==================== data_memory
## config.mk

```make
export PLATFORM = sky130hd
export DESIGN_NAME = data_memory
export DESIGN_NICKNAME = d
export VERILOG_FILES = /design/src/rtl/data_memory.sv
export SDC_FILE = /design/constraint.sdc
export NUM_CORES = 2
export LEC_CHECK = 0
export CORE_MARGIN = 4
export CORE_UTILIZATION = 55
export DETAILED_ROUTE_END_ITERATION = 8
export MAX_ROUTING_LAYER = met4
export PLACE_DENSITY = 0.78
export SLEW_MARGIN = 20
export SYNTH_ARGS = -nofsm -noshare
export SYNTH_HDL_FRONTEND = slang
export SYNTH_SLANG_ARGS = --single-unit
```

## constraint.sdc

```tcl
create_clock -name clk -period 4.35 [get_ports clk]
set_clock_uncertainty 0.05 [all_clocks]
set_input_delay 1.305 -clock clk [delete_from_list [all_inputs] [get_ports clk]]
set_output_delay 1.305 -clock clk [all_outputs]
set_load 0.02 [all_outputs]
```

## src/rtl/data_memory.sv

```systemverilog
// Word-addressed 32-bit data memory with combinational read, clocked write and
// preload-on-reset (word[i] = i). Define DATA_MEMORY_BOUNDS_CHECK_EN to reject out-of-range addresses.
module data_memory #(
  parameter int DEPTH = 64
) (
  input  logic        clk,
  input  logic        rst_n,
  input  logic        write,
  input  logic [31:0] address,
  input  logic [31:0] write_data,
  output logic [31:0] read_data
);

  localparam int AW = $clog2(DEPTH);

  logic [31:0]   mem [DEPTH];
  logic [AW-1:0] index;
  logic          in_range;
  logic          unused_bits;

  assign index = address[AW+1:2];

`ifdef DATA_MEMORY_BOUNDS_CHECK_EN
  assign in_range    = ~|address[31:AW+2];
  assign unused_bits = ^address[1:0];
`else
  // Upper bits are dropped so the address space wraps modulo DEPTH words.
  assign in_range    = 1'b1;
  assign unused_bits = ^{address[31:AW+2], address[1:0]};
`endif

  always_ff @(posedge clk or negedge rst_n) begin
    if (!rst_n) begin
      for (int i = 0; i < DEPTH; i++) begin
        mem[i] <= 32'(i);
      end
    end else if (write && in_range) begin
      mem[index] <= write_data;
    end
  end

  always_comb begin
    read_data = 32'h0000_0000;
    if (in_range) begin
      read_data = mem[index];
    end
  end

`ifdef DATA_MEMORY_BOUNDS_CHECK_EN
`ifndef SYNTHESIS
  always @(posedge clk) begin
    if (rst_n && write && !in_range) begin
      $display("data_memory warning: out-of-range write discarded, address=%h", address);
    end
  end
`endif
`endif

endmodule

```

==================== gcm_ghash_tag_flat
File: config.mk
export PLATFORM = sky130hd
export DESIGN_NAME = gcm_ghash_tag_flat
export DESIGN_NICKNAME = d
export VERILOG_FILES = /design/src/rtl/gcm_ghash_tag_pkg.sv /design/src/rtl/gcm_ghash_tag_if.sv /design/src/rtl/gcm_ghash_tag_mul.sv /design/src/rtl/gcm_ghash_tag.sv /design/src/flat_wrapper.sv
export SDC_FILE = /design/constraint.sdc
export NUM_CORES = 2
export LEC_CHECK = 0
export CORE_UTILIZATION = 35
export CTS_CLUSTER_SIZE = 12
export DETAILED_ROUTE_END_ITERATION = 16
export GPL_TIMING_DRIVEN = 0
export PLACE_DENSITY = 0.61
export SKIP_CTS_REPAIR_TIMING = 1
export SYNTH_ARGS = -nofsm -noshare
export SYNTH_HDL_FRONTEND = slang
export SYNTH_SLANG_ARGS = --single-unit
File: constraint.sdc
create_clock -name clk -period 6.4 [get_ports clk]
set_clock_uncertainty 0.05 [all_clocks]
set_input_delay 0.64 -clock clk [delete_from_list [all_inputs] [get_ports clk]]
set_output_delay 0.64 -clock clk [all_outputs]
set_load 0.02 [all_outputs]
File: src/rtl/gcm_ghash_tag_pkg.sv
// gcm_pkg: shared GCM types, reduction constant and the single-bit GF(2^128) multiply step
package gcm_pkg;
  typedef logic [0:127] block_t;
  typedef enum logic [2:0] {PH_NONE = 3'd0, PH_AAD = 3'd1, PH_DATA = 3'd2, PH_LEN = 3'd3} phase_t;
  typedef enum logic [1:0] {S_IDLE, S_ACC, S_MUL, S_TAG} state_t;
  typedef struct packed {
    block_t z;
    block_t v;
  } gf_t;
  localparam block_t GF128_R = {8'he1, 120'd0};
  // Bit 0 is x^0, so a right shift multiplies V by x and V[127] is the carry out
  function automatic gf_t gf128_step(gf_t s, logic b);
    gf_t r;
    r.z = b ? s.z ^ s.v : s.z;
    r.v = s.v[127] ? (s.v >> 1) ^ GF128_R : s.v >> 1;
    return r;
  endfunction
endpackage

File: src/rtl/gcm_ghash_tag_if.sv
// gcm_ghash_tag_if: beat input and tag output handshakes of the GHASH/tag unit
interface gcm_ghash_tag_if;
  import gcm_pkg::*;
  logic i_valid, o_ready, o_tag_valid, i_tag_ready, o_err;
  logic [2:0] i_phase;
  block_t i_h, i_encrypted_j0, i_aad, i_cipher_text, i_instance_size, o_tag;
  modport master (
    output i_valid, i_phase, i_h, i_encrypted_j0, i_aad, i_cipher_text, i_instance_size, i_tag_ready,
    input o_ready, o_tag, o_tag_valid, o_err
  );
  modport slave (
    input i_valid, i_phase, i_h, i_encrypted_j0, i_aad, i_cipher_text, i_instance_size, i_tag_ready,
    output o_ready, o_tag, o_tag_valid, o_err
  );
endinterface

File: src/rtl/gcm_ghash_tag_mul.sv
// gf128_mul_digit: combinational DIGIT-bit slice of the serial GF(2^128) multiplier
module gf128_mul_digit
  import gcm_pkg::*;
#(
  parameter int DIGIT = 8
) (
  input  block_t           z,
  input  block_t           v,
  input  logic [0:DIGIT-1] x,
  output block_t           zo,
  output block_t           vo
);
  gf_t s;
  always_comb begin
    s.z = z;
    s.v = v;
    for (int i = 0; i < DIGIT; i++) s = gf128_step(s, x[i]);
    zo = s.z;
    vo = s.v;
  end
endmodule

File: src/rtl/gcm_ghash_tag.sv
// gcm_ghash_tag: digit-serial GHASH over AAD/ciphertext/length beats, emits T = GHASH ^ E(J0)
module gcm_ghash_tag
  import gcm_pkg::*;
#(
  parameter int DIGIT = 8
) (
  input logic            clk,
  input logic            rst_n,
  gcm_ghash_tag_if.slave bus
);
  localparam int STEPS = 128 / DIGIT;
  localparam int CW = $clog2(STEPS);
  state_t state, state_n;
  block_t y, h, ej0, z, v, x, zo, vo, blk, tag;
  logic [CW-1:0] cnt;
  logic is_len, seen_data, err, tag_valid, ready, accept, legal, last;
  gf128_mul_digit #(.DIGIT(DIGIT)) u_mul (.z(z), .v(v), .x(x[0:DIGIT-1]), .zo(zo), .vo(vo));
  always_comb begin
    ready = state == S_IDLE || state == S_ACC;
    accept = bus.i_valid && ready;
    legal = bus.i_phase == PH_DATA || bus.i_phase == PH_LEN ||
            (bus.i_phase == PH_AAD && !(state == S_ACC && seen_data));
    last = cnt == CW'(STEPS - 1);
    blk = bus.i_phase == PH_AAD ? bus.i_aad : bus.i_phase == PH_DATA ? bus.i_cipher_text : bus.i_instance_size;
    state_n = accept && legal ? S_MUL :
              state == S_MUL && last ? (is_len ? S_TAG : S_ACC) :
              state == S_TAG && bus.i_tag_ready ? S_IDLE : state;
  end
  always_ff @(posedge clk or negedge rst_n)
    if (!rst_n) state <= S_IDLE;
    else state <= state_n;
  always_ff @(posedge clk or negedge rst_n) begin
    if (!rst_n) begin
      {y, h, ej0, z, v, x, tag} <= '0;
      cnt <= '0;
      {is_len, seen_data, err, tag_valid} <= '0;
    end else begin
      err <= accept && !legal;
      if (accept && legal) begin
        if (state == S_IDLE) begin
          h <= bus.i_h;
          ej0 <= bus.i_encrypted_j0;
        end
        // A new message starts from Y=0 and uses the subkey arriving with its first beat
        z <= '0;
        v <= state == S_IDLE ? bus.i_h : h;
        x <= (state == S_IDLE ? '0 : y) ^ blk;
        cnt <= '0;
        is_len <= bus.i_phase == PH_LEN;
        seen_data <= bus.i_phase == PH_DATA || (state == S_ACC && seen_data);
      end else if (state == S_MUL) begin
        z <= zo;
        v <= vo;
        x <= x << DIGIT;
        cnt <= cnt + CW'(1);
        if (last) begin
          y <= zo;
          if (is_len) begin
            tag <= zo ^ ej0;
            tag_valid <= 1'b1;
          end
        end
      end else if (state == S_TAG && bus.i_tag_ready) begin
        tag_valid <= 1'b0;
        y <= '0;
      end
    end
  end
  assign bus.o_ready = ready;
  assign bus.o_tag = tag;
  assign bus.o_tag_valid = tag_valid;
  assign bus.o_err = err;
endmodule
File: src/flat_wrapper.sv
// flat-port wrapper written by rule: the top's interface ports become plain ports
module gcm_ghash_tag_flat import gcm_pkg::*;
#(
  parameter int DIGIT = 8
)
  (clk, rst_n, bus_i_valid, bus_i_phase, bus_i_h, bus_i_encrypted_j0, bus_i_aad, bus_i_cipher_text, bus_i_instance_size, bus_i_tag_ready, bus_o_ready, bus_o_tag, bus_o_tag_valid, bus_o_err);
  gcm_ghash_tag_if bus_i ();
  input logic clk;
  input logic rst_n;
  input wire logic [$bits(bus_i.i_valid)-1:0] bus_i_valid;
  input wire logic [$bits(bus_i.i_phase)-1:0] bus_i_phase;
  input wire logic [$bits(bus_i.i_h)-1:0] bus_i_h;
  input wire logic [$bits(bus_i.i_encrypted_j0)-1:0] bus_i_encrypted_j0;
  input wire logic [$bits(bus_i.i_aad)-1:0] bus_i_aad;
  input wire logic [$bits(bus_i.i_cipher_text)-1:0] bus_i_cipher_text;
  input wire logic [$bits(bus_i.i_instance_size)-1:0] bus_i_instance_size;
  input wire logic [$bits(bus_i.i_tag_ready)-1:0] bus_i_tag_ready;
  output wire logic [$bits(bus_i.o_ready)-1:0] bus_o_ready;
  output wire logic [$bits(bus_i.o_tag)-1:0] bus_o_tag;
  output wire logic [$bits(bus_i.o_tag_valid)-1:0] bus_o_tag_valid;
  output wire logic [$bits(bus_i.o_err)-1:0] bus_o_err;
  assign bus_i.i_valid = bus_i_valid;
  assign bus_i.i_phase = bus_i_phase;
  assign bus_i.i_h = bus_i_h;
  assign bus_i.i_encrypted_j0 = bus_i_encrypted_j0;
  assign bus_i.i_aad = bus_i_aad;
  assign bus_i.i_cipher_text = bus_i_cipher_text;
  assign bus_i.i_instance_size = bus_i_instance_size;
  assign bus_i.i_tag_ready = bus_i_tag_ready;
  assign bus_o_ready = bus_i.o_ready;
  assign bus_o_tag = bus_i.o_tag;
  assign bus_o_tag_valid = bus_i.o_tag_valid;
  assign bus_o_err = bus_i.o_err;
  gcm_ghash_tag #(.DIGIT(DIGIT)) u_core (.clk(clk), .rst_n(rst_n), .bus(bus_i));
endmodule
==================== seq_shift_unit_flat
<file path="src/rtl/seq_shift_if.sv">
// seq_shift_if -- request/response bundle for seq_shift_unit.
//
// Parameters:
//   WIDTH : operand/result width
//   SHW   : shift-amount width
//
// Signals:
//   in_valid / in_ready   : request handshake (requester -> unit)
//   op, a, b              : operation code, operand, shift amount
//   out_valid / out_ready : result handshake (unit -> consumer)
//   out                   : result register of the unit
//   busy                  : unit is occupied with a request
//
// Modports:
//   master : requester/consumer side (testbench or ALU control)
//   slave  : the shift unit itself
interface seq_shift_if #(
  parameter int WIDTH = 8,
  parameter int SHW   = 4
);
  logic             in_valid;
  logic             in_ready;
  logic [1:0]       op;
  logic [WIDTH-1:0] a;
  logic [SHW-1:0]   b;
  logic             out_valid;
  logic             out_ready;
  logic [WIDTH-1:0] out;
  logic             busy;

  modport master (
    output in_valid, op, a, b, out_ready,
    input  in_ready, out_valid, out, busy
  );

  modport slave (
    input  in_valid, op, a, b, out_ready,
    output in_ready, out_valid, out, busy
  );
endinterface

</file>
<file path="src/rtl/seq_shift_unit.sv">
// seq_shift_unit -- registered, handshaked multi-mode shifter.
//
// Operations (op): 00 SLL, 01 SRL, 10 SRA, 11 ROR on a WIDTH-bit operand.
// Shift amounts of WIDTH or more saturate for SLL/SRL/SRA (all zeros, or all
// sign bits for SRA); ROR uses the amount modulo WIDTH.
//
// Default build: iterative datapath, one bit per clock (IDLE -> SHIFT -> DONE).
// With SEQ_SHIFT_BARREL_EN defined: a single-cycle log2(WIDTH)-stage barrel
// computes the result at acceptance and the unit goes IDLE -> DONE directly.
//
// Ports:
//   clk   : clock, rising edge
//   rst_n : asynchronous active-low reset
//   bus   : seq_shift_if.slave (in_valid/in_ready, op, a, b,
//           out_valid/out_ready, out, busy)
module seq_shift_unit #(
  parameter int WIDTH = 8,
  parameter int SHW   = 4
) (
  input  logic       clk,
  input  logic       rst_n,
  seq_shift_if.slave bus
);

  localparam int          LOG_W   = $clog2(WIDTH);
  localparam int          CNT_W   = LOG_W + 1;
  localparam int unsigned WIDTH_U = WIDTH;

  localparam logic [1:0] OP_SLL = 2'b00;
  localparam logic [1:0] OP_SRL = 2'b01;
  localparam logic [1:0] OP_SRA = 2'b10;

  typedef enum logic [1:0] {
    IDLE  = 2'd0,
    SHIFT = 2'd1,
    DONE  = 2'd2
  } state_t;

  state_t           state;
  state_t           state_nxt;
  logic             load_out;
  logic [WIDTH-1:0] out_nxt;
  logic [WIDTH-1:0] out_q;
  logic [CNT_W-1:0] n_eff;

  // Effective shift amount: saturate at WIDTH for the linear shifts, wrap
  // modulo WIDTH for the rotate.
  function automatic logic [CNT_W-1:0] eff_amount(input logic [1:0]     op_i,
                                                  input logic [SHW-1:0] b_i);
    int unsigned bi;
    bi = 32'(b_i);
    if (op_i == 2'b11)
      return CNT_W'(bi % WIDTH_U);
    else if (bi >= WIDTH_U)
      return CNT_W'(WIDTH_U);
    else
      return CNT_W'(bi);
  endfunction

  assign n_eff   = eff_amount(bus.op, bus.b);
  assign bus.out = out_q;

`ifdef SEQ_SHIFT_BARREL_EN
  // Stage k shifts by 2^k when bit k of the amount is set. The top stage
  // (shift by WIDTH) only fires for saturated linear shifts and clears the
  // word, or fills it with the sign for SRA.
  function automatic logic [WIDTH-1:0] barrel(input logic [1:0]       op_i,
                                              input logic [WIDTH-1:0] x,
                                              input logic [CNT_W-1:0] n);
    logic        [WIDTH-1:0] v;
    logic signed [WIDTH-1:0] vs;
    v = x;
    for (int k = 0; k < CNT_W; k++) begin
      if (n[k]) begin
        vs = signed'(v);
        case (op_i)
          OP_SLL:  v = v << (1 << k);
          OP_SRL:  v = v >> (1 << k);
          OP_SRA:  v = unsigned'(vs >>> (1 << k));
          default: v = (v >> (1 << k)) | (v << (WIDTH - (1 << k)));
        endcase
      end
    end
    return v;
  endfunction
`else
  logic [WIDTH-1:0] work;
  logic [WIDTH-1:0] work_shifted;
  logic [1:0]       op_q;
  logic [CNT_W-1:0] cnt;

  // One-bit step of the captured operation. SRA replicates the current MSB,
  // which equals the captured sign since SRA never changes it.
  function automatic logic [WIDTH-1:0] shift_one(input logic [1:0]       op_i,
                                                 input logic [WIDTH-1:0] x);
    logic signed [WIDTH-1:0] xs;
    xs = signed'(x);
    case (op_i)
      OP_SLL:  return {x[WIDTH-2:0], 1'b0};
      OP_SRL:  return {1'b0, x[WIDTH-1:1]};
      OP_SRA:  return unsigned'(xs >>> 1);
      default: return {x[0], x[WIDTH-1:1]};
    endcase
  endfunction

  assign work_shifted = shift_one(op_q, work);
`endif

  // ---- state register ----
  always_ff @(posedge clk or negedge rst_n) begin
    if (!rst_n) state <= IDLE;
    else        state <= state_nxt;
  end

  // ---- next state and handshake outputs ----
  always_comb begin
    state_nxt     = state;
    load_out      = 1'b0;
    out_nxt       = out_q;
    // in_ready depends on state only (plus reset), never on out_ready.
    bus.in_ready  = rst_n && (state == IDLE);
    bus.out_valid = (state == DONE);
    bus.busy      = (state != IDLE);
    case (state)
      IDLE: begin
        if (bus.in_valid) begin
`ifdef SEQ_SHIFT_BARREL_EN
          load_out  = 1'b1;
          out_nxt   = barrel(bus.op, bus.a, n_eff);
          state_nxt = DONE;
`else
          if (n_eff == '0) begin
            load_out  = 1'b1;
            out_nxt   = bus.a;
            state_nxt = DONE;
          end else begin
            state_nxt = SHIFT;
          end
`endif
        end
      end
      SHIFT: begin
`ifdef SEQ_SHIFT_BARREL_EN
        state_nxt = IDLE;
`else
        // Last step: the shifted value is the result.
        if (cnt == CNT_W'(1)) begin
          load_out  = 1'b1;
          out_nxt   = work_shifted;
          state_nxt = DONE;
        end
`endif
      end
      DONE: begin
        if (bus.out_ready) state_nxt = IDLE;
      end
      default: state_nxt = IDLE;
    endcase
  end

  // ---- result and work registers ----
  always_ff @(posedge clk or negedge rst_n) begin
    if (!rst_n) begin
      out_q <= '0;
`ifndef SEQ_SHIFT_BARREL_EN
      work  <= '0;
      op_q  <= '0;
      cnt   <= '0;
`endif
    end else begin
      if (load_out) out_q <= out_nxt;
`ifndef SEQ_SHIFT_BARREL_EN
      if (state == IDLE && bus.in_valid) begin
        work <= bus.a;
        op_q <= bus.op;
        cnt  <= n_eff;
      end else if (state == SHIFT) begin
        work <= work_shifted;
        cnt  <= cnt - CNT_W'(1);
      end
`endif
    end
  end

endmodule
</file>
<file path="src/flat_wrapper.sv">
// flat-port wrapper written by rule: the top's interface ports become plain ports
module seq_shift_unit_flat 
#(
  parameter int WIDTH = 8,
  parameter int SHW   = 4
)
  (clk, rst_n, bus_in_valid, bus_op, bus_a, bus_b, bus_out_ready, bus_in_ready, bus_out_valid, bus_out, bus_busy);
  seq_shift_if #(.WIDTH(WIDTH), .SHW(SHW)) bus_i ();
  input  logic clk;
  input  logic rst_n;
  input wire logic [$bits(bus_i.in_valid)-1:0] bus_in_valid;
  input wire logic [$bits(bus_i.op)-1:0] bus_op;
  input wire logic [$bits(bus_i.a)-1:0] bus_a;
  input wire logic [$bits(bus_i.b)-1:0] bus_b;
  input wire logic [$bits(bus_i.out_ready)-1:0] bus_out_ready;
  output wire logic [$bits(bus_i.in_ready)-1:0] bus_in_ready;
  output wire logic [$bits(bus_i.out_valid)-1:0] bus_out_valid;
  output wire logic [$bits(bus_i.out)-1:0] bus_out;
  output wire logic [$bits(bus_i.busy)-1:0] bus_busy;
  assign bus_i.in_valid = bus_in_valid;
  assign bus_i.op = bus_op;
  assign bus_i.a = bus_a;
  assign bus_i.b = bus_b;
  assign bus_i.out_ready = bus_out_ready;
  assign bus_in_ready = bus_i.in_ready;
  assign bus_out_valid = bus_i.out_valid;
  assign bus_out = bus_i.out;
  assign bus_busy = bus_i.busy;
  seq_shift_unit #(.WIDTH(WIDTH), .SHW(SHW)) u_core (.clk(clk), .rst_n(rst_n), .bus(bus_i));
endmodule
</file>
<file path="config.mk">
export PLATFORM = sky130hd
export DESIGN_NAME = seq_shift_unit_flat
export DESIGN_NICKNAME = d
export VERILOG_FILES = /design/src/rtl/seq_shift_if.sv /design/src/rtl/seq_shift_unit.sv /design/src/flat_wrapper.sv
export SDC_FILE = /design/constraint.sdc
export NUM_CORES = 1
export LEC_CHECK = 0
export ABC_AREA = 0
export CAP_MARGIN = 20
export CORE_MARGIN = 1.5
export CORE_UTILIZATION = 32
export CTS_CLUSTER_DIAMETER = 200
export DETAILED_ROUTE_END_ITERATION = 10
export HOLD_SLACK_MARGIN = 0.12
export PLACE_DENSITY = 0.62
export SETUP_SLACK_MARGIN = 0.4
export SYNTH_ARGS = -nofsm -noshare
export SYNTH_HDL_FRONTEND = slang
export SYNTH_SLANG_ARGS = --single-unit
</file>
<file path="constraint.sdc">
create_clock -name clk -period 2.8 [get_ports clk]
set_input_delay 0.56 -clock clk [delete_from_list [all_inputs] [get_ports clk]]
set_output_delay 0.56 -clock clk [all_outputs]
set_load 0.02 [all_outputs]
</file>
==================== pos_cell_stream_reader
File: config.mk
export PLATFORM = sky130hd
export DESIGN_NAME = pos_cell_stream_reader
export DESIGN_NICKNAME = d
export VERILOG_FILES = /design/src/rtl/pos_cell_stream_reader.sv
export SDC_FILE = /design/constraint.sdc
export NUM_CORES = 1
export LEC_CHECK = 0
export CAP_MARGIN = 20
export CORE_MARGIN = 2
export CORE_UTILIZATION = 45
export CTS_CLUSTER_SIZE = 20
export DETAILED_ROUTE_END_ITERATION = 6
export PLACE_DENSITY = 0.73
export SETUP_SLACK_MARGIN = 0.05
export SLEW_MARGIN = 15
export SYNTH_ARGS = -nofsm -noshare
export SYNTH_HDL_FRONTEND = slang
export SYNTH_SLANG_ARGS = --single-unit
export TNS_END_PERCENT = 1
File: constraint.sdc
create_clock -name clk -period 10.2 [get_ports clk]
set_input_delay 1.53 -clock clk [delete_from_list [all_inputs] [get_ports clk]]
set_output_delay 1.53 -clock clk [all_outputs]
set_load 0.005 [all_outputs]
File: src/rtl/pos_cell_stream_reader.sv
// Read-side sequencer for the per-cell position RAM: fetches the particle count, then streams records.
// Optional count clamping is enabled by defining POS_STREAM_COUNT_CLAMP_EN.
module pos_cell_stream_reader #(
  parameter int DATA_WIDTH   = 96,
  parameter int ADDR_WIDTH   = 8,
  parameter int PARTICLE_NUM = 220,
  parameter int FIFO_DEPTH   = 4
) (
  input  logic                  clk,
  input  logic                  rst,
  input  logic                  start,
  output logic                  busy,
  output logic                  done,
  output logic [ADDR_WIDTH-1:0] particle_count,
  output logic                  count_err,
  output logic [ADDR_WIDTH-1:0] mem_address,
  output logic                  mem_rden,
  output logic                  mem_wren,
  input  logic [DATA_WIDTH-1:0] mem_q,
  output logic                  out_valid,
  input  logic                  out_ready,
  output logic [DATA_WIDTH-1:0] out_data,
  output logic [ADDR_WIDTH-1:0] out_index,
  output logic                  out_last
);

  localparam int PW = $clog2(FIFO_DEPTH);
  localparam int OW = PW + 1;
  localparam int SW = $clog2(FIFO_DEPTH + 4) + 1;
  localparam int EW = ADDR_WIDTH + 1 + DATA_WIDTH;
  localparam logic [ADDR_WIDTH-1:0] ONE = ADDR_WIDTH'(1);

  localparam logic [2:0] S_IDLE     = 3'd0;
  localparam logic [2:0] S_CNT_WAIT = 3'd1;
  localparam logic [2:0] S_STREAM   = 3'd2;
  localparam logic [2:0] S_DRAIN    = 3'd3;
  localparam logic [2:0] S_FIN      = 3'd4;

  if (FIFO_DEPTH < 3 || (FIFO_DEPTH & (FIFO_DEPTH - 1)) != 0 ||
      PARTICLE_NUM > (1 << ADDR_WIDTH)) begin : g_cfg_check
    $error("pos_cell_stream_reader: illegal parameter combination");
  end

  logic [2:0]            state_q, state_d;
  logic [ADDR_WIDTH-1:0] rd_ptr_q, rd_ptr_d;
  logic [ADDR_WIDTH-1:0] count_q, count_d;
  logic [ADDR_WIDTH-1:0] addr_q, addr_d;
  logic                  rden_q, rden_d;
  logic                  last_q, last_d;
  logic                  last_sent_q, last_sent_d;
  logic [1:0]            infl_q;
  logic [ADDR_WIDTH-1:0] tag0_idx_q, tag1_idx_q;
  logic                  tag0_last_q, tag1_last_q;
  logic [OW-1:0]         occ_q, occ_d;
  logic [PW-1:0]         wp_q, rp_q;
  logic [EW-1:0]         fifo_mem_q [FIFO_DEPTH];

  logic [ADDR_WIDTH-1:0] raw_count, new_count;
  logic [SW-1:0]         credit_sum;
  logic                  can_issue, in_valid, fifo_empty, pop, store, deq;
  logic [EW-1:0]         incoming, out_entry;
  logic [ADDR_WIDTH-1:0] entry_idx;
  logic                  entry_last;

  assign raw_count = mem_q[ADDR_WIDTH-1:0];

`ifdef POS_STREAM_COUNT_CLAMP_EN
  localparam logic [ADDR_WIDTH-1:0] MAX_COUNT = ADDR_WIDTH'(PARTICLE_NUM - 1);
  logic count_over;
  logic err_q, err_d;
  assign count_over = raw_count > MAX_COUNT;
  assign new_count  = count_over ? MAX_COUNT : raw_count;
  assign count_err  = err_q;
`else
  assign new_count  = raw_count;
  assign count_err  = 1'b0;
`endif

  // Every read that could still land in the buffer counts against its depth.
  assign credit_sum = SW'(occ_q) + SW'(rden_q) + SW'(infl_q[0]) + SW'(infl_q[1]);
  assign can_issue  = credit_sum < SW'(FIFO_DEPTH);

  // Returning data bypasses the empty buffer so the first record appears as it leaves the RAM.
  assign in_valid   = infl_q[1] && (state_q == S_STREAM || state_q == S_DRAIN);
  assign fifo_empty = (occ_q == '0);
  assign incoming   = {tag1_idx_q, tag1_last_q, mem_q};
  assign out_entry  = fifo_empty ? incoming : fifo_mem_q[rp_q];
  assign {entry_idx, entry_last, out_data} = out_entry;

  assign out_valid = in_valid || !fifo_empty;
  assign out_index = out_valid ? entry_idx : '0;
  assign out_last  = out_valid && entry_last;
  assign pop       = out_valid && out_ready;
  assign store     = in_valid && !(fifo_empty && pop);
  assign deq       = pop && !fifo_empty;

  assign busy           = (state_q == S_CNT_WAIT) || (state_q == S_STREAM) || (state_q == S_DRAIN);
  assign done           = (state_q == S_FIN);
  assign particle_count = count_q;
  assign mem_address    = addr_q;
  assign mem_rden       = rden_q;
  assign mem_wren       = 1'b0;

  always_comb begin
    state_d     = state_q;
    rd_ptr_d    = rd_ptr_q;
    count_d     = count_q;
    addr_d      = addr_q;
    rden_d      = 1'b0;
    last_d      = last_q;
    last_sent_d = last_sent_q | (pop && out_last);
`ifdef POS_STREAM_COUNT_CLAMP_EN
    err_d       = err_q;
`endif
    case (state_q)
      S_IDLE: begin
        if (start) begin
          state_d     = S_CNT_WAIT;
          addr_d      = '0;
          rden_d      = 1'b1;
          last_d      = 1'b0;
          last_sent_d = 1'b0;
        end
      end
      S_CNT_WAIT: begin
        // Address 1 is requested on the count-return edge itself to shorten start-to-first-record.
        if (infl_q[1]) begin
          count_d = new_count;
`ifdef POS_STREAM_COUNT_CLAMP_EN
          if (count_over) err_d = 1'b1;
`endif
          if (new_count == '0) begin
            state_d = S_FIN;
          end else begin
            rden_d   = 1'b1;
            addr_d   = ONE;
            last_d   = (new_count == ONE);
            rd_ptr_d = ONE + ONE;
            state_d  = (new_count == ONE) ? S_DRAIN : S_STREAM;
          end
        end
      end
      S_STREAM: begin
        if (can_issue) begin
          rden_d   = 1'b1;
          addr_d   = rd_ptr_q;
          last_d   = (rd_ptr_q == count_q);
          rd_ptr_d = rd_ptr_q + ONE;
          if (rd_ptr_q == count_q) state_d = S_DRAIN;
        end
      end
      S_DRAIN: begin
        if (last_sent_q && !rden_q && infl_q == '0 && fifo_empty) state_d = S_FIN;
      end
      S_FIN:   state_d = S_IDLE;
      default: state_d = S_IDLE;
    endcase
  end

  always_comb begin
    occ_d = occ_q;
    case ({store, deq})
      2'b10:   occ_d = occ_q + OW'(1);
      2'b01:   occ_d = occ_q - OW'(1);
      default: occ_d = occ_q;
    endcase
  end

  always_ff @(posedge clk) begin
    if (rst) begin
      state_q     <= S_IDLE;
      rd_ptr_q    <= '0;
      count_q     <= '0;
      addr_q      <= '0;
      rden_q      <= 1'b0;
      last_q      <= 1'b0;
      last_sent_q <= 1'b0;
      infl_q      <= '0;
      tag0_idx_q  <= '0;
      tag1_idx_q  <= '0;
      tag0_last_q <= 1'b0;
      tag1_last_q <= 1'b0;
      occ_q       <= '0;
      wp_q        <= '0;
      rp_q        <= '0;
`ifdef POS_STREAM_COUNT_CLAMP_EN
      err_q       <= 1'b0;
`endif
    end else begin
      state_q     <= state_d;
      rd_ptr_q    <= rd_ptr_d;
      count_q     <= count_d;
      addr_q      <= addr_d;
      rden_q      <= rden_d;
      last_q      <= last_d;
      last_sent_q <= last_sent_d;
      infl_q      <= {infl_q[0], rden_q};
      tag0_idx_q  <= addr_q;
      tag0_last_q <= last_q;
      tag1_idx_q  <= tag0_idx_q;
      tag1_last_q <= tag0_last_q;
      occ_q       <= occ_d;
      if (store) wp_q <= wp_q + PW'(1);
      if (deq)   rp_q <= rp_q + PW'(1);
`ifdef POS_STREAM_COUNT_CLAMP_EN
      err_q       <= err_d;
`endif
    end
  end

  always_ff @(posedge clk) begin
    if (store) fifo_mem_q[wp_q] <= incoming;
  end

endmodule

### M4 wires, data_memory

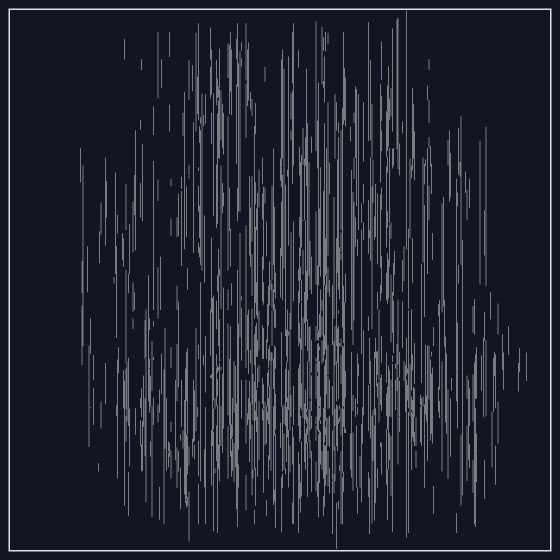
- main direction: vertical
- nets with wire on the layer: 408
- longest straight run: 197 um
via count: 69285
overall routed net length: 337700 um

==> impl_metrics.xml, data_memory <==
<?xml version="1.0" encoding="UTF-8"?>
<metrics>
  <group name="yosys">
    <metric name="synth.mux.area_fraction" unit="%">27.18</metric>
  </group>
  <group name="sta">
    <metric name="setup_viol_count_final" unit="">32</metric>
    <metric name="worst_hold_slack" unit="ns">0.3502</metric>
    <metric name="setup_ws" unit="ns">-0.6880</metric>
  </group>
  <group name="layout">
    <metric name="ff_latch_area" unit="um^2">51490</metric>
    <metric name="clkbuf_count" unit="">299</metric>
    <metric name="postLayoutCellArea" unit="um^2">113600</metric>
    <metric name="layout.filler_cells" unit="">10486</metric>
  </group>
  <group name="status">
    <metric name="run_status" unit="">finished with violations</metric>
    <metric name="violated_checks" unit="">setup timing</metric>
  </group>
  <group name="global_routing">
    <metric name="global_route.usage.met1" unit="%">46.94</metric>
    <metric name="vias_in_the_first_global_route" unit="">71250</metric>
    <metric name="grt_use_met3" unit="%">13.33</metric>
  </group>
  <group name="clock_network">
    <metric name="cts_setup_buffers" unit="">115</metric>
  </group>
  <group name="floorplanning">
    <metric name="die_width" unit="um">418.0</metric>
  </group>
  <group name="job">
    <metric name="maxCapViolations" unit="">0</metric>
  </group>
</metrics>
[data_memory: final timing paths]
path	slack, ns	cells after the start	startpoint	to
min	0.35	1	rst_n	mem[969]$_DFFE_PN0P_
max in group asynchronous	2.60	2	rst_n	mem[288]$_DFFE_PN0P_
min in group clk	0.44	1	mem[1172]$_DFFE_PN0P_	mem[1172]$_DFFE_PN0P_
min reg2reg	0.44	1	mem[1172]$_DFFE_PN0P_	mem[1172]$_DFFE_PN0P_
max	-0.69	10	address[4]	read_data[31]
max reg2reg	3.41	1	mem[1179]$_DFFE_PN0P_	mem[1179]$_DFFE_PN0P_
[data_memory: placed cells by master, fill, tap and decap left out, types with 41 or more instances in the layout]
cell and instances:
a21oi_1 130, a221oi_1 195, a221oi_2 96, a22oi_1 319
a22oi_2 140, buf_12 190, buf_4 563, buf_6 136
clkbuf_1 48, clkbuf_16 208, clkbuf_8 50, dfrtp_1 1856
dfstp_2 192, mux2_2 2037, mux2i_1 130, nand2_1 116
nand2_2 42, nor2_1 116, o21ai_0 82, o21ai_1 41
o22ai_1 117, o22ai_2 41
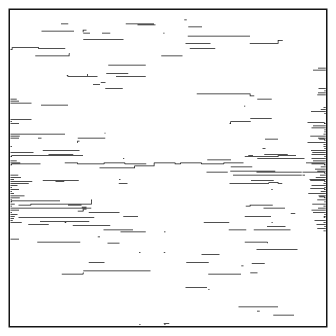
*Signal wires on met3, pos_cell_stream_reader*
- nets with wire on the layer: 146
- main direction: horizontal
M3 GR Usage: 3.442%
via count: 10365
overall routed net length: 39980 um

==> impl_metrics.xml, pos_cell_stream_reader <==
<?xml version="1.0" encoding="UTF-8"?>
<metrics>
  <group name="floorplanning">
    <metric name="placement_rows" unit="">75</metric>
    <metric name="chip_area" unit="um^2">43580</metric>
    <metric name="area_of_the_core" unit="um^2">41670</metric>
  </group>
  <group name="yosys">
    <metric name="syn_area" unit="um^2">18870</metric>
    <metric name="synthesized_area_fraction_occupied_by_and_or_nand_nor_cells" unit="%">9.079</metric>
    <metric name="compound_area_share" unit="%">2.069</metric>
  </group>
  <group name="clock_network">
    <metric name="clkSlewWorstSetupHoldPaths" unit="ns">0.06</metric>
    <metric name="post_cts_hold_buffer_count" unit="">0</metric>
  </group>
  <group name="global_routing">
    <metric name="grt_pass1_wl" unit="um">62310</metric>
  </group>
  <group name="sta">
    <metric name="summed_negative_setup_slack_over_all_endpoints" unit="ns">0</metric>
  </group>
  <group name="hold_path">
    <metric name="hold-path-endpoint" unit="">tag1_idx_q[0]$_SDFF_PP0_</metric>
  </group>
  <group name="setup_path">
    <metric name="worst_case_register_to_register_setup_slack" unit="ns">6.69</metric>
    <metric name="critical_path_class" unit="">reg -&gt; out</metric>
  </group>
  <group name="route">
    <metric name="postRouteAntennaNets" unit="">0</metric>
  </group>
  <group name="status">
    <metric name="run_status" unit="">completed</metric>
  </group>
</metrics>
==> pos_cell_stream_reader: area by class of cell <==
| cell class | count | share of cell area, % |
|---|---|---|
| multi-input combinational | 590 | 20.68 |
| clock inverter | 27 | 1.340 |
| inverter | 10 | 0.1608 |
| tap | 539 | 2.889 |
| sequential | 479 | 59.13 |
| timing repair buffer | 238 | 10.28 |
| clock buffer | 63 | 5.521 |
==> pos_cell_stream_reader: worst max-delay path: cells and delay by family (launching register included) <==
family / cells / cell delay, ns
multiplexers: 1 / 0.54
buffers and inverters: 4 / 2.06
AND-OR/OR-AND: 1 / 0.24
flip-flops: 1 / 0.48
==> pos_cell_stream_reader: sequential cells by signal, indices dropped and copies added, names as in the netlist, 2 cells and up, named ones only <==
name,cells
state_q,3
rd_ptr_q,8
occ_q,3
particle_count,8
fifo_mem_q,420
rp_q,2
wp_q,2
tag0_idx_q,8
mem_address,8
infl_q,2
tag1_idx_q,8
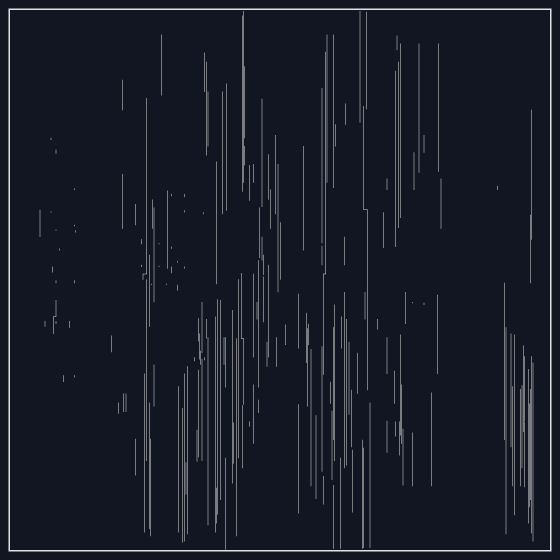
*M4 wires, gcm_ghash_tag_flat*
- longest straight run: 167 um
- share of all routed wire: 4.4%
via count: 51855
overall routed net length: 235200 um

==> impl_metrics.xml, gcm_ghash_tag_flat <==
<?xml version="1.0" encoding="UTF-8"?>
<metrics>
  <group name="sta">
    <metric name="post-route-min-period" unit="ns">4.169</metric>
  </group>
  <group name="yosys">
    <metric name="yosys_most_used_dff" unit="">dfrtp_1</metric>
    <metric name="syn-num-nets" unit="">7537</metric>
    <metric name="compound_area_share" unit="%">8.721</metric>
    <metric name="yosys.cell_types.count" unit="">50</metric>
  </group>
  <group name="status">
    <metric name="run_status" unit="">finished with violations</metric>
    <metric name="violated_checks" unit="">capacitance limit</metric>
  </group>
  <group name="placement">
    <metric name="place_ws" unit="ns">2.086</metric>
    <metric name="portBuffers" unit="">775</metric>
  </group>
  <group name="setup_path">
    <metric name="critPathTopFamily" unit="">buffers and inverters</metric>
    <metric name="timing.critical_path.fanout_max" unit="">10</metric>
    <metric name="endpoint" unit="">u_core.state[1]$_DFFE_PN0P_</metric>
  </group>
  <group name="global_routing">
    <metric name="vias_in_the_first_global_route" unit="">49717</metric>
  </group>
  <group name="floorplanning">
    <metric name="placement_rows" unit="">147</metric>
  </group>
  <group name="job">
    <metric name="tool_warnings" unit="">41</metric>
    <metric name="maxCapViolations" unit="">1</metric>
  </group>
</metrics>
[gcm_ghash_tag_flat: per-layer routing]
| layer | track usage (%) | vias up | wire length, um |
|---|---|---|---|
| met5 | 0 | - | 352 |
| met4 | 11.98 | 56 | 10270 |
| met3 | 6.262 | 411 | 20610 |
| met2 | 43.18 | 2252 | 104900 |
| met1 | 37.00 | 25239 | 99050 |
| li1 | - | 23897 | - |
[gcm_ghash_tag_flat: final cells by class]
type                    count  share of cell area (%)
diodes                     15                 0.05290
plain buffers             587                   3.422
clock buffers             144                   4.073
clock inverters            31                  0.6066
inverters                   7                 0.03703
multi-input cells        5389                   44.75
flip-flops and latches    906                   31.95
well taps                2160                   3.809
repair buffers            785                   11.30
[gcm_ghash_tag_flat: per-stage QoR]
step	hold WS (ns)	util, %
detailed placement	0.4196	42.00
global route	0.4193	44.08
CTS	-0.1149	44.06
finish	0.3875	44.09
global placement	0.4123	41.84
floorplan	0.2944	-
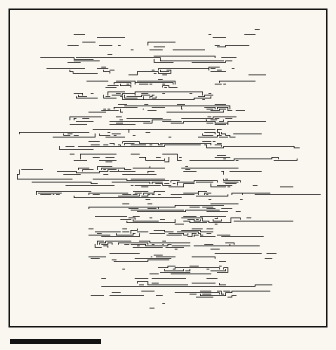
*Signal wires on met1, seq_shift_unit_flat*
Bar = 20 um.
- longest straight run: 33.6 um
- wire length on this layer: 1680 um
- main direction: horizontal
met1 Usage GRT: 20.66%
overall routed net length: 3465 um
via count: 1199

==> impl_metrics.xml, seq_shift_unit_flat <==
<?xml version="1.0" encoding="UTF-8"?>
<metrics>
  <group name="setup_path">
    <metric name="critPathCaptureType" unit="">flop</metric>
    <metric name="critical_path.max_stage_delay" unit="ns">0.48</metric>
    <metric name="path_depth" unit="">5</metric>
    <metric name="critical_path_buf_inv_count" unit="">1</metric>
    <metric name="crit_start" unit="">bus_op[0]</metric>
  </group>
  <group name="yosys">
    <metric name="yosys_most_used_dff" unit="">dfrtp_1</metric>
    <metric name="xor_share" unit="%">0</metric>
    <metric name="synthAdderAreaFrac" unit="%">1.791</metric>
    <metric name="synth-edff-count" unit="">0</metric>
  </group>
  <group name="layout">
    <metric name="layout.filler_cells" unit="">403</metric>
  </group>
  <group name="global_routing">
    <metric name="antenna_violations_before_repair" unit="">0</metric>
    <metric name="grt_start_max_net_pins" unit="">25</metric>
  </group>
  <group name="status">
    <metric name="run_status" unit="">completed</metric>
  </group>
  <group name="floorplanning">
    <metric name="floorplan.initialDensity" unit="%">34.20</metric>
  </group>
</metrics>
-- seq_shift_unit_flat: placed cells by master, fill, tap and decap left out, types with 2 or more instances in the layout --
cell	Yosys	routed
nand2_1	10	10
buf_4	0	5
a2bb2oi_1	6	6
nand2b_1	2	2
a21oi_1	13	13
nor3b_1	2	2
ha_1	2	2
nor2_1	21	21
nand3_1	4	4
clkbuf_8	0	4
mux2_4	7	7
mux2i_1	8	8
o22a_2	2	2
clkdlybuf4s50_1	0	27
inv_1	12	12
dfrtp_1	24	24
o21ai_0	5	5
o31ai_1	2	2
a221oi_1	6	6
-- seq_shift_unit_flat: state kept, by name, indices dropped and copies added, names as in the netlist --
register and flops:
u_core.op_q 2, u_core.state 2, u_core.cnt 4, u_core.work 8, u_core.bus.out 8
-- seq_shift_unit_flat: cell type report --
type / instances / area share (%)
Clock buffer: 4 / 3.045
Tap cell: 50 / 3.460
Inverter: 12 / 2.491
Sequential cell: 24 / 33.22
Timing Repair Buffer: 33 / 17.51
Multi-Input combinational cell: 105 / 40.28
-- seq_shift_unit_flat: routing by layer --
metal | up-vias | wire, um
met5 | - | 0
met4 | 0 | 50
met3 | 6 | 87
met2 | 22 | 1642
met1 | 583 | 1684
li1 | 588 | -

==================== serial_subtractor_14bit
==> src/rtl/calc_pkg.sv <==
// Shared types and sizing helpers for the calculator arithmetic blocks.
package calc_pkg;

  localparam int WIDTH_DEFAULT = 14;

  typedef enum logic [1:0] {
    IDLE = 2'd0,
    BUSY = 2'd1,
    DONE = 2'd2
  } sub_state_t;

  function automatic int cnt_width(input int w);
    return (w > 1) ? $clog2(w) : 1;
  endfunction

  localparam int CNT_W = cnt_width(WIDTH_DEFAULT);

endpackage

==> src/rtl/full_subtractor_1bit.sv <==
// Single-bit full subtractor cell: d = a - b - bin, with borrow out.
module full_subtractor_1bit (
  input  logic a,
  input  logic b,
  input  logic bin,
  output logic d,
  output logic bout
);

  assign d    = a ^ b ^ bin;
  assign bout = (~a & b) | (~(a ^ b) & bin);

endmodule

==> src/rtl/serial_subtractor_14bit.sv <==
// Bit-serial subtractor: computes a - b - bin LSB first, one bit per clock,
// returning a WIDTH+1 bit two's-complement difference and borrow-out.
module serial_subtractor_14bit
  import calc_pkg::*;
#(
  parameter int WIDTH = WIDTH_DEFAULT
) (
  input  logic             clk,
  input  logic             rst_n,
  input  logic             start,
  input  logic [WIDTH-1:0] a,
  input  logic [WIDTH-1:0] b,
  input  logic             bin,
  output logic             busy,
  output logic             done,
  output logic [WIDTH:0]   diff,
  output logic             bout
);

  localparam int CW = cnt_width(WIDTH);

  sub_state_t       r_state;
  sub_state_t       w_next;
  logic [WIDTH-1:0] r_a;
  logic [WIDTH-1:0] r_b;
  logic [WIDTH-2:0] r_res;
  logic             r_borrow;
  logic [CW-1:0]    r_cnt;
  logic [WIDTH:0]   r_diff;
  logic             w_d;
  logic             w_bo;
  logic             w_accept;
  logic             w_last;

  full_subtractor_1bit u_fs (
    .a    (r_a[0]),
    .b    (r_b[0]),
    .bin  (r_borrow),
    .d    (w_d),
    .bout (w_bo)
  );

  // A new request is taken in IDLE and also in DONE, so back-to-back ops have no gap.
  assign w_accept = start && (r_state != BUSY);
  assign w_last   = (r_state == BUSY) && (r_cnt == CW'(WIDTH - 1));

  always_ff @(posedge clk or negedge rst_n) begin
    if (!rst_n) begin
      r_state <= IDLE;
    end else begin
      r_state <= w_next;
    end
  end

  always_comb begin
    w_next = r_state;
    case (r_state)
      IDLE:    if (start) w_next = BUSY;
      BUSY:    if (w_last) w_next = DONE;
      DONE:    w_next = start ? BUSY : IDLE;
      default: w_next = IDLE;
    endcase
  end

  // The final bit and borrow go straight into diff on the last edge, so diff
  // only ever changes as DONE begins and never exposes a partial result.
  always_ff @(posedge clk or negedge rst_n) begin
    if (!rst_n) begin
      r_a      <= '0;
      r_b      <= '0;
      r_res    <= '0;
      r_borrow <= 1'b0;
      r_cnt    <= '0;
      r_diff   <= '0;
    end else if (w_accept) begin
      r_a      <= a;
      r_b      <= b;
      r_borrow <= bin;
      r_cnt    <= '0;
    end else if (r_state == BUSY) begin
      r_a      <= r_a >> 1;
      r_b      <= r_b >> 1;
      r_res    <= {w_d, r_res[WIDTH-2:1]};
      r_borrow <= w_bo;
      r_cnt    <= r_cnt + CW'(1);
      if (w_last) begin
        r_diff <= {w_bo, w_d, r_res};
      end
    end
  end

  assign busy = (r_state == BUSY);
  assign done = (r_state == DONE);
  assign diff = r_diff;
  assign bout = r_diff[WIDTH];

endmodule

==> config.mk <==
export PLATFORM = sky130hd
export DESIGN_NAME = serial_subtractor_14bit
export DESIGN_NICKNAME = d
export VERILOG_FILES = /design/src/rtl/calc_pkg.sv /design/src/rtl/full_subtractor_1bit.sv /design/src/rtl/serial_subtractor_14bit.sv
export SDC_FILE = /design/constraint.sdc
export NUM_CORES = 1
export LEC_CHECK = 0
export ABC_AREA = 1
export CAP_MARGIN = 10
export CORE_ASPECT_RATIO = 1.1
export CORE_MARGIN = 10
export CORE_UTILIZATION = 30
export DETAILED_ROUTE_END_ITERATION = 16
export GPL_TIMING_DRIVEN = 0
export SYNTH_ARGS = -nofsm -noshare
export SYNTH_HDL_FRONTEND = slang
export SYNTH_SLANG_ARGS = --single-unit
==> constraint.sdc <==
create_clock -name clk -period 1.1 [get_ports clk]
set_input_delay 0.11 -clock clk [delete_from_list [all_inputs] [get_ports clk]]
set_output_delay 0.11 -clock clk [all_outputs]
set_load 0.005 [all_outputs]
==================== melody_scheduler
===== src/rtl/melody_scheduler.sv =====
// melody_scheduler: plays a ROM song onto the tone-generator frequency, passing keyboard notes through when idle.
// Optional KEY_PREEMPT_EN: a held key during a song aborts it like stop.
module melody_scheduler #(
   parameter int UNIT_CYCLES = 12_500_000,
   parameter int GAP_CYCLES  = 1_250_000,
   parameter int ADDR_W      = 5
) (
   input  logic              clk,
   input  logic              rst,
   input  logic [10:0]       key_freq,
   input  logic              key_valid,
   input  logic              play,
   input  logic              stop,
   output logic [ADDR_W-1:0] rom_addr,
   input  logic [15:0]       rom_data,
   output logic [10:0]       frequency,
   output logic              playing,
   output logic              done
);
   typedef enum logic [2:0] {IDLE, LOAD, LATCH, SOUND, GAP} state_t;
   state_t      r_state;
   logic [31:0] r_cnt;
   logic [4:0]  w_dur;
   logic [10:0] w_note, w_key;
   logic        w_key_on, w_abort, w_cnt0, w_adv, w_end;
   assign w_dur    = rom_data[15:11];
   assign w_note   = rom_data[10:0] == 11'd0 ? 11'd1 : rom_data[10:0];
   assign w_key_on = key_valid && key_freq != 11'd0;
   assign w_key    = w_key_on ? key_freq : 11'd1;
`ifdef KEY_PREEMPT_EN
   assign w_abort  = stop || w_key_on;
`else
   assign w_abort  = stop;
`endif
   assign w_cnt0   = r_cnt == 32'd0;
   // A finished note (no gap) or a finished gap moves on to the next address
   assign w_adv    = w_cnt0 && (r_state == GAP || (r_state == SOUND && GAP_CYCLES == 0));
   assign w_end    = r_state != IDLE && (w_abort || (r_state == LATCH && w_dur == 5'd0) || (w_adv && &rom_addr));
   always_ff @(posedge clk) begin
      if (rst) begin
         r_state   <= IDLE;
         r_cnt     <= 32'd0;
         rom_addr  <= '0;
         frequency <= 11'd1;
         playing   <= 1'b0;
         done      <= 1'b0;
      end else begin
         done <= w_end;
         if (w_end) begin
            r_state   <= IDLE;
            r_cnt     <= 32'd0;
            rom_addr  <= '0;
            frequency <= 11'd1;
            playing   <= 1'b0;
         end else if (w_adv) begin
            rom_addr <= rom_addr + ADDR_W'(1);
            r_state  <= LOAD;
         end else begin
            case (r_state)
               LOAD: r_state <= LATCH;
               LATCH: begin
                  frequency <= w_note;
                  r_cnt     <= 32'(w_dur) * 32'(UNIT_CYCLES) - 32'd1;
                  r_state   <= SOUND;
               end
               SOUND: begin
                  r_cnt     <= w_cnt0 ? 32'(GAP_CYCLES - 1) : r_cnt - 32'd1;
                  frequency <= w_cnt0 ? 11'd1 : frequency;
                  r_state   <= w_cnt0 ? GAP : SOUND;
               end
               GAP: r_cnt <= r_cnt - 32'd1;
               default: begin
                  frequency <= w_key;
                  if (play && !stop) begin
                     rom_addr <= '0;
                     playing  <= 1'b1;
                     r_state  <= LOAD;
                  end
               end
            endcase
         end
      end
   end
endmodule


===== config.mk =====
export PLATFORM = sky130hd
export DESIGN_NAME = melody_scheduler
export DESIGN_NICKNAME = d
export VERILOG_FILES = /design/src/rtl/melody_scheduler.sv
export SDC_FILE = /design/constraint.sdc
export NUM_CORES = 1
export LEC_CHECK = 0
export CAP_MARGIN = 20
export CORE_MARGIN = 2
export CORE_UTILIZATION = 40
export CTS_CLUSTER_DIAMETER = 100
export DETAILED_ROUTE_END_ITERATION = 10
export REMOVE_ABC_BUFFERS = 1
export SYNTH_ARGS = -nofsm -noshare
export SYNTH_HDL_FRONTEND = slang
export SYNTH_SLANG_ARGS = --single-unit

===== constraint.sdc =====
create_clock -name clk -period 5.3 [get_ports clk]
set_input_delay 1.325 -clock clk [delete_from_list [all_inputs] [get_ports clk]]
set_output_delay 1.325 -clock clk [all_outputs]
set_load 0.01 [all_outputs]

### Signal wires on met1, serial_subtractor_14bit

Bar = 20 um.
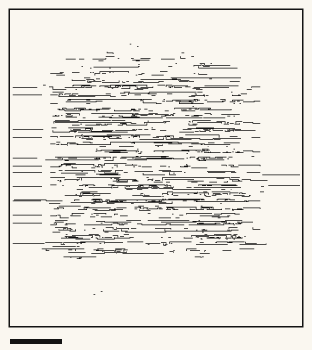
- nets with wire on the layer: 392
- share of all routed wire: 42%
via count: 2476
met1 Usage GRT: 12.60%

==> impl_metrics.xml, serial_subtractor_14bit <==
<?xml version="1.0" encoding="UTF-8"?>
<metrics>
  <group name="pwr">
    <metric name="netSwitchingPower" unit="uW">4740</metric>
    <metric name="seq_power_share" unit="%">31.8</metric>
    <metric name="power" unit="uW">12800</metric>
  </group>
  <group name="status">
    <metric name="violated_checks" unit="">setup timing</metric>
    <metric name="run_status" unit="">finished with violations</metric>
  </group>
  <group name="floorplanning">
    <metric name="floorplan.initialDensity" unit="%">30.95</metric>
  </group>
  <group name="sta">
    <metric name="max_slew.worst_pin.slew" unit="ns">0.5800</metric>
    <metric name="timing_hold_violations_final" unit="">0</metric>
    <metric name="setup_ws" unit="ns">-0.2478</metric>
    <metric name="setup_viol_count_final" unit="">61</metric>
    <metric name="worst_hold_slack" unit="ns">0.1804</metric>
    <metric name="rsz0062_at_grt" unit="">true</metric>
  </group>
  <group name="layout">
    <metric name="postLayoutCellArea" unit="um^2">4572</metric>
    <metric name="ratio_of_cells_with_drive_above_1_in_the_final_layout" unit="%">40.39</metric>
    <metric name="final_util" unit="%">51.26</metric>
  </group>
  <group name="placement">
    <metric name="post_dp_cell_area" unit="um^2">3400</metric>
  </group>
  <group name="job">
    <metric name="tool_warnings" unit="">30</metric>
  </group>
  <group name="yosys">
    <metric name="synth_stat.cells" unit="">313</metric>
  </group>
  <group name="setup_path">
    <metric name="critical_path.max_stage_delay" unit="ns">0.42</metric>
  </group>
  <group name="route">
    <metric name="detail_route.vias_per_cell" unit="">4.716</metric>
  </group>
</metrics>
serial_subtractor_14bit: final cells by class:
class	count	area (um^2)	area share, %
sequential	63	1578	34.51
multi-input combinational	214	1409	30.82
timing repair buffer	81	883.3	19.32
buffer	18	241.5	5.282
clock buffer	13	158.9	3.476
tap	114	142.6	3.120
inverter	19	93.84	2.053
clock inverter	3	65.06	1.423
serial_subtractor_14bit: cell usage after synthesis (all sizes together):
master,instances,area [um^2]
a21oi,1,5.000
buf,15,120.1
clkbuf,3,12.51
dfrtp,63,1577
fa,1,20.02
ha,2,25.02
inv,19,73.82
nand2,116,445.4
nand3,57,290.3
nand4,1,6.260
nor2,5,33.78
o21ai,29,145.1
o22ai,1,6.260
serial_subtractor_14bit: routing by layer:
layer / global-route usage, % / routed length (um) / up-vias
li1: - / - / 1202
met1: 12.60 / 3458 / 1201
met2: 17.78 / 4293 / 62
met3: 3.116 / 417 / 11
met4: 5.064 / 155 / 0
met5: 0 / 0 / -
serial_subtractor_14bit: sequential cells by signal, indices dropped and copies added (netlist names):
register / count
r_cnt: 4
r_state: 2
r_borrow: 1
r_res: 13
r_b: 14
r_a: 14
diff: 15
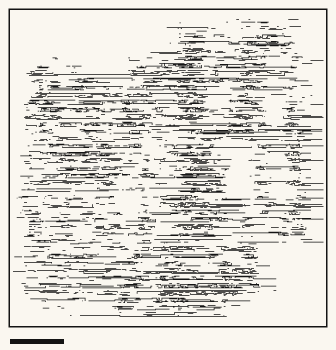
*Signal wires on met1, melody_scheduler*
Bar = 20 um.
- main direction: horizontal
- wire length on this layer: 6570 um
- nets with wire on the layer: 823
- share of all routed wire: 44%
met1 Usage GRT: 25.87%
overall routed net length: 14790 um
via count: 5332

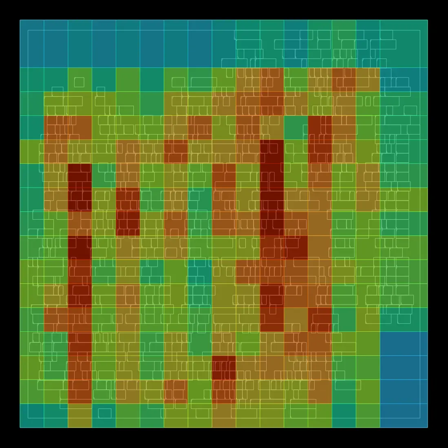
*Congestion heat map, melody_scheduler*
M3 GR Usage: 2.111%
per-cell routed wire length: 15.56 um

==> impl_metrics.xml, melody_scheduler <==
<?xml version="1.0" encoding="UTF-8"?>
<metrics>
  <group name="yosys">
    <metric name="synth.top_cells.by_count" unit="">nor2_1, dfxtp_1, o21ai_0</metric>
    <metric name="synth_warnings" unit="">0</metric>
    <metric name="synth.most_common_cell" unit="">nor2_1</metric>
    <metric name="yosys.cell_types.count" unit="">73</metric>
  </group>
  <group name="global_routing">
    <metric name="antenna_violations_before_repair" unit="">0</metric>
  </group>
  <group name="route">
    <metric name="top_layer" unit="">met4</metric>
    <metric name="detail_route.vias_per_cell" unit="">5.607</metric>
    <metric name="postRouteAntennaNets" unit="">0</metric>
  </group>
  <group name="status">
    <metric name="run_status" unit="">completed</metric>
  </group>
  <group name="layout">
    <metric name="clkbuf_count" unit="">6</metric>
  </group>
  <group name="sta">
    <metric name="setup_viol_count_final" unit="">0</metric>
    <metric name="post-route-min-period" unit="ns">5.084</metric>
  </group>
  <group name="pwr">
    <metric name="intPower" unit="uW">1491</metric>
    <metric name="power" unit="uW">2617</metric>
  </group>
  <group name="placement">
    <metric name="post_dp_cell_area" unit="um^2">6380</metric>
  </group>
  <group name="clock_network">
    <metric name="cts_max_path_buffers" unit="">2</metric>
  </group>
  <group name="setup_path">
    <metric name="critPathCaptureType" unit="">flop</metric>
  </group>
</metrics>
[melody_scheduler: repair_timing]
item                                    4_1_cts  5_1_grt
gates cloned                                  0        0
pin swaps                                    20        7
setup buffers                                 6        0
endpoints found under the setup margin       12       13
endpoints found under the hold margin         0        0
gates resized                                30        9
[melody_scheduler: power groups by stage]
stage | Sequential [uW] | Combinational, uW | Clock (uW)
6_report | 479 | 1810 | 323
5_1_grt | 486 | 2000 | 344
4_1_cts | 479 | 1780 | 330
3_5_place_dp | 487 | 1640 | 0
3_3_place_gp | 485 | 1620 | 0
2_1_floorplan | 489 | 975 | 0
[melody_scheduler: flip-flops by register name, summed over array words and instances (netlist names)]
name,cells
r_cnt,32
playing,1
done,1
r_state,3
rom_addr,5
frequency,11
[melody_scheduler: critical path, stage by stage]
cell	delay, ns
dlygate4sd2_1	0.25
fa_1	0.51
inv_1	0.06
fa_2	0.51
inv_1	0.06
fa_1	0.52
ha_4	0.22
a211o_1	0.29
o211ai_1	0.17
o2111ai_2	0.24
and3_4	0.23
buf_4	0.14
a311oi_2	0.26
buf_4	0.17
nor2_1	0.05
mux2i_1	0.15
o21ai_0	0.10

==================== ram_port_arbiter
### Signal wires on met1, ram_port_arbiter

Bar = 20 um.
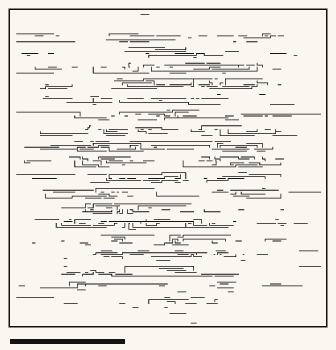

$ cat src/rtl/ram_port_arbiter.sv
// Two-requester front end for a dual-port RAM: independent round-robin
// arbitration of the write port and the registered-read port.
module ram_port_arbiter #(
  parameter int unsigned DATA_WIDTH = 8,
  parameter int unsigned ROWS       = 4,
  parameter int unsigned COLS       = 32,
  localparam int unsigned RW        = $clog2(ROWS),
  localparam int unsigned CW        = $clog2(COLS)
) (
  input  logic                  clk,
  input  logic                  rst,

  input  logic                  a_req_valid,
  output logic                  a_req_ready,
  input  logic                  a_req_we,
  input  logic [RW-1:0]         a_req_row,
  input  logic [CW-1:0]         a_req_col,
  input  logic [DATA_WIDTH-1:0] a_req_wdata,
  output logic                  a_rsp_valid,
  output logic [DATA_WIDTH-1:0] a_rsp_data,

  input  logic                  b_req_valid,
  output logic                  b_req_ready,
  input  logic                  b_req_we,
  input  logic [RW-1:0]         b_req_row,
  input  logic [CW-1:0]         b_req_col,
  input  logic [DATA_WIDTH-1:0] b_req_wdata,
  output logic                  b_rsp_valid,
  output logic [DATA_WIDTH-1:0] b_rsp_data,

  output logic                  ram_we,
  output logic [RW-1:0]         ram_w_row,
  output logic [CW-1:0]         ram_w_col,
  output logic [DATA_WIDTH-1:0] ram_din,
  output logic [RW-1:0]         ram_r_row,
  output logic [CW-1:0]         ram_r_col,
  input  logic [DATA_WIDTH-1:0] ram_dout
);

  typedef enum logic {PICK_A = 1'b0, PICK_B = 1'b1} pick_e;

  pick_e wr_ptr_q, wr_ptr_d;
  pick_e rd_ptr_q, rd_ptr_d;
  pick_e rd_owner_q, rd_owner_d;
  logic  rd_valid_q, rd_valid_d;

  logic a_wr, b_wr, a_rd, b_rd;
  logic gnt_a_wr, gnt_b_wr, gnt_a_rd, gnt_b_rd;

  // Contention is only resolved within a class; reset masks every request.
  always_comb begin
    a_wr = a_req_valid &&  a_req_we && !rst;
    b_wr = b_req_valid &&  b_req_we && !rst;
    a_rd = a_req_valid && !a_req_we && !rst;
    b_rd = b_req_valid && !b_req_we && !rst;

    gnt_a_wr = a_wr && (!b_wr || (wr_ptr_q == PICK_A));
    gnt_b_wr = b_wr && (!a_wr || (wr_ptr_q == PICK_B));
    gnt_a_rd = a_rd && (!b_rd || (rd_ptr_q == PICK_A));
    gnt_b_rd = b_rd && (!a_rd || (rd_ptr_q == PICK_B));

    a_req_ready = gnt_a_wr || gnt_a_rd;
    b_req_ready = gnt_b_wr || gnt_b_rd;
  end

  always_comb begin
    ram_we    = 1'b0;
    ram_w_row = '0;
    ram_w_col = '0;
    ram_din   = '0;
    if (gnt_a_wr) begin
      ram_we    = 1'b1;
      ram_w_row = a_req_row;
      ram_w_col = a_req_col;
      ram_din   = a_req_wdata;
    end else if (gnt_b_wr) begin
      ram_we    = 1'b1;
      ram_w_row = b_req_row;
      ram_w_col = b_req_col;
      ram_din   = b_req_wdata;
    end
  end

  always_comb begin
    ram_r_row = '0;
    ram_r_col = '0;
    if (gnt_a_rd) begin
      ram_r_row = a_req_row;
      ram_r_col = a_req_col;
    end else if (gnt_b_rd) begin
      ram_r_row = b_req_row;
      ram_r_col = b_req_col;
    end
  end

  always_comb begin
    wr_ptr_d = wr_ptr_q;
    if (gnt_a_wr)      wr_ptr_d = PICK_B;
    else if (gnt_b_wr) wr_ptr_d = PICK_A;

    rd_ptr_d = rd_ptr_q;
    if (gnt_a_rd)      rd_ptr_d = PICK_B;
    else if (gnt_b_rd) rd_ptr_d = PICK_A;

    rd_valid_d = gnt_a_rd || gnt_b_rd;
    rd_owner_d = gnt_b_rd ? PICK_B : PICK_A;
  end

  always_ff @(posedge clk) begin
    if (rst) begin
      wr_ptr_q   <= PICK_A;
      rd_ptr_q   <= PICK_A;
      rd_owner_q <= PICK_A;
      rd_valid_q <= 1'b0;
    end else begin
      wr_ptr_q   <= wr_ptr_d;
      rd_ptr_q   <= rd_ptr_d;
      rd_owner_q <= rd_owner_d;
      rd_valid_q <= rd_valid_d;
    end
  end

  // A read accepted just before reset must not surface while rst is high.
  always_comb begin
    a_rsp_valid = rd_valid_q && (rd_owner_q == PICK_A) && !rst;
    b_rsp_valid = rd_valid_q && (rd_owner_q == PICK_B) && !rst;
    a_rsp_data  = ram_dout;
    b_rsp_data  = ram_dout;
  end

endmodule

$ cat config.mk
export PLATFORM = sky130hd
export DESIGN_NAME = ram_port_arbiter
export DESIGN_NICKNAME = d
export VERILOG_FILES = /design/src/rtl/ram_port_arbiter.sv
export SDC_FILE = /design/constraint.sdc
export NUM_CORES = 1
export LEC_CHECK = 0
export ABC_AREA = 1
export CORE_MARGIN = 1.5
export CORE_UTILIZATION = 31
export DETAILED_ROUTE_END_ITERATION = 10
export GPL_TIMING_DRIVEN = 0
export PLACE_DENSITY_LB_ADDON = 0.12
export SKIP_CTS_REPAIR_TIMING = 1
export SLEW_MARGIN = 40
export SYNTH_ARGS = -nofsm -noshare
export SYNTH_HDL_FRONTEND = slang
export SYNTH_SLANG_ARGS = --single-unit
$ cat constraint.sdc
create_clock -name clk -period 2 [get_ports clk]
set_input_delay 0.4 -clock clk [delete_from_list [all_inputs] [get_ports clk]]
set_output_delay 0.4 -clock clk [all_outputs]
set_load 0.005 [all_outputs]
==================== rgb_led_pwm
[config.mk]
export PLATFORM = sky130hd
export DESIGN_NAME = rgb_led_pwm
export DESIGN_NICKNAME = d
export VERILOG_FILES = /design/src/rtl/rgb_led_pwm.sv
export SDC_FILE = /design/constraint.sdc
export NUM_CORES = 1
export LEC_CHECK = 0
export CORE_ASPECT_RATIO = 0.9
export CORE_MARGIN = 5
export CORE_UTILIZATION = 58
export DETAILED_ROUTE_END_ITERATION = 8
export GPL_TIMING_DRIVEN = 0
export MAX_ROUTING_LAYER = met4
export PLACE_DENSITY = 0.79
export SYNTH_ARGS = -nofsm -noshare
export SYNTH_HDL_FRONTEND = slang
export SYNTH_SLANG_ARGS = --single-unit
[constraint.sdc]
create_clock -name clk -period 3.1 [get_ports clk]
set_input_delay 0.62 -clock clk [delete_from_list [all_inputs] [get_ports clk]]
set_output_delay 0.62 -clock clk [all_outputs]
set_load 0.02 [all_outputs]
[src/rtl/rgb_led_pwm.sv]
// rtl/rgb_led_pwm.sv - per-channel PWM driver for the active-low RGB LED with double-buffered colour commands
// Optional ramp between colours: define RGB_LED_FADE_EN.
module rgb_led_pwm #(
  parameter int PRESCALE = 12,
  parameter int PWM_BITS = 8
) (
  input  logic                clk,
  input  logic                reset,
  input  logic                i_valid,
  output logic                o_ready,
  input  logic [PWM_BITS-1:0] i_red,
  input  logic [PWM_BITS-1:0] i_green,
  input  logic [PWM_BITS-1:0] i_blue,
  output logic                o_period_start,
  output logic                o_settled,
  output logic                led0_r,
  output logic                led0_g,
  output logic                led0_b
);

  localparam int PW = (PRESCALE > 1) ? $clog2(PRESCALE) : 1;
  localparam logic [PW-1:0]       PLAST = PW'(PRESCALE - 1);
  localparam logic [PWM_BITS-1:0] CLAST = {{(PWM_BITS-1){1'b1}}, 1'b0};

  logic [PW-1:0]                  pcnt;
  logic [PWM_BITS-1:0]            cnt;
  logic [PWM_BITS-1:0]            cnt_nxt;
  logic                           tick;
  logic                           boundary;
  logic                           accept;
  logic                           pending;
  // channel index: 2 = red, 1 = green, 0 = blue
  logic [2:0][PWM_BITS-1:0]       shadow;
  logic [2:0][PWM_BITS-1:0]       target;
  logic [2:0][PWM_BITS-1:0]       active;
  logic [2:0][PWM_BITS-1:0]       active_nxt;

  assign tick     = (pcnt == PLAST);
  assign boundary = tick && (cnt == CLAST);
  assign accept   = i_valid && !pending;
  assign cnt_nxt  = !tick ? cnt : ((cnt == CLAST) ? '0 : cnt + 1'b1);

  always_comb begin
    active_nxt = active;
    if (boundary) begin
`ifdef RGB_LED_FADE_EN
      // ramp toward the value target is about to take, one step per period
      for (int c = 0; c < 3; c++) begin
        if (active[c] < shadow[c])
          active_nxt[c] = active[c] + 1'b1;
        else if (active[c] > shadow[c])
          active_nxt[c] = active[c] - 1'b1;
      end
`else
      active_nxt = shadow;
`endif
    end
  end

  // LEDs compare the values that will hold next cycle, so the registered
  // output lines up with cnt/active of the cycle it is shown in.
  always_ff @(posedge clk or posedge reset) begin
    if (reset) begin
      pcnt           <= '0;
      cnt            <= '0;
      shadow         <= '0;
      target         <= '0;
      active         <= '0;
      pending        <= 1'b0;
      o_period_start <= 1'b0;
      led0_r         <= 1'b1;
      led0_g         <= 1'b1;
      led0_b         <= 1'b1;
    end else begin
      pcnt   <= tick ? '0 : pcnt + 1'b1;
      cnt    <= cnt_nxt;
      active <= active_nxt;
      if (boundary)
        target <= shadow;
      if (accept) begin
        shadow  <= {i_red, i_green, i_blue};
        pending <= 1'b1;
      end else if (boundary) begin
        pending <= 1'b0;
      end
      o_period_start <= boundary;
      led0_r         <= !(cnt_nxt < active_nxt[2]);
      led0_g         <= !(cnt_nxt < active_nxt[1]);
      led0_b         <= !(cnt_nxt < active_nxt[0]);
    end
  end

  assign o_ready   = !pending;
  assign o_settled = !pending && (active == target);

endmodule
### Metal 2, ram_port_arbiter

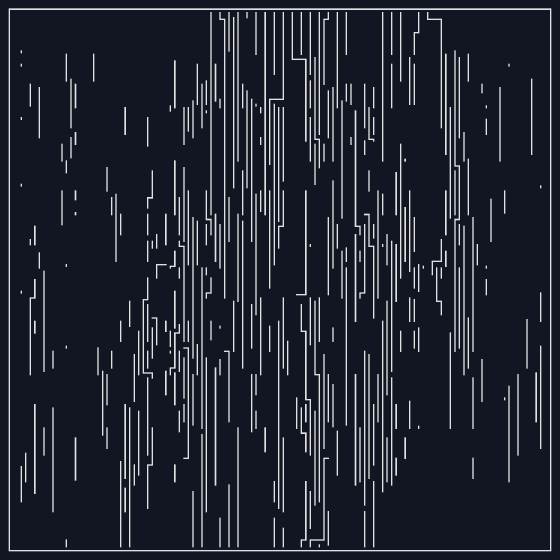
- main direction: vertical
- share of all routed wire: 49%
met2 track demand over resource: 34.72%
via count: 1246
overall routed net length: 3374 um

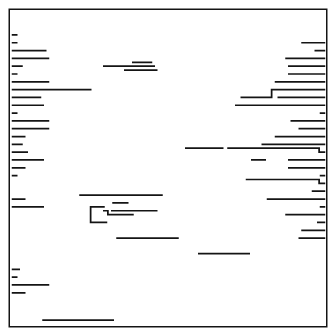
*Signal wires on met3, ram_port_arbiter*
- main direction: horizontal
- nets with wire on the layer: 63
- wire length on this layer: 362 um
M3 GR Usage: 6.183%

## Picture notes: 'Signal wires on met1' of ram_port_arbiter
- longest straight run: 18.4 um
- nets with wire on the layer: 221
- wire length on this layer: 1340 um
- main direction: horizontal
- share of all routed wire: 40%
met1 Usage GRT: 23.59%

==> impl_metrics.xml, ram_port_arbiter <==
<?xml version="1.0" encoding="UTF-8"?>
<metrics>
  <group name="setup_path">
    <metric name="worst-endpoint-required" unit="ns">1.60</metric>
    <metric name="critPathCaptureType" unit="">output pin</metric>
    <metric name="crit_top_cell" unit="">nand2_1</metric>
    <metric name="worst_case_register_to_register_setup_slack" unit="ns">1.05</metric>
  </group>
  <group name="layout">
    <metric name="ff_count" unit="">4</metric>
    <metric name="nonClkBufAreaFrac" unit="%">59.88</metric>
    <metric name="fin_nets" unit="">268</metric>
  </group>
  <group name="clock_network">
    <metric name="clkSlewWorstSetupHoldPaths" unit="ns">0.05</metric>
    <metric name="clock_tree_from_tritoncts" unit="">built</metric>
  </group>
  <group name="floorplanning">
    <metric name="area_of_the_core" unit="um^2">2522</metric>
    <metric name="taps" unit="">30</metric>
    <metric name="pin_count" unit="">87</metric>
  </group>
  <group name="status">
    <metric name="run_status" unit="">completed</metric>
  </group>
  <group name="yosys">
    <metric name="synth_stat.cells" unit="">126</metric>
  </group>
  <group name="placement">
    <metric name="dp_hpwl" unit="um">2371</metric>
    <metric name="place_ws" unit="ns">-0.5259</metric>
  </group>
  <group name="route">
    <metric name="dr.pass1.iters" unit="">4</metric>
  </group>
  <group name="sta">
    <metric name="setup_viol_count_final" unit="">0</metric>
    <metric name="max_slew.worst_pin.slew" unit="ns">0.1956</metric>
    <metric name="summed_negative_setup_slack_over_all_endpoints" unit="ns">0</metric>
  </group>
  <group name="pwr">
    <metric name="comb_power_share" unit="%">60.5</metric>
    <metric name="power.static_leakage" unit="uW">0.001253</metric>
  </group>
</metrics>
-- ram_port_arbiter: sequential cells by signal, summed over array words and instances (netlist names) --
name        cells
wr_ptr_q        1
rd_owner_q      1
rd_valid_q      1
rd_ptr_q        1
-- ram_port_arbiter: synthesized netlist by cell type --
library cell	instances	share of area, %
nand3_1	36	21
nor3_4	1	1.9
nand3_2	10	12
inv_1	7	3.1
and2_1	1	0.75
o21ai_0	1	0.60
nor2_1	4	1.8
a21oi_1	1	0.60
nand4_2	1	1.5
nand2_1	22	9.9
buf_6	4	5.4
buf_4	17	15
nand2_2	13	9.7
nor2_8	2	4.8
dfxtp_1	4	9.6
inv_2	1	0.45
nand2_4	1	1.3
-- ram_port_arbiter: per-layer routing --
layer	vias to the layer above	routed length [um]	track usage (%)
met5	-	0	0
met1	569	1337	23.59
met3	2	362	6.183
met2	76	1653	34.72
li1	599	-	-
met4	0	20	4.878
-- ram_port_arbiter: cells by family (layout without fill, tap and decap cells) --
group | after synthesis | after routing | synth area share (%)
AND/OR/NAND/NOR | 91 | 91 | 65.08
buffers and inverters | 29 | 125 | 24.18
flip-flops | 4 | 4 | 9.553
AND-OR/OR-AND | 2 | 2 | 1.193
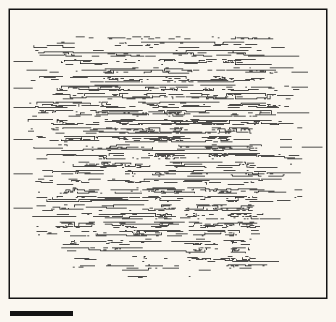
*Signal wires on met1, rgb_led_pwm*
Bar = 20 um.
- main direction: horizontal
- longest straight run: 36.8 um
- wire length on this layer: 3930 um
- nets with wire on the layer: 444
overall routed net length: 8905 um
met1 Usage GRT: 29.16%
via count: 2928

==> impl_metrics.xml, rgb_led_pwm <==
<?xml version="1.0" encoding="UTF-8"?>
<metrics>
  <group name="status">
    <metric name="run_status" unit="">completed</metric>
  </group>
  <group name="pwr">
    <metric name="comb-power" unit="uW">206</metric>
    <metric name="power_density" unit="nW/um^2">475.2</metric>
    <metric name="intPower" unit="uW">1741</metric>
  </group>
  <group name="sta">
    <metric name="summed_negative_setup_slack_over_all_endpoints" unit="ns">0</metric>
    <metric name="timing.final.crit_share" unit="%">92.33</metric>
    <metric name="worst_hold_slack" unit="ns">0.4561</metric>
  </group>
  <group name="clock_network">
    <metric name="tritoncts_num_sinks" unit="">89</metric>
  </group>
  <group name="yosys">
    <metric name="yosys-top-cells-area" unit="">dfrtp_1, nand2_1, ha_1</metric>
    <metric name="yosys_most_used_dff" unit="">dfrtp_1</metric>
    <metric name="xor_share" unit="%">5.962</metric>
  </group>
  <group name="setup_path">
    <metric name="worst-endpoint-required" unit="ns">3.40</metric>
    <metric name="cp-start-kind" unit="">flop</metric>
    <metric name="path_depth" unit="">12</metric>
    <metric name="critical_path.max_stage_delay" unit="ns">0.47</metric>
    <metric name="critPathTopFamily" unit="">simple AND/OR/NAND/NOR gates</metric>
  </group>
  <group name="layout">
    <metric name="post_layout_nonfiller_instances" unit="">529</metric>
    <metric name="final_util" unit="%">69.19</metric>
    <metric name="ff_latch_area" unit="um^2">2231</metric>
  </group>
  <group name="global_routing">
    <metric name="grt_start_max_net_pins" unit="">74</metric>
  </group>
  <group name="floorplanning">
    <metric name="die_width" unit="um">100.3</metric>
    <metric name="pin_count" unit="">33</metric>
  </group>
  <group name="job">
    <metric name="maxCapViolations" unit="">0</metric>
  </group>
</metrics>
==> rgb_led_pwm: synth_stat cells (2+ instances only) <==
cell type	number
nand2_1	96
a31o_1	3
a211oi_1	4
nand4_1	7
clkbuf_1	4
buf_6	4
inv_2	11
xor2_1	15
mux2i_2	10
a21boi_0	3
dfstp_2	3
inv_1	12
o21ai_0	4
mux2i_1	9
buf_2	5
and3_1	2
a21oi_1	10
mux2_2	25
nor4_1	5
ha_1	24
xnor2_1	14
o221ai_1	3
a21o_1	4
nor2b_1	2
nand3_1	7
dfrtp_1	86
nor2_1	9
==> rgb_led_pwm: routing by layer <==
metal | vias up | part of all wire, %
li1 | 1380 | -
met1 | 1446 | 44
met5 | - | 0
met4 | 0 | 2.8
met2 | 81 | 48
met3 | 21 | 5.3
==> rgb_led_pwm: registers in the layout, indices dropped and copies added, names as in the netlist <==
| name | flops |
|---|---|
| active | 24 |
| target | 24 |
| cnt | 8 |
| shadow | 24 |
| led0_g | 1 |
| o_period_start | 1 |
| led0_b | 1 |
| pcnt | 4 |
| pending | 1 |
| led0_r | 1 |
==> rgb_led_pwm: repair_timing <==
action / CTS / global route
pin swaps: 0 / 0
resized: 1 / 2
setup endpoints to repair: 1 / 3
hold buffers: 0 / 0

==================== sipo_framer
### Signal wires on met3, sipo_framer

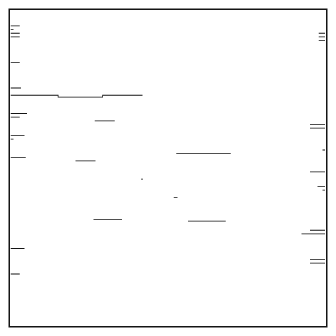

### src/rtl/sipo_framer.sv
// sipo_framer: framed serial-to-parallel deserializer with a tagged valid/ready output FIFO.
//
// Assembles a gated bit stream into SYM_W-bit symbols, tags each one with its
// frame position (first/last) and queues it in a DEPTH-entry first-word-fall-through FIFO.
//
// Parameters
//   SYM_W      symbol width in bits (>=2)
//   FRAME_SYMS symbols per frame (>=2)
//   DEPTH      FIFO entries (power of 2, >=2)
//   MSB_FIRST  1: first received bit lands in sym_data[SYM_W-1]; 0: in sym_data[0]
//
// Ports
//   clk, rst       clock (rising edge), asynchronous active-high reset
//   bit_in         serial data, sampled when bit_valid=1
//   bit_valid      bit qualifier
//   sof            with bit_valid, marks bit_in as bit 0 of symbol 0
//   ovf_clr        synchronous clear of overflow
//   sym_data       FIFO head symbol
//   sym_first      head symbol is symbol 0 of its frame
//   sym_last       head symbol is symbol FRAME_SYMS-1
//   sym_valid      FIFO not empty
//   sym_ready      consumer accepts the head symbol
//   overflow       sticky: a symbol was dropped on a full FIFO
//   frame_abort    one-cycle pulse: a running frame was restarted by sof
//   frames_done    completed frames pushed (saturating)
//   drop_cnt       dropped symbols (saturating)
//
// Optional feature: define SIPO_FRAMER_STATS_EN to build frames_done/drop_cnt;
// otherwise both ports are tied to zero.
module sipo_framer #(
    parameter int SYM_W      = 8,
    parameter int FRAME_SYMS = 255,
    parameter int DEPTH      = 4,
    parameter bit MSB_FIRST  = 1'b1
) (
    input  logic             clk,
    input  logic             rst,
    input  logic             bit_in,
    input  logic             bit_valid,
    input  logic             sof,
    input  logic             ovf_clr,
    output logic [SYM_W-1:0] sym_data,
    output logic             sym_first,
    output logic             sym_last,
    output logic             sym_valid,
    input  logic             sym_ready,
    output logic             overflow,
    output logic             frame_abort,
    output logic [15:0]      frames_done,
    output logic [15:0]      drop_cnt
);
    localparam int BW = $clog2(SYM_W);
    localparam int SW = $clog2(FRAME_SYMS);
    localparam int AW = $clog2(DEPTH);
    localparam int EW = SYM_W + 2;

    typedef enum logic [1:0] {IDLE, RUN, DROP} state_t;

    state_t            state, state_n;
    logic [BW-1:0]     bit_cnt, bit_cnt_n;
    logic [SW-1:0]     sym_cnt, sym_cnt_n;
    logic [SYM_W-1:0]  shreg, shreg_n;
    logic [EW-1:0]     mem [DEPTH];
    logic [AW-1:0]     wr_ptr, rd_ptr;
    logic [AW:0]       count;
    logic              start, abort, complete, last, full, pop, drop, push;

    assign sym_valid = count != '0;
    assign {sym_data, sym_first, sym_last} = sym_valid ? mem[rd_ptr] : '0;

    always_comb begin
        shreg_n   = MSB_FIRST ? {shreg[SYM_W-2:0], bit_in} : {bit_in, shreg[SYM_W-1:1]};
        start     = bit_valid & sof;
        abort     = start & (state == RUN);
        // sof never completes a symbol: a restart always wins over completion
        complete  = bit_valid & ~sof & (state == RUN) & (bit_cnt == BW'(SYM_W - 1));
        last      = sym_cnt == SW'(FRAME_SYMS - 1);
        full      = count == (AW + 1)'(DEPTH);
        pop       = sym_valid & sym_ready;
        drop      = complete & full & ~pop;
        push      = complete & ~drop;
        state_n   = state;
        bit_cnt_n = bit_cnt;
        sym_cnt_n = sym_cnt;
        if (start) begin
            state_n   = RUN;
            bit_cnt_n = BW'(1);
            sym_cnt_n = '0;
        end else if (complete) begin
            bit_cnt_n = '0;
            sym_cnt_n = (drop | last) ? '0 : sym_cnt + 1'b1;
            state_n   = drop ? DROP : last ? IDLE : RUN;
        end else if (bit_valid && state == RUN) begin
            bit_cnt_n = bit_cnt + 1'b1;
        end
    end

    always_ff @(posedge clk or posedge rst) begin
        if (rst) begin
            state       <= IDLE;
            bit_cnt     <= '0;
            sym_cnt     <= '0;
            shreg       <= '0;
            wr_ptr      <= '0;
            rd_ptr      <= '0;
            count       <= '0;
            overflow    <= 1'b0;
            frame_abort <= 1'b0;
        end else begin
            state       <= state_n;
            bit_cnt     <= bit_cnt_n;
            sym_cnt     <= sym_cnt_n;
            if (bit_valid) shreg <= shreg_n;
            if (push) wr_ptr <= wr_ptr + 1'b1;
            if (pop) rd_ptr <= rd_ptr + 1'b1;
            count       <= count + {{AW{1'b0}}, push} - {{AW{1'b0}}, pop};
            overflow    <= drop | (overflow & ~ovf_clr);
            frame_abort <= abort;
        end
    end

    // Storage needs no reset: the head is masked while the FIFO is empty.
    always_ff @(posedge clk) begin
        if (push) mem[wr_ptr] <= {shreg_n, sym_cnt == '0, last};
    end

`ifdef SIPO_FRAMER_STATS_EN
    always_ff @(posedge clk or posedge rst) begin
        if (rst) begin
            frames_done <= '0;
            drop_cnt    <= '0;
        end else begin
            if (push && last && frames_done != 16'hFFFF) frames_done <= frames_done + 16'd1;
            if (drop && drop_cnt != 16'hFFFF) drop_cnt <= drop_cnt + 16'd1;
        end
    end
`else
    assign frames_done = 16'h0000;
    assign drop_cnt    = 16'h0000;
`endif

endmodule
### config.mk
export PLATFORM = sky130hd
export DESIGN_NAME = sipo_framer
export DESIGN_NICKNAME = d
export VERILOG_FILES = /design/src/rtl/sipo_framer.sv
export SDC_FILE = /design/constraint.sdc
export NUM_CORES = 1
export LEC_CHECK = 0
export CAP_MARGIN = 10
export CORE_MARGIN = 2
export CORE_UTILIZATION = 25
export CTS_BUF_LIST = sky130_fd_sc_hd__clkbuf_4 sky130_fd_sc_hd__clkbuf_8
export CTS_CLUSTER_DIAMETER = 100
export DETAILED_ROUTE_END_ITERATION = 10
export GPL_ROUTABILITY_DRIVEN = 0
export PLACE_DENSITY = 0.45
export SETUP_SLACK_MARGIN = 0.05
export SYNTH_ARGS = -nofsm -noshare
export SYNTH_HDL_FRONTEND = slang
export SYNTH_SLANG_ARGS = --single-unit
### constraint.sdc
create_clock -name clk -period 2.82 [get_ports clk]
set_input_delay 0.282 -clock clk [delete_from_list [all_inputs] [get_ports clk]]
set_output_delay 0.282 -clock clk [all_outputs]
set_load 0.02 [all_outputs]
==================== wor_bus_arb
<file path="config.mk">
export PLATFORM = sky130hd
export DESIGN_NAME = wor_bus_arb
export DESIGN_NICKNAME = d
export VERILOG_FILES = /design/src/rtl/wor_bus_arb.sv
export SDC_FILE = /design/constraint.sdc
export NUM_CORES = 1
export LEC_CHECK = 0
export ABC_AREA = 1
export ABC_CLOCK_PERIOD_IN_PS = 3100
export CORE_UTILIZATION = 30
export CTS_CLUSTER_SIZE = 12
export DETAILED_ROUTE_END_ITERATION = 10
export PLACE_DENSITY = 0.59
export SYNTH_ARGS = -nofsm -noshare
export SYNTH_HDL_FRONTEND = slang
export SYNTH_SLANG_ARGS = --single-unit
</file>
<file path="constraint.sdc">
create_clock -name clk -period 3.1 [get_ports clk]
set_clock_uncertainty 0.05 [all_clocks]
set_input_delay 0.31 -clock clk [delete_from_list [all_inputs] [get_ports clk]]
set_output_delay 0.31 -clock clk [all_outputs]
set_load 0.02 [all_outputs]
</file>
<file path="src/rtl/wor_bus_arb.sv">
`default_nettype none
// ============================================================================
//  Module   : wor_bus_arb
//  Purpose  : Round-robin arbiter for NREQ requesters sharing a wired-OR bus.
//             A winner owns the bus for a burst of blen+1 beats. The burst
//             ends early (abort) if the winner drops its request. Each burst
//             is followed by one idle turnaround cycle, so two different
//             drivers never hold the net in adjacent cycles.
//  Ports    : clk     - clock, rising edge
//             rst     - asynchronous active-high reset
//             req     - per-requester level request
//             blen    - per-requester burst length field (beats = field+1)
//             wdat    - per-requester write data, slice i for requester i
//             bus_rdy - downstream accepts the current beat
//             gnt     - one-hot grant (or zero)
//             bus_vld - beat valid on bus_dat
//             bus_dat - data of the granted requester, zero otherwise
//             done    - one-cycle pulse on burst completion
//             abort   - one-cycle pulse on burst abandonment
//             busy    - arbiter not idle
//  Revision : 1.0 - initial release
// ============================================================================
module wor_bus_arb #(
  parameter int NREQ = 4,
  parameter int DW   = 8
) (
  input  logic                 clk,
  input  logic                 rst,
  input  logic [NREQ-1:0]      req,
  input  logic [4*NREQ-1:0]    blen,
  input  logic [DW*NREQ-1:0]   wdat,
  input  logic                 bus_rdy,
  output logic [NREQ-1:0]      gnt,
  output logic                 bus_vld,
  output logic [DW-1:0]        bus_dat,
  output logic [NREQ-1:0]      done,
  output logic [NREQ-1:0]      abort,
  output logic                 busy
);

  localparam int C_IW = (NREQ > 1) ? $clog2(NREQ) : 1;

  typedef enum logic [1:0] {
    S_IDLE = 2'd0,
    S_XFER = 2'd1,
    S_TURN = 2'd2
  } state_t;

  state_t            r_state;
  logic [C_IW-1:0]   r_ptr;
  logic [C_IW-1:0]   r_win;
  logic [4:0]        r_cnt;
  logic [NREQ-1:0]   r_gnt;
  logic              r_vld;
  logic              r_busy;

  logic              w_found;
  logic [C_IW-1:0]   w_idx;
  logic [C_IW-1:0]   w_pick;
  logic [NREQ-1:0]   w_pick_oh;
  logic [3:0]        w_pick_blen;
  logic [NREQ-1:0]   w_win_oh;
  logic [DW-1:0]     w_dat;
  logic              w_xfer;
  logic              w_req_win;
  logic              w_last;
  logic              w_drop;
  logic [C_IW-1:0]   w_ptr_nxt;

  // Round-robin search: first active request at or above r_ptr, wrapping.
  always_comb begin
    w_found = 1'b0;
    w_pick  = '0;
    w_idx   = '0;
    for (int k = 0; k < NREQ; k++) begin
      w_idx = C_IW'((int'(r_ptr) + k) % NREQ);
      if (!w_found && req[w_idx]) begin
        w_found = 1'b1;
        w_pick  = w_idx;
      end
    end
  end

  // Constant-index muxes keep the slice selects width-clean.
  always_comb begin
    w_pick_oh   = '0;
    w_win_oh    = '0;
    w_pick_blen = '0;
    w_dat       = '0;
    for (int i = 0; i < NREQ; i++) begin
      w_pick_oh[i] = (w_pick == C_IW'(i));
      w_win_oh[i]  = (r_win == C_IW'(i));
      if (w_pick == C_IW'(i)) w_pick_blen = blen[4*i +: 4];
      if (r_win == C_IW'(i))  w_dat       = wdat[DW*i +: DW];
    end
  end

  assign w_xfer    = (r_state == S_XFER);
  assign w_req_win = |(req & w_win_oh);
  // A final beat accepted wins over a simultaneous request drop.
  assign w_last    = w_xfer && bus_rdy && (r_cnt == 5'd1);
  assign w_drop    = w_xfer && !w_req_win && !w_last;
  assign w_ptr_nxt = (r_win == C_IW'(NREQ-1)) ? '0 : r_win + 1'b1;

  // Pulses are decoded from the state register, so reset kills them at once.
  assign done    = w_last ? w_win_oh : '0;
  assign abort   = w_drop ? w_win_oh : '0;
  assign gnt     = r_gnt;
  assign bus_vld = r_vld;
  assign bus_dat = r_vld ? w_dat : '0;
  assign busy    = r_busy;

  always_ff @(posedge clk or posedge rst) begin
    if (rst) begin
      r_state <= S_IDLE;
      r_ptr   <= '0;
      r_win   <= '0;
      r_cnt   <= '0;
      r_gnt   <= '0;
      r_vld   <= 1'b0;
      r_busy  <= 1'b0;
    end else begin
      case (r_state)
        S_IDLE: begin
          if (w_found) begin
            r_state <= S_XFER;
            r_win   <= w_pick;
            r_cnt   <= {1'b0, w_pick_blen} + 5'd1;
            r_gnt   <= w_pick_oh;
            r_vld   <= 1'b1;
            r_busy  <= 1'b1;
          end
        end
        S_XFER: begin
          if (w_last || w_drop) begin
            // Any beats still outstanding on an abort are simply dropped.
            r_state <= S_TURN;
            r_cnt   <= '0;
            r_gnt   <= '0;
            r_vld   <= 1'b0;
          end else if (bus_rdy) begin
            r_cnt <= r_cnt - 5'd1;
          end
        end
        S_TURN: begin
          r_ptr   <= w_ptr_nxt;
          r_state <= S_IDLE;
          r_busy  <= 1'b0;
        end
        default: begin
          r_state <= S_IDLE;
          r_gnt   <= '0;
          r_vld   <= 1'b0;
          r_busy  <= 1'b0;
        end
      endcase
    end
  end

endmodule
`default_nettype wire

</file>
==================== bcd_counter_2dig
## src/rtl/bcd_counter_2dig.sv

```systemverilog
// bcd_counter_2dig: two-digit BCD up/down counter with debounced pushbuttons.
// Output BCD = {tens, ones}, always 00..99; WRAP pulses one cycle on 99<->00.
// Optional macro BCD_COUNTER_AUTO_REPEAT_EN adds hold-to-repeat on UP/DN.

// Per-input debouncer working on an already synchronized level.
module bcd_counter_2dig_debounce #(
  parameter int unsigned CYCLES     = 4
`ifdef BCD_COUNTER_AUTO_REPEAT_EN
  , parameter bit          RPT_EN     = 1'b0
  , parameter int unsigned RPT_DELAY  = 20
  , parameter int unsigned RPT_PERIOD = 5
`endif
) (
  input  logic i_clk,
  input  logic i_rst_n,
  input  logic i_pressed,
  output logic o_pulse
);

  localparam int unsigned   CW       = $clog2(CYCLES);
  localparam logic [CW-1:0] CNT_LAST = CW'(CYCLES - 1);

  typedef enum logic [1:0] {
    IDLE,
    PRESS_WAIT,
    PRESSED,
    REL_WAIT
  } state_t;

  state_t        r_state;
  logic [CW-1:0] r_cnt;
  logic          r_pulse;

`ifdef BCD_COUNTER_AUTO_REPEAT_EN
  localparam int unsigned   HMAX     = (RPT_DELAY > RPT_PERIOD) ? RPT_DELAY : RPT_PERIOD;
  localparam int unsigned   HW       = $clog2(HMAX + 1);
  localparam logic [HW-1:0] DLY_LAST = HW'(RPT_DELAY - 1);
  localparam logic [HW-1:0] PER_LAST = HW'(RPT_PERIOD - 1);

  logic [HW-1:0] r_hold;
  logic          r_rep;
`endif

  // Debounce FSM; the step pulse is registered, giving a fixed press-to-count latency.
  always_ff @(posedge i_clk or negedge i_rst_n) begin
    if (!i_rst_n) begin
      r_state <= IDLE;
      r_cnt   <= '0;
      r_pulse <= 1'b0;
`ifdef BCD_COUNTER_AUTO_REPEAT_EN
      r_hold  <= '0;
      r_rep   <= 1'b0;
`endif
    end else begin
      r_pulse <= 1'b0;
      case (r_state)
        IDLE: begin
          if (i_pressed) begin
            r_state <= PRESS_WAIT;
            r_cnt   <= '0;
          end
        end
        PRESS_WAIT: begin
          if (!i_pressed) begin
            r_state <= IDLE;
          end else if (r_cnt == CNT_LAST) begin
            r_state <= PRESSED;
            r_pulse <= 1'b1;
`ifdef BCD_COUNTER_AUTO_REPEAT_EN
            r_hold  <= '0;
            r_rep   <= 1'b0;
`endif
          end else begin
            r_cnt <= r_cnt + 1'b1;
          end
        end
        PRESSED: begin
          if (!i_pressed) begin
            r_state <= REL_WAIT;
            r_cnt   <= '0;
`ifdef BCD_COUNTER_AUTO_REPEAT_EN
            r_hold  <= '0;
            r_rep   <= 1'b0;
`endif
          end
`ifdef BCD_COUNTER_AUTO_REPEAT_EN
          // First repeat after RPT_DELAY cycles, then every RPT_PERIOD cycles.
          else if (RPT_EN) begin
            if (r_hold == (r_rep ? PER_LAST : DLY_LAST)) begin
              r_pulse <= 1'b1;
              r_hold  <= '0;
              r_rep   <= 1'b1;
            end else begin
              r_hold <= r_hold + 1'b1;
            end
          end
`endif
        end
        REL_WAIT: begin
          if (i_pressed) begin
            r_state <= PRESSED;
          end else if (r_cnt == CNT_LAST) begin
            r_state <= IDLE;
          end else begin
            r_cnt <= r_cnt + 1'b1;
          end
        end
        default: begin
          r_state <= IDLE;
          r_cnt   <= '0;
        end
      endcase
    end
  end

  assign o_pulse = r_pulse;

endmodule

module bcd_counter_2dig #(
  parameter int unsigned DEBOUNCE_CYCLES = 500000,
  parameter int unsigned REPEAT_DELAY    = 25000000,
  parameter int unsigned REPEAT_PERIOD   = 5000000
) (
  input  logic       CLOCK_50,
  input  logic       RST_N,
  input  logic       KEY_UP_N,
  input  logic       KEY_DN_N,
  input  logic       LOAD_N,
  input  logic [7:0] SW_VAL,
  output logic [7:0] BCD,
  output logic       WRAP
);

  if (DEBOUNCE_CYCLES < 2) begin : g_bad_debounce
    $error("DEBOUNCE_CYCLES must be at least 2");
  end
  if (REPEAT_DELAY == 0 || REPEAT_PERIOD == 0) begin : g_bad_repeat
    $error("REPEAT_DELAY and REPEAT_PERIOD must be non-zero");
  end

  // Bit order in the synchronizer vectors: [2]=LOAD, [1]=DN, [0]=UP (active-low).
  logic [2:0] r_sync1;
  logic [2:0] r_sync2;
  logic       w_up_pulse;
  logic       w_dn_pulse;
  logic       w_ld_pulse;
  logic [7:0] r_bcd;
  logic       r_wrap;

  // Two-flop synchronizers; reset to the released (high) level.
  always_ff @(posedge CLOCK_50 or negedge RST_N) begin
    if (!RST_N) begin
      r_sync1 <= '1;
      r_sync2 <= '1;
    end else begin
      r_sync1 <= {LOAD_N, KEY_DN_N, KEY_UP_N};
      r_sync2 <= r_sync1;
    end
  end

`ifdef BCD_COUNTER_AUTO_REPEAT_EN
  bcd_counter_2dig_debounce #(
    .CYCLES(DEBOUNCE_CYCLES), .RPT_EN(1'b1),
    .RPT_DELAY(REPEAT_DELAY), .RPT_PERIOD(REPEAT_PERIOD)
  ) u_db_up (
    .i_clk(CLOCK_50), .i_rst_n(RST_N), .i_pressed(!r_sync2[0]), .o_pulse(w_up_pulse)
  );
  bcd_counter_2dig_debounce #(
    .CYCLES(DEBOUNCE_CYCLES), .RPT_EN(1'b1),
    .RPT_DELAY(REPEAT_DELAY), .RPT_PERIOD(REPEAT_PERIOD)
  ) u_db_dn (
    .i_clk(CLOCK_50), .i_rst_n(RST_N), .i_pressed(!r_sync2[1]), .o_pulse(w_dn_pulse)
  );
  bcd_counter_2dig_debounce #(
    .CYCLES(DEBOUNCE_CYCLES), .RPT_EN(1'b0),
    .RPT_DELAY(REPEAT_DELAY), .RPT_PERIOD(REPEAT_PERIOD)
  ) u_db_ld (
    .i_clk(CLOCK_50), .i_rst_n(RST_N), .i_pressed(!r_sync2[2]), .o_pulse(w_ld_pulse)
  );
`else
  bcd_counter_2dig_debounce #(.CYCLES(DEBOUNCE_CYCLES)) u_db_up (
    .i_clk(CLOCK_50), .i_rst_n(RST_N), .i_pressed(!r_sync2[0]), .o_pulse(w_up_pulse)
  );
  bcd_counter_2dig_debounce #(.CYCLES(DEBOUNCE_CYCLES)) u_db_dn (
    .i_clk(CLOCK_50), .i_rst_n(RST_N), .i_pressed(!r_sync2[1]), .o_pulse(w_dn_pulse)
  );
  bcd_counter_2dig_debounce #(.CYCLES(DEBOUNCE_CYCLES)) u_db_ld (
    .i_clk(CLOCK_50), .i_rst_n(RST_N), .i_pressed(!r_sync2[2]), .o_pulse(w_ld_pulse)
  );
`endif

  function automatic logic [3:0] clamp9(input logic [3:0] n);
    return (n > 4'd9) ? 4'd9 : n;
  endfunction

  // Counter: load > up+down cancel > single step; WRAP is a registered one-cycle pulse.
  always_ff @(posedge CLOCK_50 or negedge RST_N) begin
    if (!RST_N) begin
      r_bcd  <= '0;
      r_wrap <= 1'b0;
    end else begin
      r_wrap <= 1'b0;
      if (w_ld_pulse) begin
        r_bcd <= {clamp9(SW_VAL[7:4]), clamp9(SW_VAL[3:0])};
      end else if (w_up_pulse && w_dn_pulse) begin
        r_bcd <= r_bcd;
      end else if (w_up_pulse) begin
        if (r_bcd[3:0] == 4'd9) begin
          r_bcd[3:0] <= 4'd0;
          if (r_bcd[7:4] == 4'd9) begin
            r_bcd[7:4] <= 4'd0;
            r_wrap     <= 1'b1;
          end else begin
            r_bcd[7:4] <= r_bcd[7:4] + 4'd1;
          end
        end else begin
          r_bcd[3:0] <= r_bcd[3:0] + 4'd1;
        end
      end else if (w_dn_pulse) begin
        if (r_bcd[3:0] == 4'd0) begin
          r_bcd[3:0] <= 4'd9;
          if (r_bcd[7:4] == 4'd0) begin
            r_bcd[7:4] <= 4'd9;
            r_wrap     <= 1'b1;
          end else begin
            r_bcd[7:4] <= r_bcd[7:4] - 4'd1;
          end
        end else begin
          r_bcd[3:0] <= r_bcd[3:0] - 4'd1;
        end
      end
    end
  end

  assign BCD  = r_bcd;
  assign WRAP = r_wrap;

endmodule

```

## config.mk

```make
export PLATFORM = sky130hd
export DESIGN_NAME = bcd_counter_2dig
export DESIGN_NICKNAME = d
export VERILOG_FILES = /design/src/rtl/bcd_counter_2dig.sv
export SDC_FILE = /design/constraint.sdc
export NUM_CORES = 1
export LEC_CHECK = 0
export CAP_MARGIN = 40
export CORE_ASPECT_RATIO = 0.75
export CORE_MARGIN = 10
export CORE_UTILIZATION = 45
export DETAILED_ROUTE_END_ITERATION = 6
export GPL_TIMING_DRIVEN = 1
export HOLD_SLACK_MARGIN = 0.15
export PLACE_DENSITY = 0.69
export SKIP_CTS_REPAIR_TIMING = 1
export SLEW_MARGIN = 20
export SYNTH_ARGS = -nofsm -noshare
export SYNTH_HDL_FRONTEND = slang
export SYNTH_SLANG_ARGS = --single-unit
```

## constraint.sdc

```tcl
create_clock -name CLOCK_50 -period 2.44 [get_ports CLOCK_50]
set_input_delay 0.61 -clock CLOCK_50 [delete_from_list [all_inputs] [get_ports CLOCK_50]]
set_output_delay 0.61 -clock CLOCK_50 [all_outputs]
set_load 0.03 [all_outputs]
```


==> screenshots <==
Metal 2.
shot_01.png
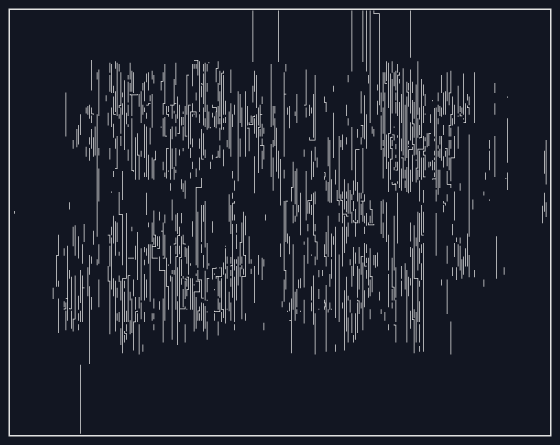
shot_02.png
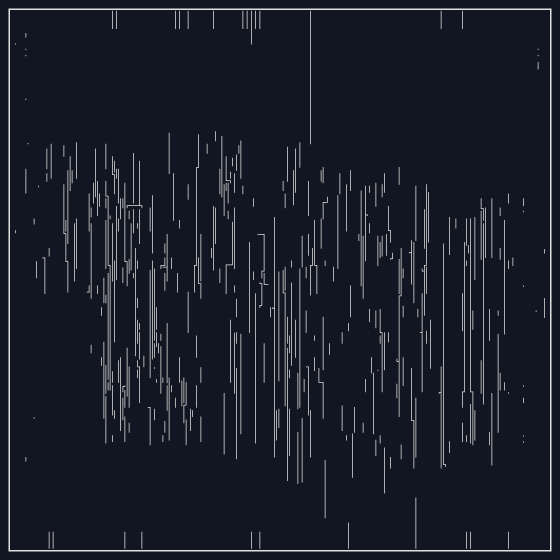
shot_03.png
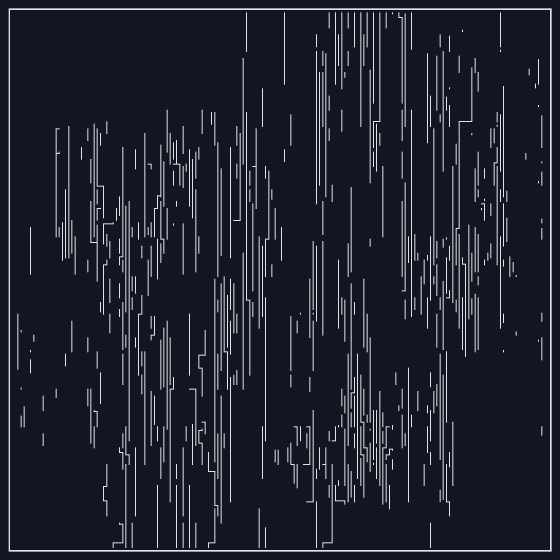
shot_01.png: bcd_counter_2dig
shot_02.png: sipo_framer
shot_03.png: wor_bus_arb

Key to shot_01.png:
- nets with wire on the layer: 438
- longest straight run: 30.6 um
- share of all routed wire: 44%
- main direction: vertical
- wire length on this layer: 4460 um

### Signal wires on met3, bcd_counter_2dig

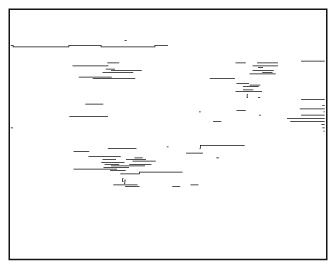
- share of all routed wire: 5.6%
- longest straight run: 23.9 um
- main direction: horizontal
- wire length on this layer: 565 um
- nets with wire on the layer: 51
M3 GR Usage: 3.638%
via count: 3966
overall routed net length: 10120 um

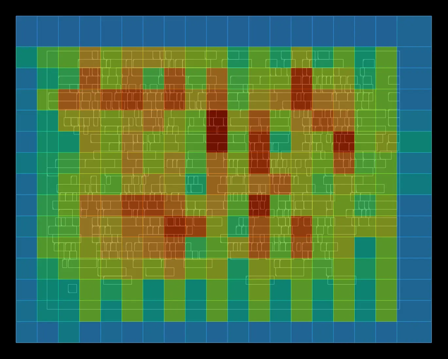
*Congestion heat map, bcd_counter_2dig*
layer with the highest usage: met2
met2 track demand over resource: 20.98%
utilization of the core after routing: 52.75%
global router's overall resource usage: 14.36%

==> impl_metrics.xml, bcd_counter_2dig <==
<?xml version="1.0" encoding="UTF-8"?>
<metrics>
  <group name="route">
    <metric name="dr.first_iter.drc_count" unit="">553</metric>
    <metric name="postRouteAntennaNets" unit="">0</metric>
    <metric name="drt-met1-wl" unit="um">4976</metric>
  </group>
  <group name="setup_path">
    <metric name="critPathTopFamily" unit="">buffers and inverters</metric>
    <metric name="crit_start" unit="">BCD[3]$_DFFE_PN0P_</metric>
    <metric name="data_arrival_at_the_endpoint_of_the_critical_path" unit="ns">1.65</metric>
    <metric name="critical_path_class" unit="">reg -&gt; out</metric>
    <metric name="worst-endpoint-required" unit="ns">1.83</metric>
    <metric name="critical_path.max_stage_delay" unit="ns">0.76</metric>
  </group>
  <group name="status">
    <metric name="run_status" unit="">completed</metric>
  </group>
  <group name="sta">
    <metric name="final.setup_skew" unit="ns">0.004894</metric>
  </group>
  <group name="yosys">
    <metric name="ys_seq_elements" unit="">81</metric>
    <metric name="synthAdderAreaFrac" unit="%">0.8336</metric>
    <metric name="syn_area" unit="um^2">4503</metric>
  </group>
  <group name="floorplanning">
    <metric name="pin_count" unit="">22</metric>
    <metric name="chip_area" unit="um^2">14450</metric>
  </group>
  <group name="placement">
    <metric name="portBuffers" unit="">21</metric>
  </group>
  <group name="clock_network">
    <metric name="tritoncts_num_sinks" unit="">81</metric>
    <metric name="clock_tree_from_tritoncts" unit="">built</metric>
  </group>
  <group name="pwr">
    <metric name="seq_power_share" unit="%">50.3</metric>
  </group>
</metrics>
bcd_counter_2dig: sequential cells by signal, indices dropped and copies added, names as in the netlist, named ones only:
signal           flops
u_db_ld.r_state      1
u_db_up.r_cnt       19
u_db_up.r_state      1
r_sync1              3
u_db_ld.r_cnt       19
u_db_dn.r_state      1
u_db_dn.o_pulse      1
u_db_ld.o_pulse      1
u_db_dn.r_cnt       19
u_db_up.o_pulse      1
r_sync2              3
WRAP                 1
BCD                  8
bcd_counter_2dig: synth_stat cells (all sizes together) (5+ instances only):
cell,number,area share [%]
nand2,51,4.3
o31ai,10,1.7
nand2b,5,0.69
nand3,29,3.2
o21ai,54,6.0
clkbuf,22,2.3
nor2b,5,0.69
nor3,15,1.7
dfrtp,75,42
o22ai,5,0.69
nand4,14,2.1
dfstp,6,3.5
a31oi,17,2.4
nand3b,5,0.83
xor2,9,1.8
or4,8,1.3
nor2,43,3.6
nor4b,5,0.97
mux2i,17,3.8
inv,21,1.8
and3,6,0.83
nor4,9,1.3
a21oi,25,2.8
bcd_counter_2dig: worst register-to-register path, cell delays in order (launching register included):
cell and delay, ns:
dfrtp_1 0.39, ha_1 0.24, nand4_2 0.14, or4_1 0.65, or4_1 0.50, a21oi_1 0.16
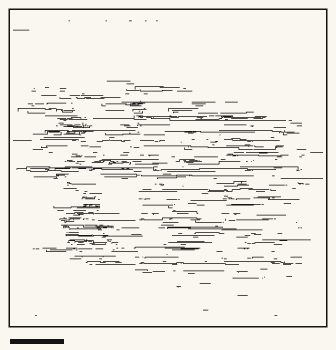
*Signal wires on met1, sipo_framer*
Bar = 20 um.
- longest straight run: 43.2 um
- nets with wire on the layer: 226
overall routed net length: 5573 um
via count: 1700
met1 Usage GRT: 10.73%

## Picture notes: 'Signal wires on met3' of sipo_framer
- longest straight run: 20.0 um
- wire length on this layer: 204 um
M3 GR Usage: 2.955%

==> impl_metrics.xml, sipo_framer <==
<?xml version="1.0" encoding="UTF-8"?>
<metrics>
  <group name="status">
    <metric name="run_status" unit="">completed</metric>
  </group>
  <group name="sta">
    <metric name="timing.final.crit_share" unit="%">87.10</metric>
    <metric name="max_slew.worst_pin.slew" unit="ns">0.5741</metric>
  </group>
  <group name="setup_path">
    <metric name="worst_r2r_endpoint" unit="">mem[1][1]$_DFFE_PP_</metric>
    <metric name="cp-start-kind" unit="">flop</metric>
    <metric name="worstReg2RegStart" unit="">bit_cnt[0]$_DFFE_PP0P_</metric>
  </group>
  <group name="placement">
    <metric name="place_ws" unit="ns">0.4257</metric>
    <metric name="dp_hpwl" unit="um">3816</metric>
  </group>
  <group name="job">
    <metric name="tool_warnings" unit="">31</metric>
  </group>
  <group name="yosys">
    <metric name="yosys.cell_types.count" unit="">38</metric>
    <metric name="top_cell_area_share" unit="%">37.09</metric>
    <metric name="synth_async_sr_flop_share" unit="%">42.03</metric>
  </group>
  <group name="global_routing">
    <metric name="grt_usage" unit="%">8.547</metric>
  </group>
  <group name="floorplanning">
    <metric name="die_width" unit="um">117.8</metric>
  </group>
  <group name="pwr">
    <metric name="pg_seq" unit="uW">1340</metric>
  </group>
  <group name="clock_network">
    <metric name="post_cts_hold_buffer_count" unit="">0</metric>
    <metric name="clock_tree_from_tritoncts" unit="">built</metric>
  </group>
  <group name="layout">
    <metric name="fin_nets" unit="">278</metric>
    <metric name="comb_area_share" unit="%">29.80</metric>
  </group>
</metrics>
-- sipo_framer: how the worst max path moves through the flow --
stage	startpoint	endpoint	slack, ns
final	rd_ptr[1]$_DFFE_PP0P_	sym_data[3]	0.36
after floorplan	bit_cnt[0]$_DFFE_PP0P_	count[2]$_DFF_PP0_	0.81
after global placement	sof	mem[1][3]$_DFFE_PP_	0.47
after detailed placement	sof	mem[1][2]$_DFFE_PP_	0.43
after global routing	rd_ptr[1]$_DFFE_PP0P_	sym_data[3]	0.25
after CTS	rd_ptr[1]$_DFFE_PP0P_	sym_data[3]	0.31
-- sipo_framer: cell usage after synthesis (all sizes together) (2+ instances only) --
master / n
and2: 16
a211oi: 2
xnor2: 9
a21oi: 7
edfxtp: 40
inv: 10
o21ai: 7
nand2b: 2
buf: 35
mux2: 7
nand2: 11
or3: 2
nor2: 9
mux4: 10
dfrtp: 29
ha: 10
clkbuf: 2
nand3: 8
-- sipo_framer: layer usage --
metal | vias to the layer above | global-route usage (%) | wire length (um)
li1 | 817 | - | -
met1 | 840 | 10.73 | 2617
met2 | 36 | 13.52 | 2666
met3 | 7 | 2.955 | 203
met4 | 0 | 3.389 | 85
met5 | - | 0 | 0
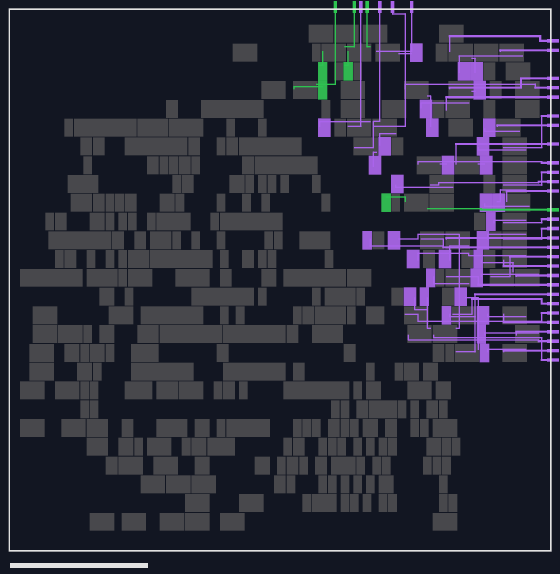
*Port wiring, wor_bus_arb*
Bar = 20 um.
- green: done (bits 4; direction output; edge 3 top, 1 right; end cells 4; wire 55.2 um)
- purple: wdat (bits 32; direction input; edge 28 right, 4 top; end cells 32; wire 655 um)
# IOs: 77
input/output buffers: 76

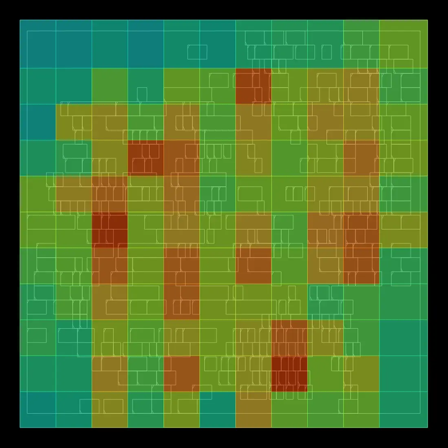
*Congestion heat map, wor_bus_arb*
per-cell routed wire length: 12.63 um
met1 Usage GRT: 22.64%
utilization of the core after routing: 47.04%
met2 track demand over resource: 30.61%
M3 GR Usage: 2.326%

==> impl_metrics.xml, wor_bus_arb <==
<?xml version="1.0" encoding="UTF-8"?>
<metrics>
  <group name="route">
    <metric name="detail_route.vias_per_cell" unit="">4.774</metric>
    <metric name="met3_wirelength" unit="um">299</metric>
    <metric name="postRouteAntennaNets" unit="">0</metric>
    <metric name="dr.first_iter.drc_count" unit="">90</metric>
  </group>
  <group name="pwr">
    <metric name="intPower" unit="uW">1185</metric>
    <metric name="clkPwrFrac" unit="%">6.3</metric>
    <metric name="comb-power" unit="uW">2040</metric>
    <metric name="power.group.top" unit="">combinational logic</metric>
  </group>
  <group name="yosys">
    <metric name="syn-num-nets" unit="">337</metric>
    <metric name="area_of_the_synthesized_netlist_per_yosys_stat" unit="um^2">1744</metric>
  </group>
  <group name="layout">
    <metric name="nonClockInverterCount" unit="">32</metric>
    <metric name="logic_gates" unit="">218</metric>
    <metric name="post_layout_nonfiller_instances" unit="">420</metric>
  </group>
  <group name="status">
    <metric name="run_status" unit="">completed</metric>
  </group>
  <group name="setup_path">
    <metric name="critical_path.slowest_cell" unit="">clkdlybuf4s50_1</metric>
    <metric name="path_depth" unit="">8</metric>
  </group>
  <group name="clock_network">
    <metric name="cts_root_buf" unit="">clkbuf_8</metric>
    <metric name="htree_depth" unit="">1</metric>
  </group>
  <group name="global_routing">
    <metric name="antenna_violations_before_repair" unit="">0</metric>
  </group>
  <group name="placement">
    <metric name="instance_count_after_placement_with_tap_cells_included" unit="">416</metric>
  </group>
  <group name="floorplanning">
    <metric name="chipHeight" unit="um">78.25</metric>
  </group>
</metrics>
==> wor_bus_arb: layout by cell type, fill, tap and decap left out <==
| cell | count |
|---|---|
| ha_1 | 7 |
| nand2_2 | 9 |
| a21boi_2 | 1 |
| a32o_1 | 1 |
| inv_1 | 29 |
| nor2_4 | 3 |
| xnor2_1 | 1 |
| a21oi_2 | 1 |
| nand2_1 | 66 |
| nand4_2 | 1 |
| clkdlybuf4s50_1 | 76 |
| xor2_1 | 1 |
| nand4_1 | 5 |
| buf_4 | 1 |
| nor2_2 | 2 |
| nand3_2 | 5 |
| a31oi_1 | 1 |
| or2_0 | 2 |
| o22ai_1 | 1 |
| nor2_1 | 31 |
| nand3_4 | 1 |
| o21ai_1 | 3 |
| dfrtp_2 | 1 |
| a22o_1 | 2 |
| dfrtp_1 | 16 |
| o21ai_0 | 36 |
| clkbuf_8 | 3 |
| inv_2 | 3 |
| a21oi_1 | 20 |
| o21ai_2 | 2 |
| nand3_1 | 13 |
| and3_1 | 1 |
| nor3_1 | 1 |
| nor3_2 | 1 |
| clkinv_2 | 1 |

==================== mult_shift_add_unit
`src/rtl/mult_pkg.sv`:
```
// Shared types and constants for the shift-add multiplier.
package mult_pkg;

  localparam int unsigned DefAWidth = 8;
  localparam int unsigned DefBWidth = 8;

  typedef enum logic [1:0] {IDLE, RUN, DONE} mult_state_t;

  // Width of the full unsigned product A*B.
  function automatic int unsigned prod_width(input int unsigned a_w, input int unsigned b_w);
    return a_w + b_w;
  endfunction

endpackage

```
`src/rtl/mult_shift_add_ctrl.sv`:
```
// Sequencer for the shift-add multiplier: FSM plus step counter, issuing
// capture/step/finish strobes to the datapath in the top level.
module mult_shift_add_ctrl
  import mult_pkg::*;
#(
  parameter int unsigned B_WIDTH    = DefBWidth,
  parameter bit          EARLY_EXIT = 1'b1,
  parameter int unsigned IW         = $clog2(B_WIDTH + 1)
) (
  input  logic          SYS_CLOCK,
  input  logic          SYS_RESET,
  input  logic          in_valid_i,
  input  logic          out_ready_i,
  input  logic          b_zero_i,
  output logic          in_ready_o,
  output logic          busy_o,
  output logic          out_valid_o,
  output logic [IW-1:0] iter_count_o,
  output logic          capture_o,
  output logic          step_o,
  output logic          finish_o
);

  mult_state_t   state_q;
  logic [IW-1:0] iter_q;
  logic          run_exit;

  // Decode handshake flags and datapath strobes from the registered state.
  always_comb begin
    run_exit     = (EARLY_EXIT && b_zero_i) || (iter_q == IW'(B_WIDTH));
    in_ready_o   = (state_q == IDLE);
    busy_o       = (state_q == RUN);
    out_valid_o  = (state_q == DONE);
    capture_o    = (state_q == IDLE) && in_valid_i;
    step_o       = (state_q == RUN) && !run_exit;
    finish_o     = (state_q == RUN) && run_exit;
    iter_count_o = iter_q;
  end

  // State transitions and step counting; the count persists through DONE and
  // IDLE so the last product's step count stays observable.
  always_ff @(posedge SYS_CLOCK or posedge SYS_RESET) begin
    if (SYS_RESET) begin
      state_q <= IDLE;
      iter_q  <= '0;
    end else begin
      unique case (state_q)
        IDLE: begin
          if (in_valid_i) begin
            state_q <= RUN;
            iter_q  <= '0;
          end
        end
        RUN: begin
          if (run_exit) begin
            state_q <= DONE;
          end else begin
            iter_q <= iter_q + IW'(1);
          end
        end
        DONE: begin
          if (out_ready_i) begin
            state_q <= IDLE;
          end
        end
        default: state_q <= IDLE;
      endcase
    end
  end

endmodule

```
`src/rtl/mult_shift_add_unit.sv`:
```
// Radix-2 shift-add unsigned multiplier with valid/ready on both sides.
// The control FSM lives in mult_shift_add_ctrl; this level holds the datapath.
module mult_shift_add_unit
  import mult_pkg::*;
#(
  parameter int unsigned A_WIDTH    = DefAWidth,
  parameter int unsigned B_WIDTH    = DefBWidth,
  parameter bit          EARLY_EXIT = 1'b1
) (
  input  logic                           SYS_CLOCK,
  input  logic                           SYS_RESET,
  input  logic                           IN_VALID,
  output logic                           IN_READY,
  input  logic [A_WIDTH-1:0]             A,
  input  logic [B_WIDTH-1:0]             B,
  output logic                           OUT_VALID,
  input  logic                           OUT_READY,
  output logic [A_WIDTH+B_WIDTH-1:0]     PRODUCT,
  output logic                           BUSY,
  output logic [$clog2(B_WIDTH+1)-1:0]   ITER_COUNT
);

  localparam int unsigned PW = prod_width(A_WIDTH, B_WIDTH);
  localparam int unsigned IW = $clog2(B_WIDTH + 1);

  logic [PW-1:0]      acc_q;
  logic [PW-1:0]      a_sh_q;
  logic [B_WIDTH-1:0] b_sh_q;
  logic [PW-1:0]      product_q;
  logic               capture;
  logic               step;
  logic               finish;
  logic               b_zero;

  assign b_zero  = (b_sh_q == '0);
  assign PRODUCT = product_q;

  mult_shift_add_ctrl #(
    .B_WIDTH    (B_WIDTH),
    .EARLY_EXIT (EARLY_EXIT),
    .IW         (IW)
  ) u_ctrl (
    .SYS_CLOCK    (SYS_CLOCK),
    .SYS_RESET    (SYS_RESET),
    .in_valid_i   (IN_VALID),
    .out_ready_i  (OUT_READY),
    .b_zero_i     (b_zero),
    .in_ready_o   (IN_READY),
    .busy_o       (BUSY),
    .out_valid_o  (OUT_VALID),
    .iter_count_o (ITER_COUNT),
    .capture_o    (capture),
    .step_o       (step),
    .finish_o     (finish)
  );

  // Operand capture, one add/shift per step, and product latch on finish.
  // Bits of a_sh shifted past the MSB are always zero for any real product.
  always_ff @(posedge SYS_CLOCK or posedge SYS_RESET) begin
    if (SYS_RESET) begin
      acc_q     <= '0;
      a_sh_q    <= '0;
      b_sh_q    <= '0;
      product_q <= '0;
    end else if (capture) begin
      acc_q  <= '0;
      a_sh_q <= PW'(A);
      b_sh_q <= B;
    end else if (step) begin
      acc_q  <= acc_q + (b_sh_q[0] ? a_sh_q : '0);
      a_sh_q <= a_sh_q << 1;
      b_sh_q <= b_sh_q >> 1;
    end else if (finish) begin
      product_q <= acc_q;
    end
  end

endmodule
```
`config.mk`:
```
export PLATFORM = sky130hd
export DESIGN_NAME = mult_shift_add_unit
export DESIGN_NICKNAME = d
export VERILOG_FILES = /design/src/rtl/mult_pkg.sv /design/src/rtl/mult_shift_add_ctrl.sv /design/src/rtl/mult_shift_add_unit.sv
export SDC_FILE = /design/constraint.sdc
export NUM_CORES = 1
export LEC_CHECK = 0
export ABC_AREA = 1
export CORE_MARGIN = 2
export CORE_UTILIZATION = 46
export CTS_CLUSTER_SIZE = 10
export DETAILED_ROUTE_END_ITERATION = 8
export PLACE_DENSITY = 0.72
export SLEW_MARGIN = 20
export SYNTH_ARGS = -nofsm -noshare
export SYNTH_HDL_FRONTEND = slang
export SYNTH_HIERARCHICAL = 1
export SYNTH_SLANG_ARGS = --single-unit
```
`constraint.sdc`:
```
create_clock -name SYS_CLOCK -period 6.04 [get_ports SYS_CLOCK]
set_clock_uncertainty 0.15 [all_clocks]
set_input_delay 1.812 -clock SYS_CLOCK [delete_from_list [all_inputs] [get_ports SYS_CLOCK]]
set_output_delay 1.812 -clock SYS_CLOCK [all_outputs]
set_load 0.02 [all_outputs]
```
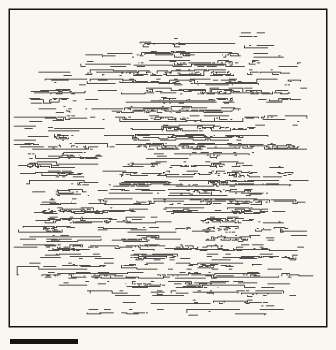
*Signal wires on met1, mult_shift_add_unit*
Bar = 20 um.
- share of all routed wire: 50%
- longest straight run: 30.6 um
met1 Usage GRT: 28.66%
via count: 3084
overall routed net length: 8165 um

==> impl_metrics.xml <==
<?xml version="1.0" encoding="UTF-8"?>
<metrics>
  <group name="job">
    <metric name="tool_warnings" unit="">27</metric>
  </group>
  <group name="layout">
    <metric name="ff_count" unit="">62</metric>
    <metric name="layout.filler_cells" unit="">731</metric>
    <metric name="signal_buffers" unit="">43</metric>
    <metric name="clkbuf_count" unit="">11</metric>
    <metric name="dominant-cell-class" unit="">multi-input combinational cells</metric>
    <metric name="logic_gates" unit="">315</metric>
    <metric name="postLayoutCellArea" unit="um^2">4343</metric>
    <metric name="fin_nets" unit="">569</metric>
    <metric name="final_util" unit="%">56.20</metric>
    <metric name="ff_latch_area" unit="um^2">1551</metric>
  </group>
  <group name="yosys">
    <metric name="synth.most_common_cell" unit="">nand2_1</metric>
    <metric name="yosys.cell_types.count" unit="">36</metric>
    <metric name="yosys.stat.seqShare" unit="%">42.29</metric>
    <metric name="syn-instance-count" unit="">489</metric>
    <metric name="synth.top_cells.by_count" unit="">nand2_1, inv_1, dfrtp_1</metric>
    <metric name="post-synth-top-area-cell" unit="">dfrtp_1</metric>
    <metric name="synth-edff-count" unit="">0</metric>
    <metric name="area_of_the_synthesized_netlist_per_yosys_stat" unit="um^2">3669</metric>
  </group>
  <group name="sta">
    <metric name="timing_hold_violations_final" unit="">0</metric>
    <metric name="summed_negative_setup_slack_over_all_endpoints" unit="ns">0</metric>
    <metric name="slew_viol_final" unit="">0</metric>
    <metric name="timing.final.crit_share" unit="%">65.37</metric>
  </group>
  <group name="floorplanning">
    <metric name="area_of_the_core" unit="um^2">7727</metric>
  </group>
  <group name="setup_path">
    <metric name="critical_path.slowest_cell" unit="">clkdlybuf4s50_1</metric>
    <metric name="crit_top_cell" unit="">o21ai_0</metric>
    <metric name="crit_start" unit="">IN_VALID</metric>
  </group>
  <group name="clock_network">
    <metric name="clk-insertion-delay-late" unit="ns">0.34</metric>
    <metric name="clock_tree_from_tritoncts" unit="">built</metric>
    <metric name="cts_root_buf" unit="">clkbuf_8</metric>
    <metric name="tritoncts_num_sinks" unit="">62</metric>
  </group>
  <group name="pwr">
    <metric name="max-vdd-ir-drop" unit="uV">229.4</metric>
  </group>
  <group name="placement">
    <metric name="portBuffers" unit="">42</metric>
    <metric name="dp_hpwl" unit="um">6101</metric>
  </group>
  <group name="route">
    <metric name="detail_route.vias_per_cell" unit="">4.834</metric>
    <metric name="postRouteAntennaNets" unit="">0</metric>
    <metric name="drt-met1-wl" unit="um">4055</metric>
  </group>
  <group name="status">
    <metric name="run_status" unit="">completed</metric>
  </group>
</metrics>
[power by group]
part / internal [uW] / switching, uW / total [uW] / leakage, uW
sequential: 589 / 132 / 721 / 0.000766
clock: 202 / 169 / 371 / 0.0000955
combinational: 436 / 723 / 1160 / 0.00152
[worst paths after layout]
kind                                                       to  slack, ns  cells past startpoint
max                                      acc_q[6]$_DFFE_PP0P_       2.09                      9
min                                   PRODUCT[10]$_DFFE_PP0P_       0.32                      2
max reg2reg                              acc_q[6]$_DFFE_PP0P_       3.16                     10
min reg2reg                           PRODUCT[10]$_DFFE_PP0P_       0.32                      2
max in group asynchronous               b_sh_q[5]$_DFFE_PP0P_       3.39                      3
min in group asynchronous  u_ctrl/iter_count_o[2]$_DFFE_PP0P_       1.60                      2
[cell families (layout without fill, tap and decap cells)]
logic type      count (synthesis)  in the layout  synth area share (%)
xor+xnor                        4              4                0.9552
buf+inv                       112            159                 12.52
compound gates                 68             68                 11.12
flops                          62             62                 42.29
fa+ha+maj                      18             18                 6.344
simple gates                  225            225                 26.77
[sequential cells by signal, indices dropped and copies added, names as in the netlist]
name / cells
PRODUCT: 16
a_sh_q: 16
acc_q: 16
b_sh_q: 8
u_ctrl/iter_count_o: 4
u_ctrl/state_q: 2


==> screenshots <==
Signal wires on met1.
(a)
Bar = 50 um.
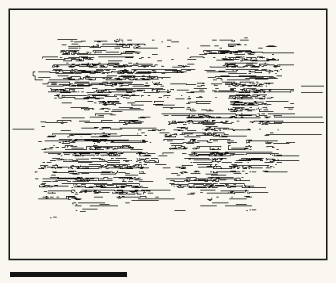
(b)
Bar = 20 um.
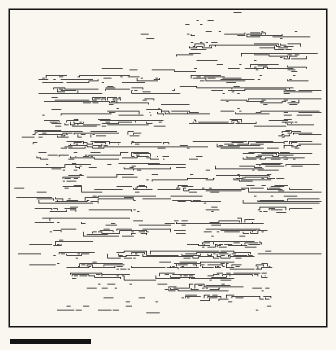
(c)
Bar = 100 um.
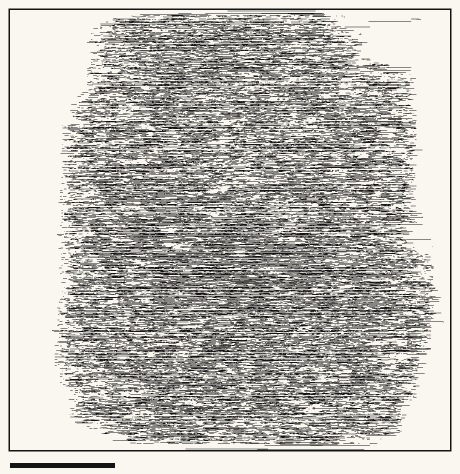
(d)
Bar = 50 um.
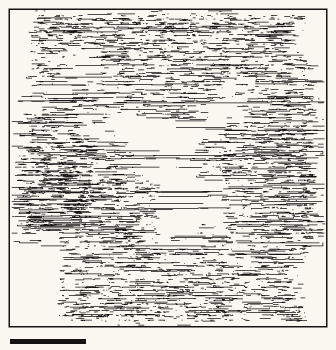
(e)
Bar = 100 um.
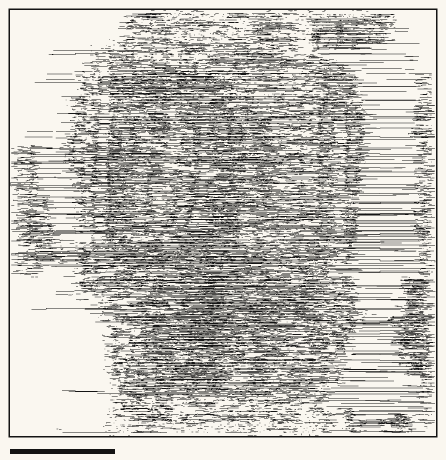
(c) -> data_memory
(a) -> bcd_counter_2dig
(e) -> gcm_ghash_tag_flat
(b) -> wor_bus_arb
(d) -> pos_cell_stream_reader


==> gallery <==
Signal wires on met3.
panel A
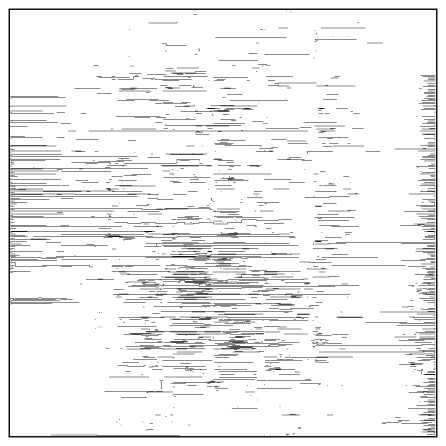
panel B
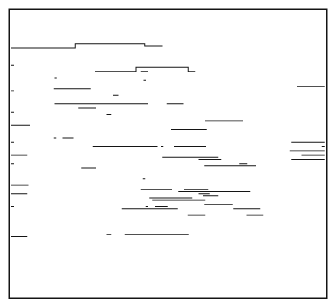
panel C
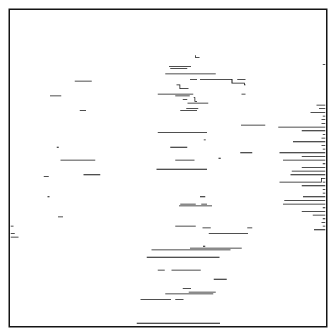
panel D
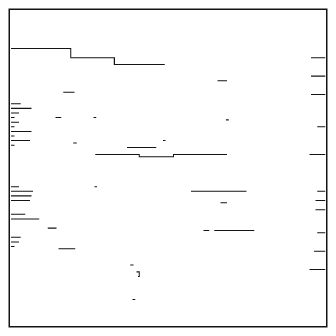
panel E
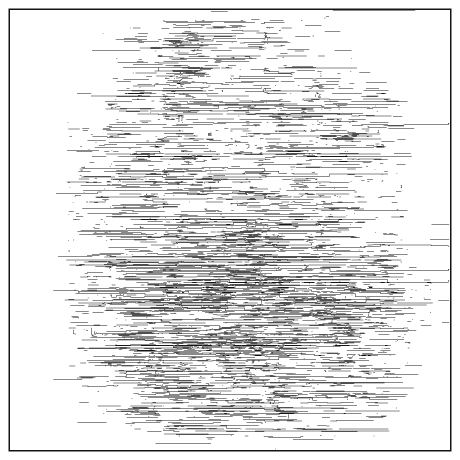
panel F
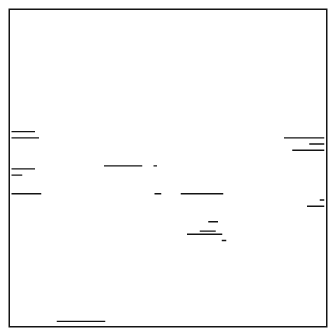
rgb_led_pwm is panel B.
mult_shift_add_unit is panel D.
gcm_ghash_tag_flat is panel A.
seq_shift_unit_flat is panel F.
data_memory is panel E.
melody_scheduler is panel C.

No activity file was given, so power comes from the tool's default toggle rates.
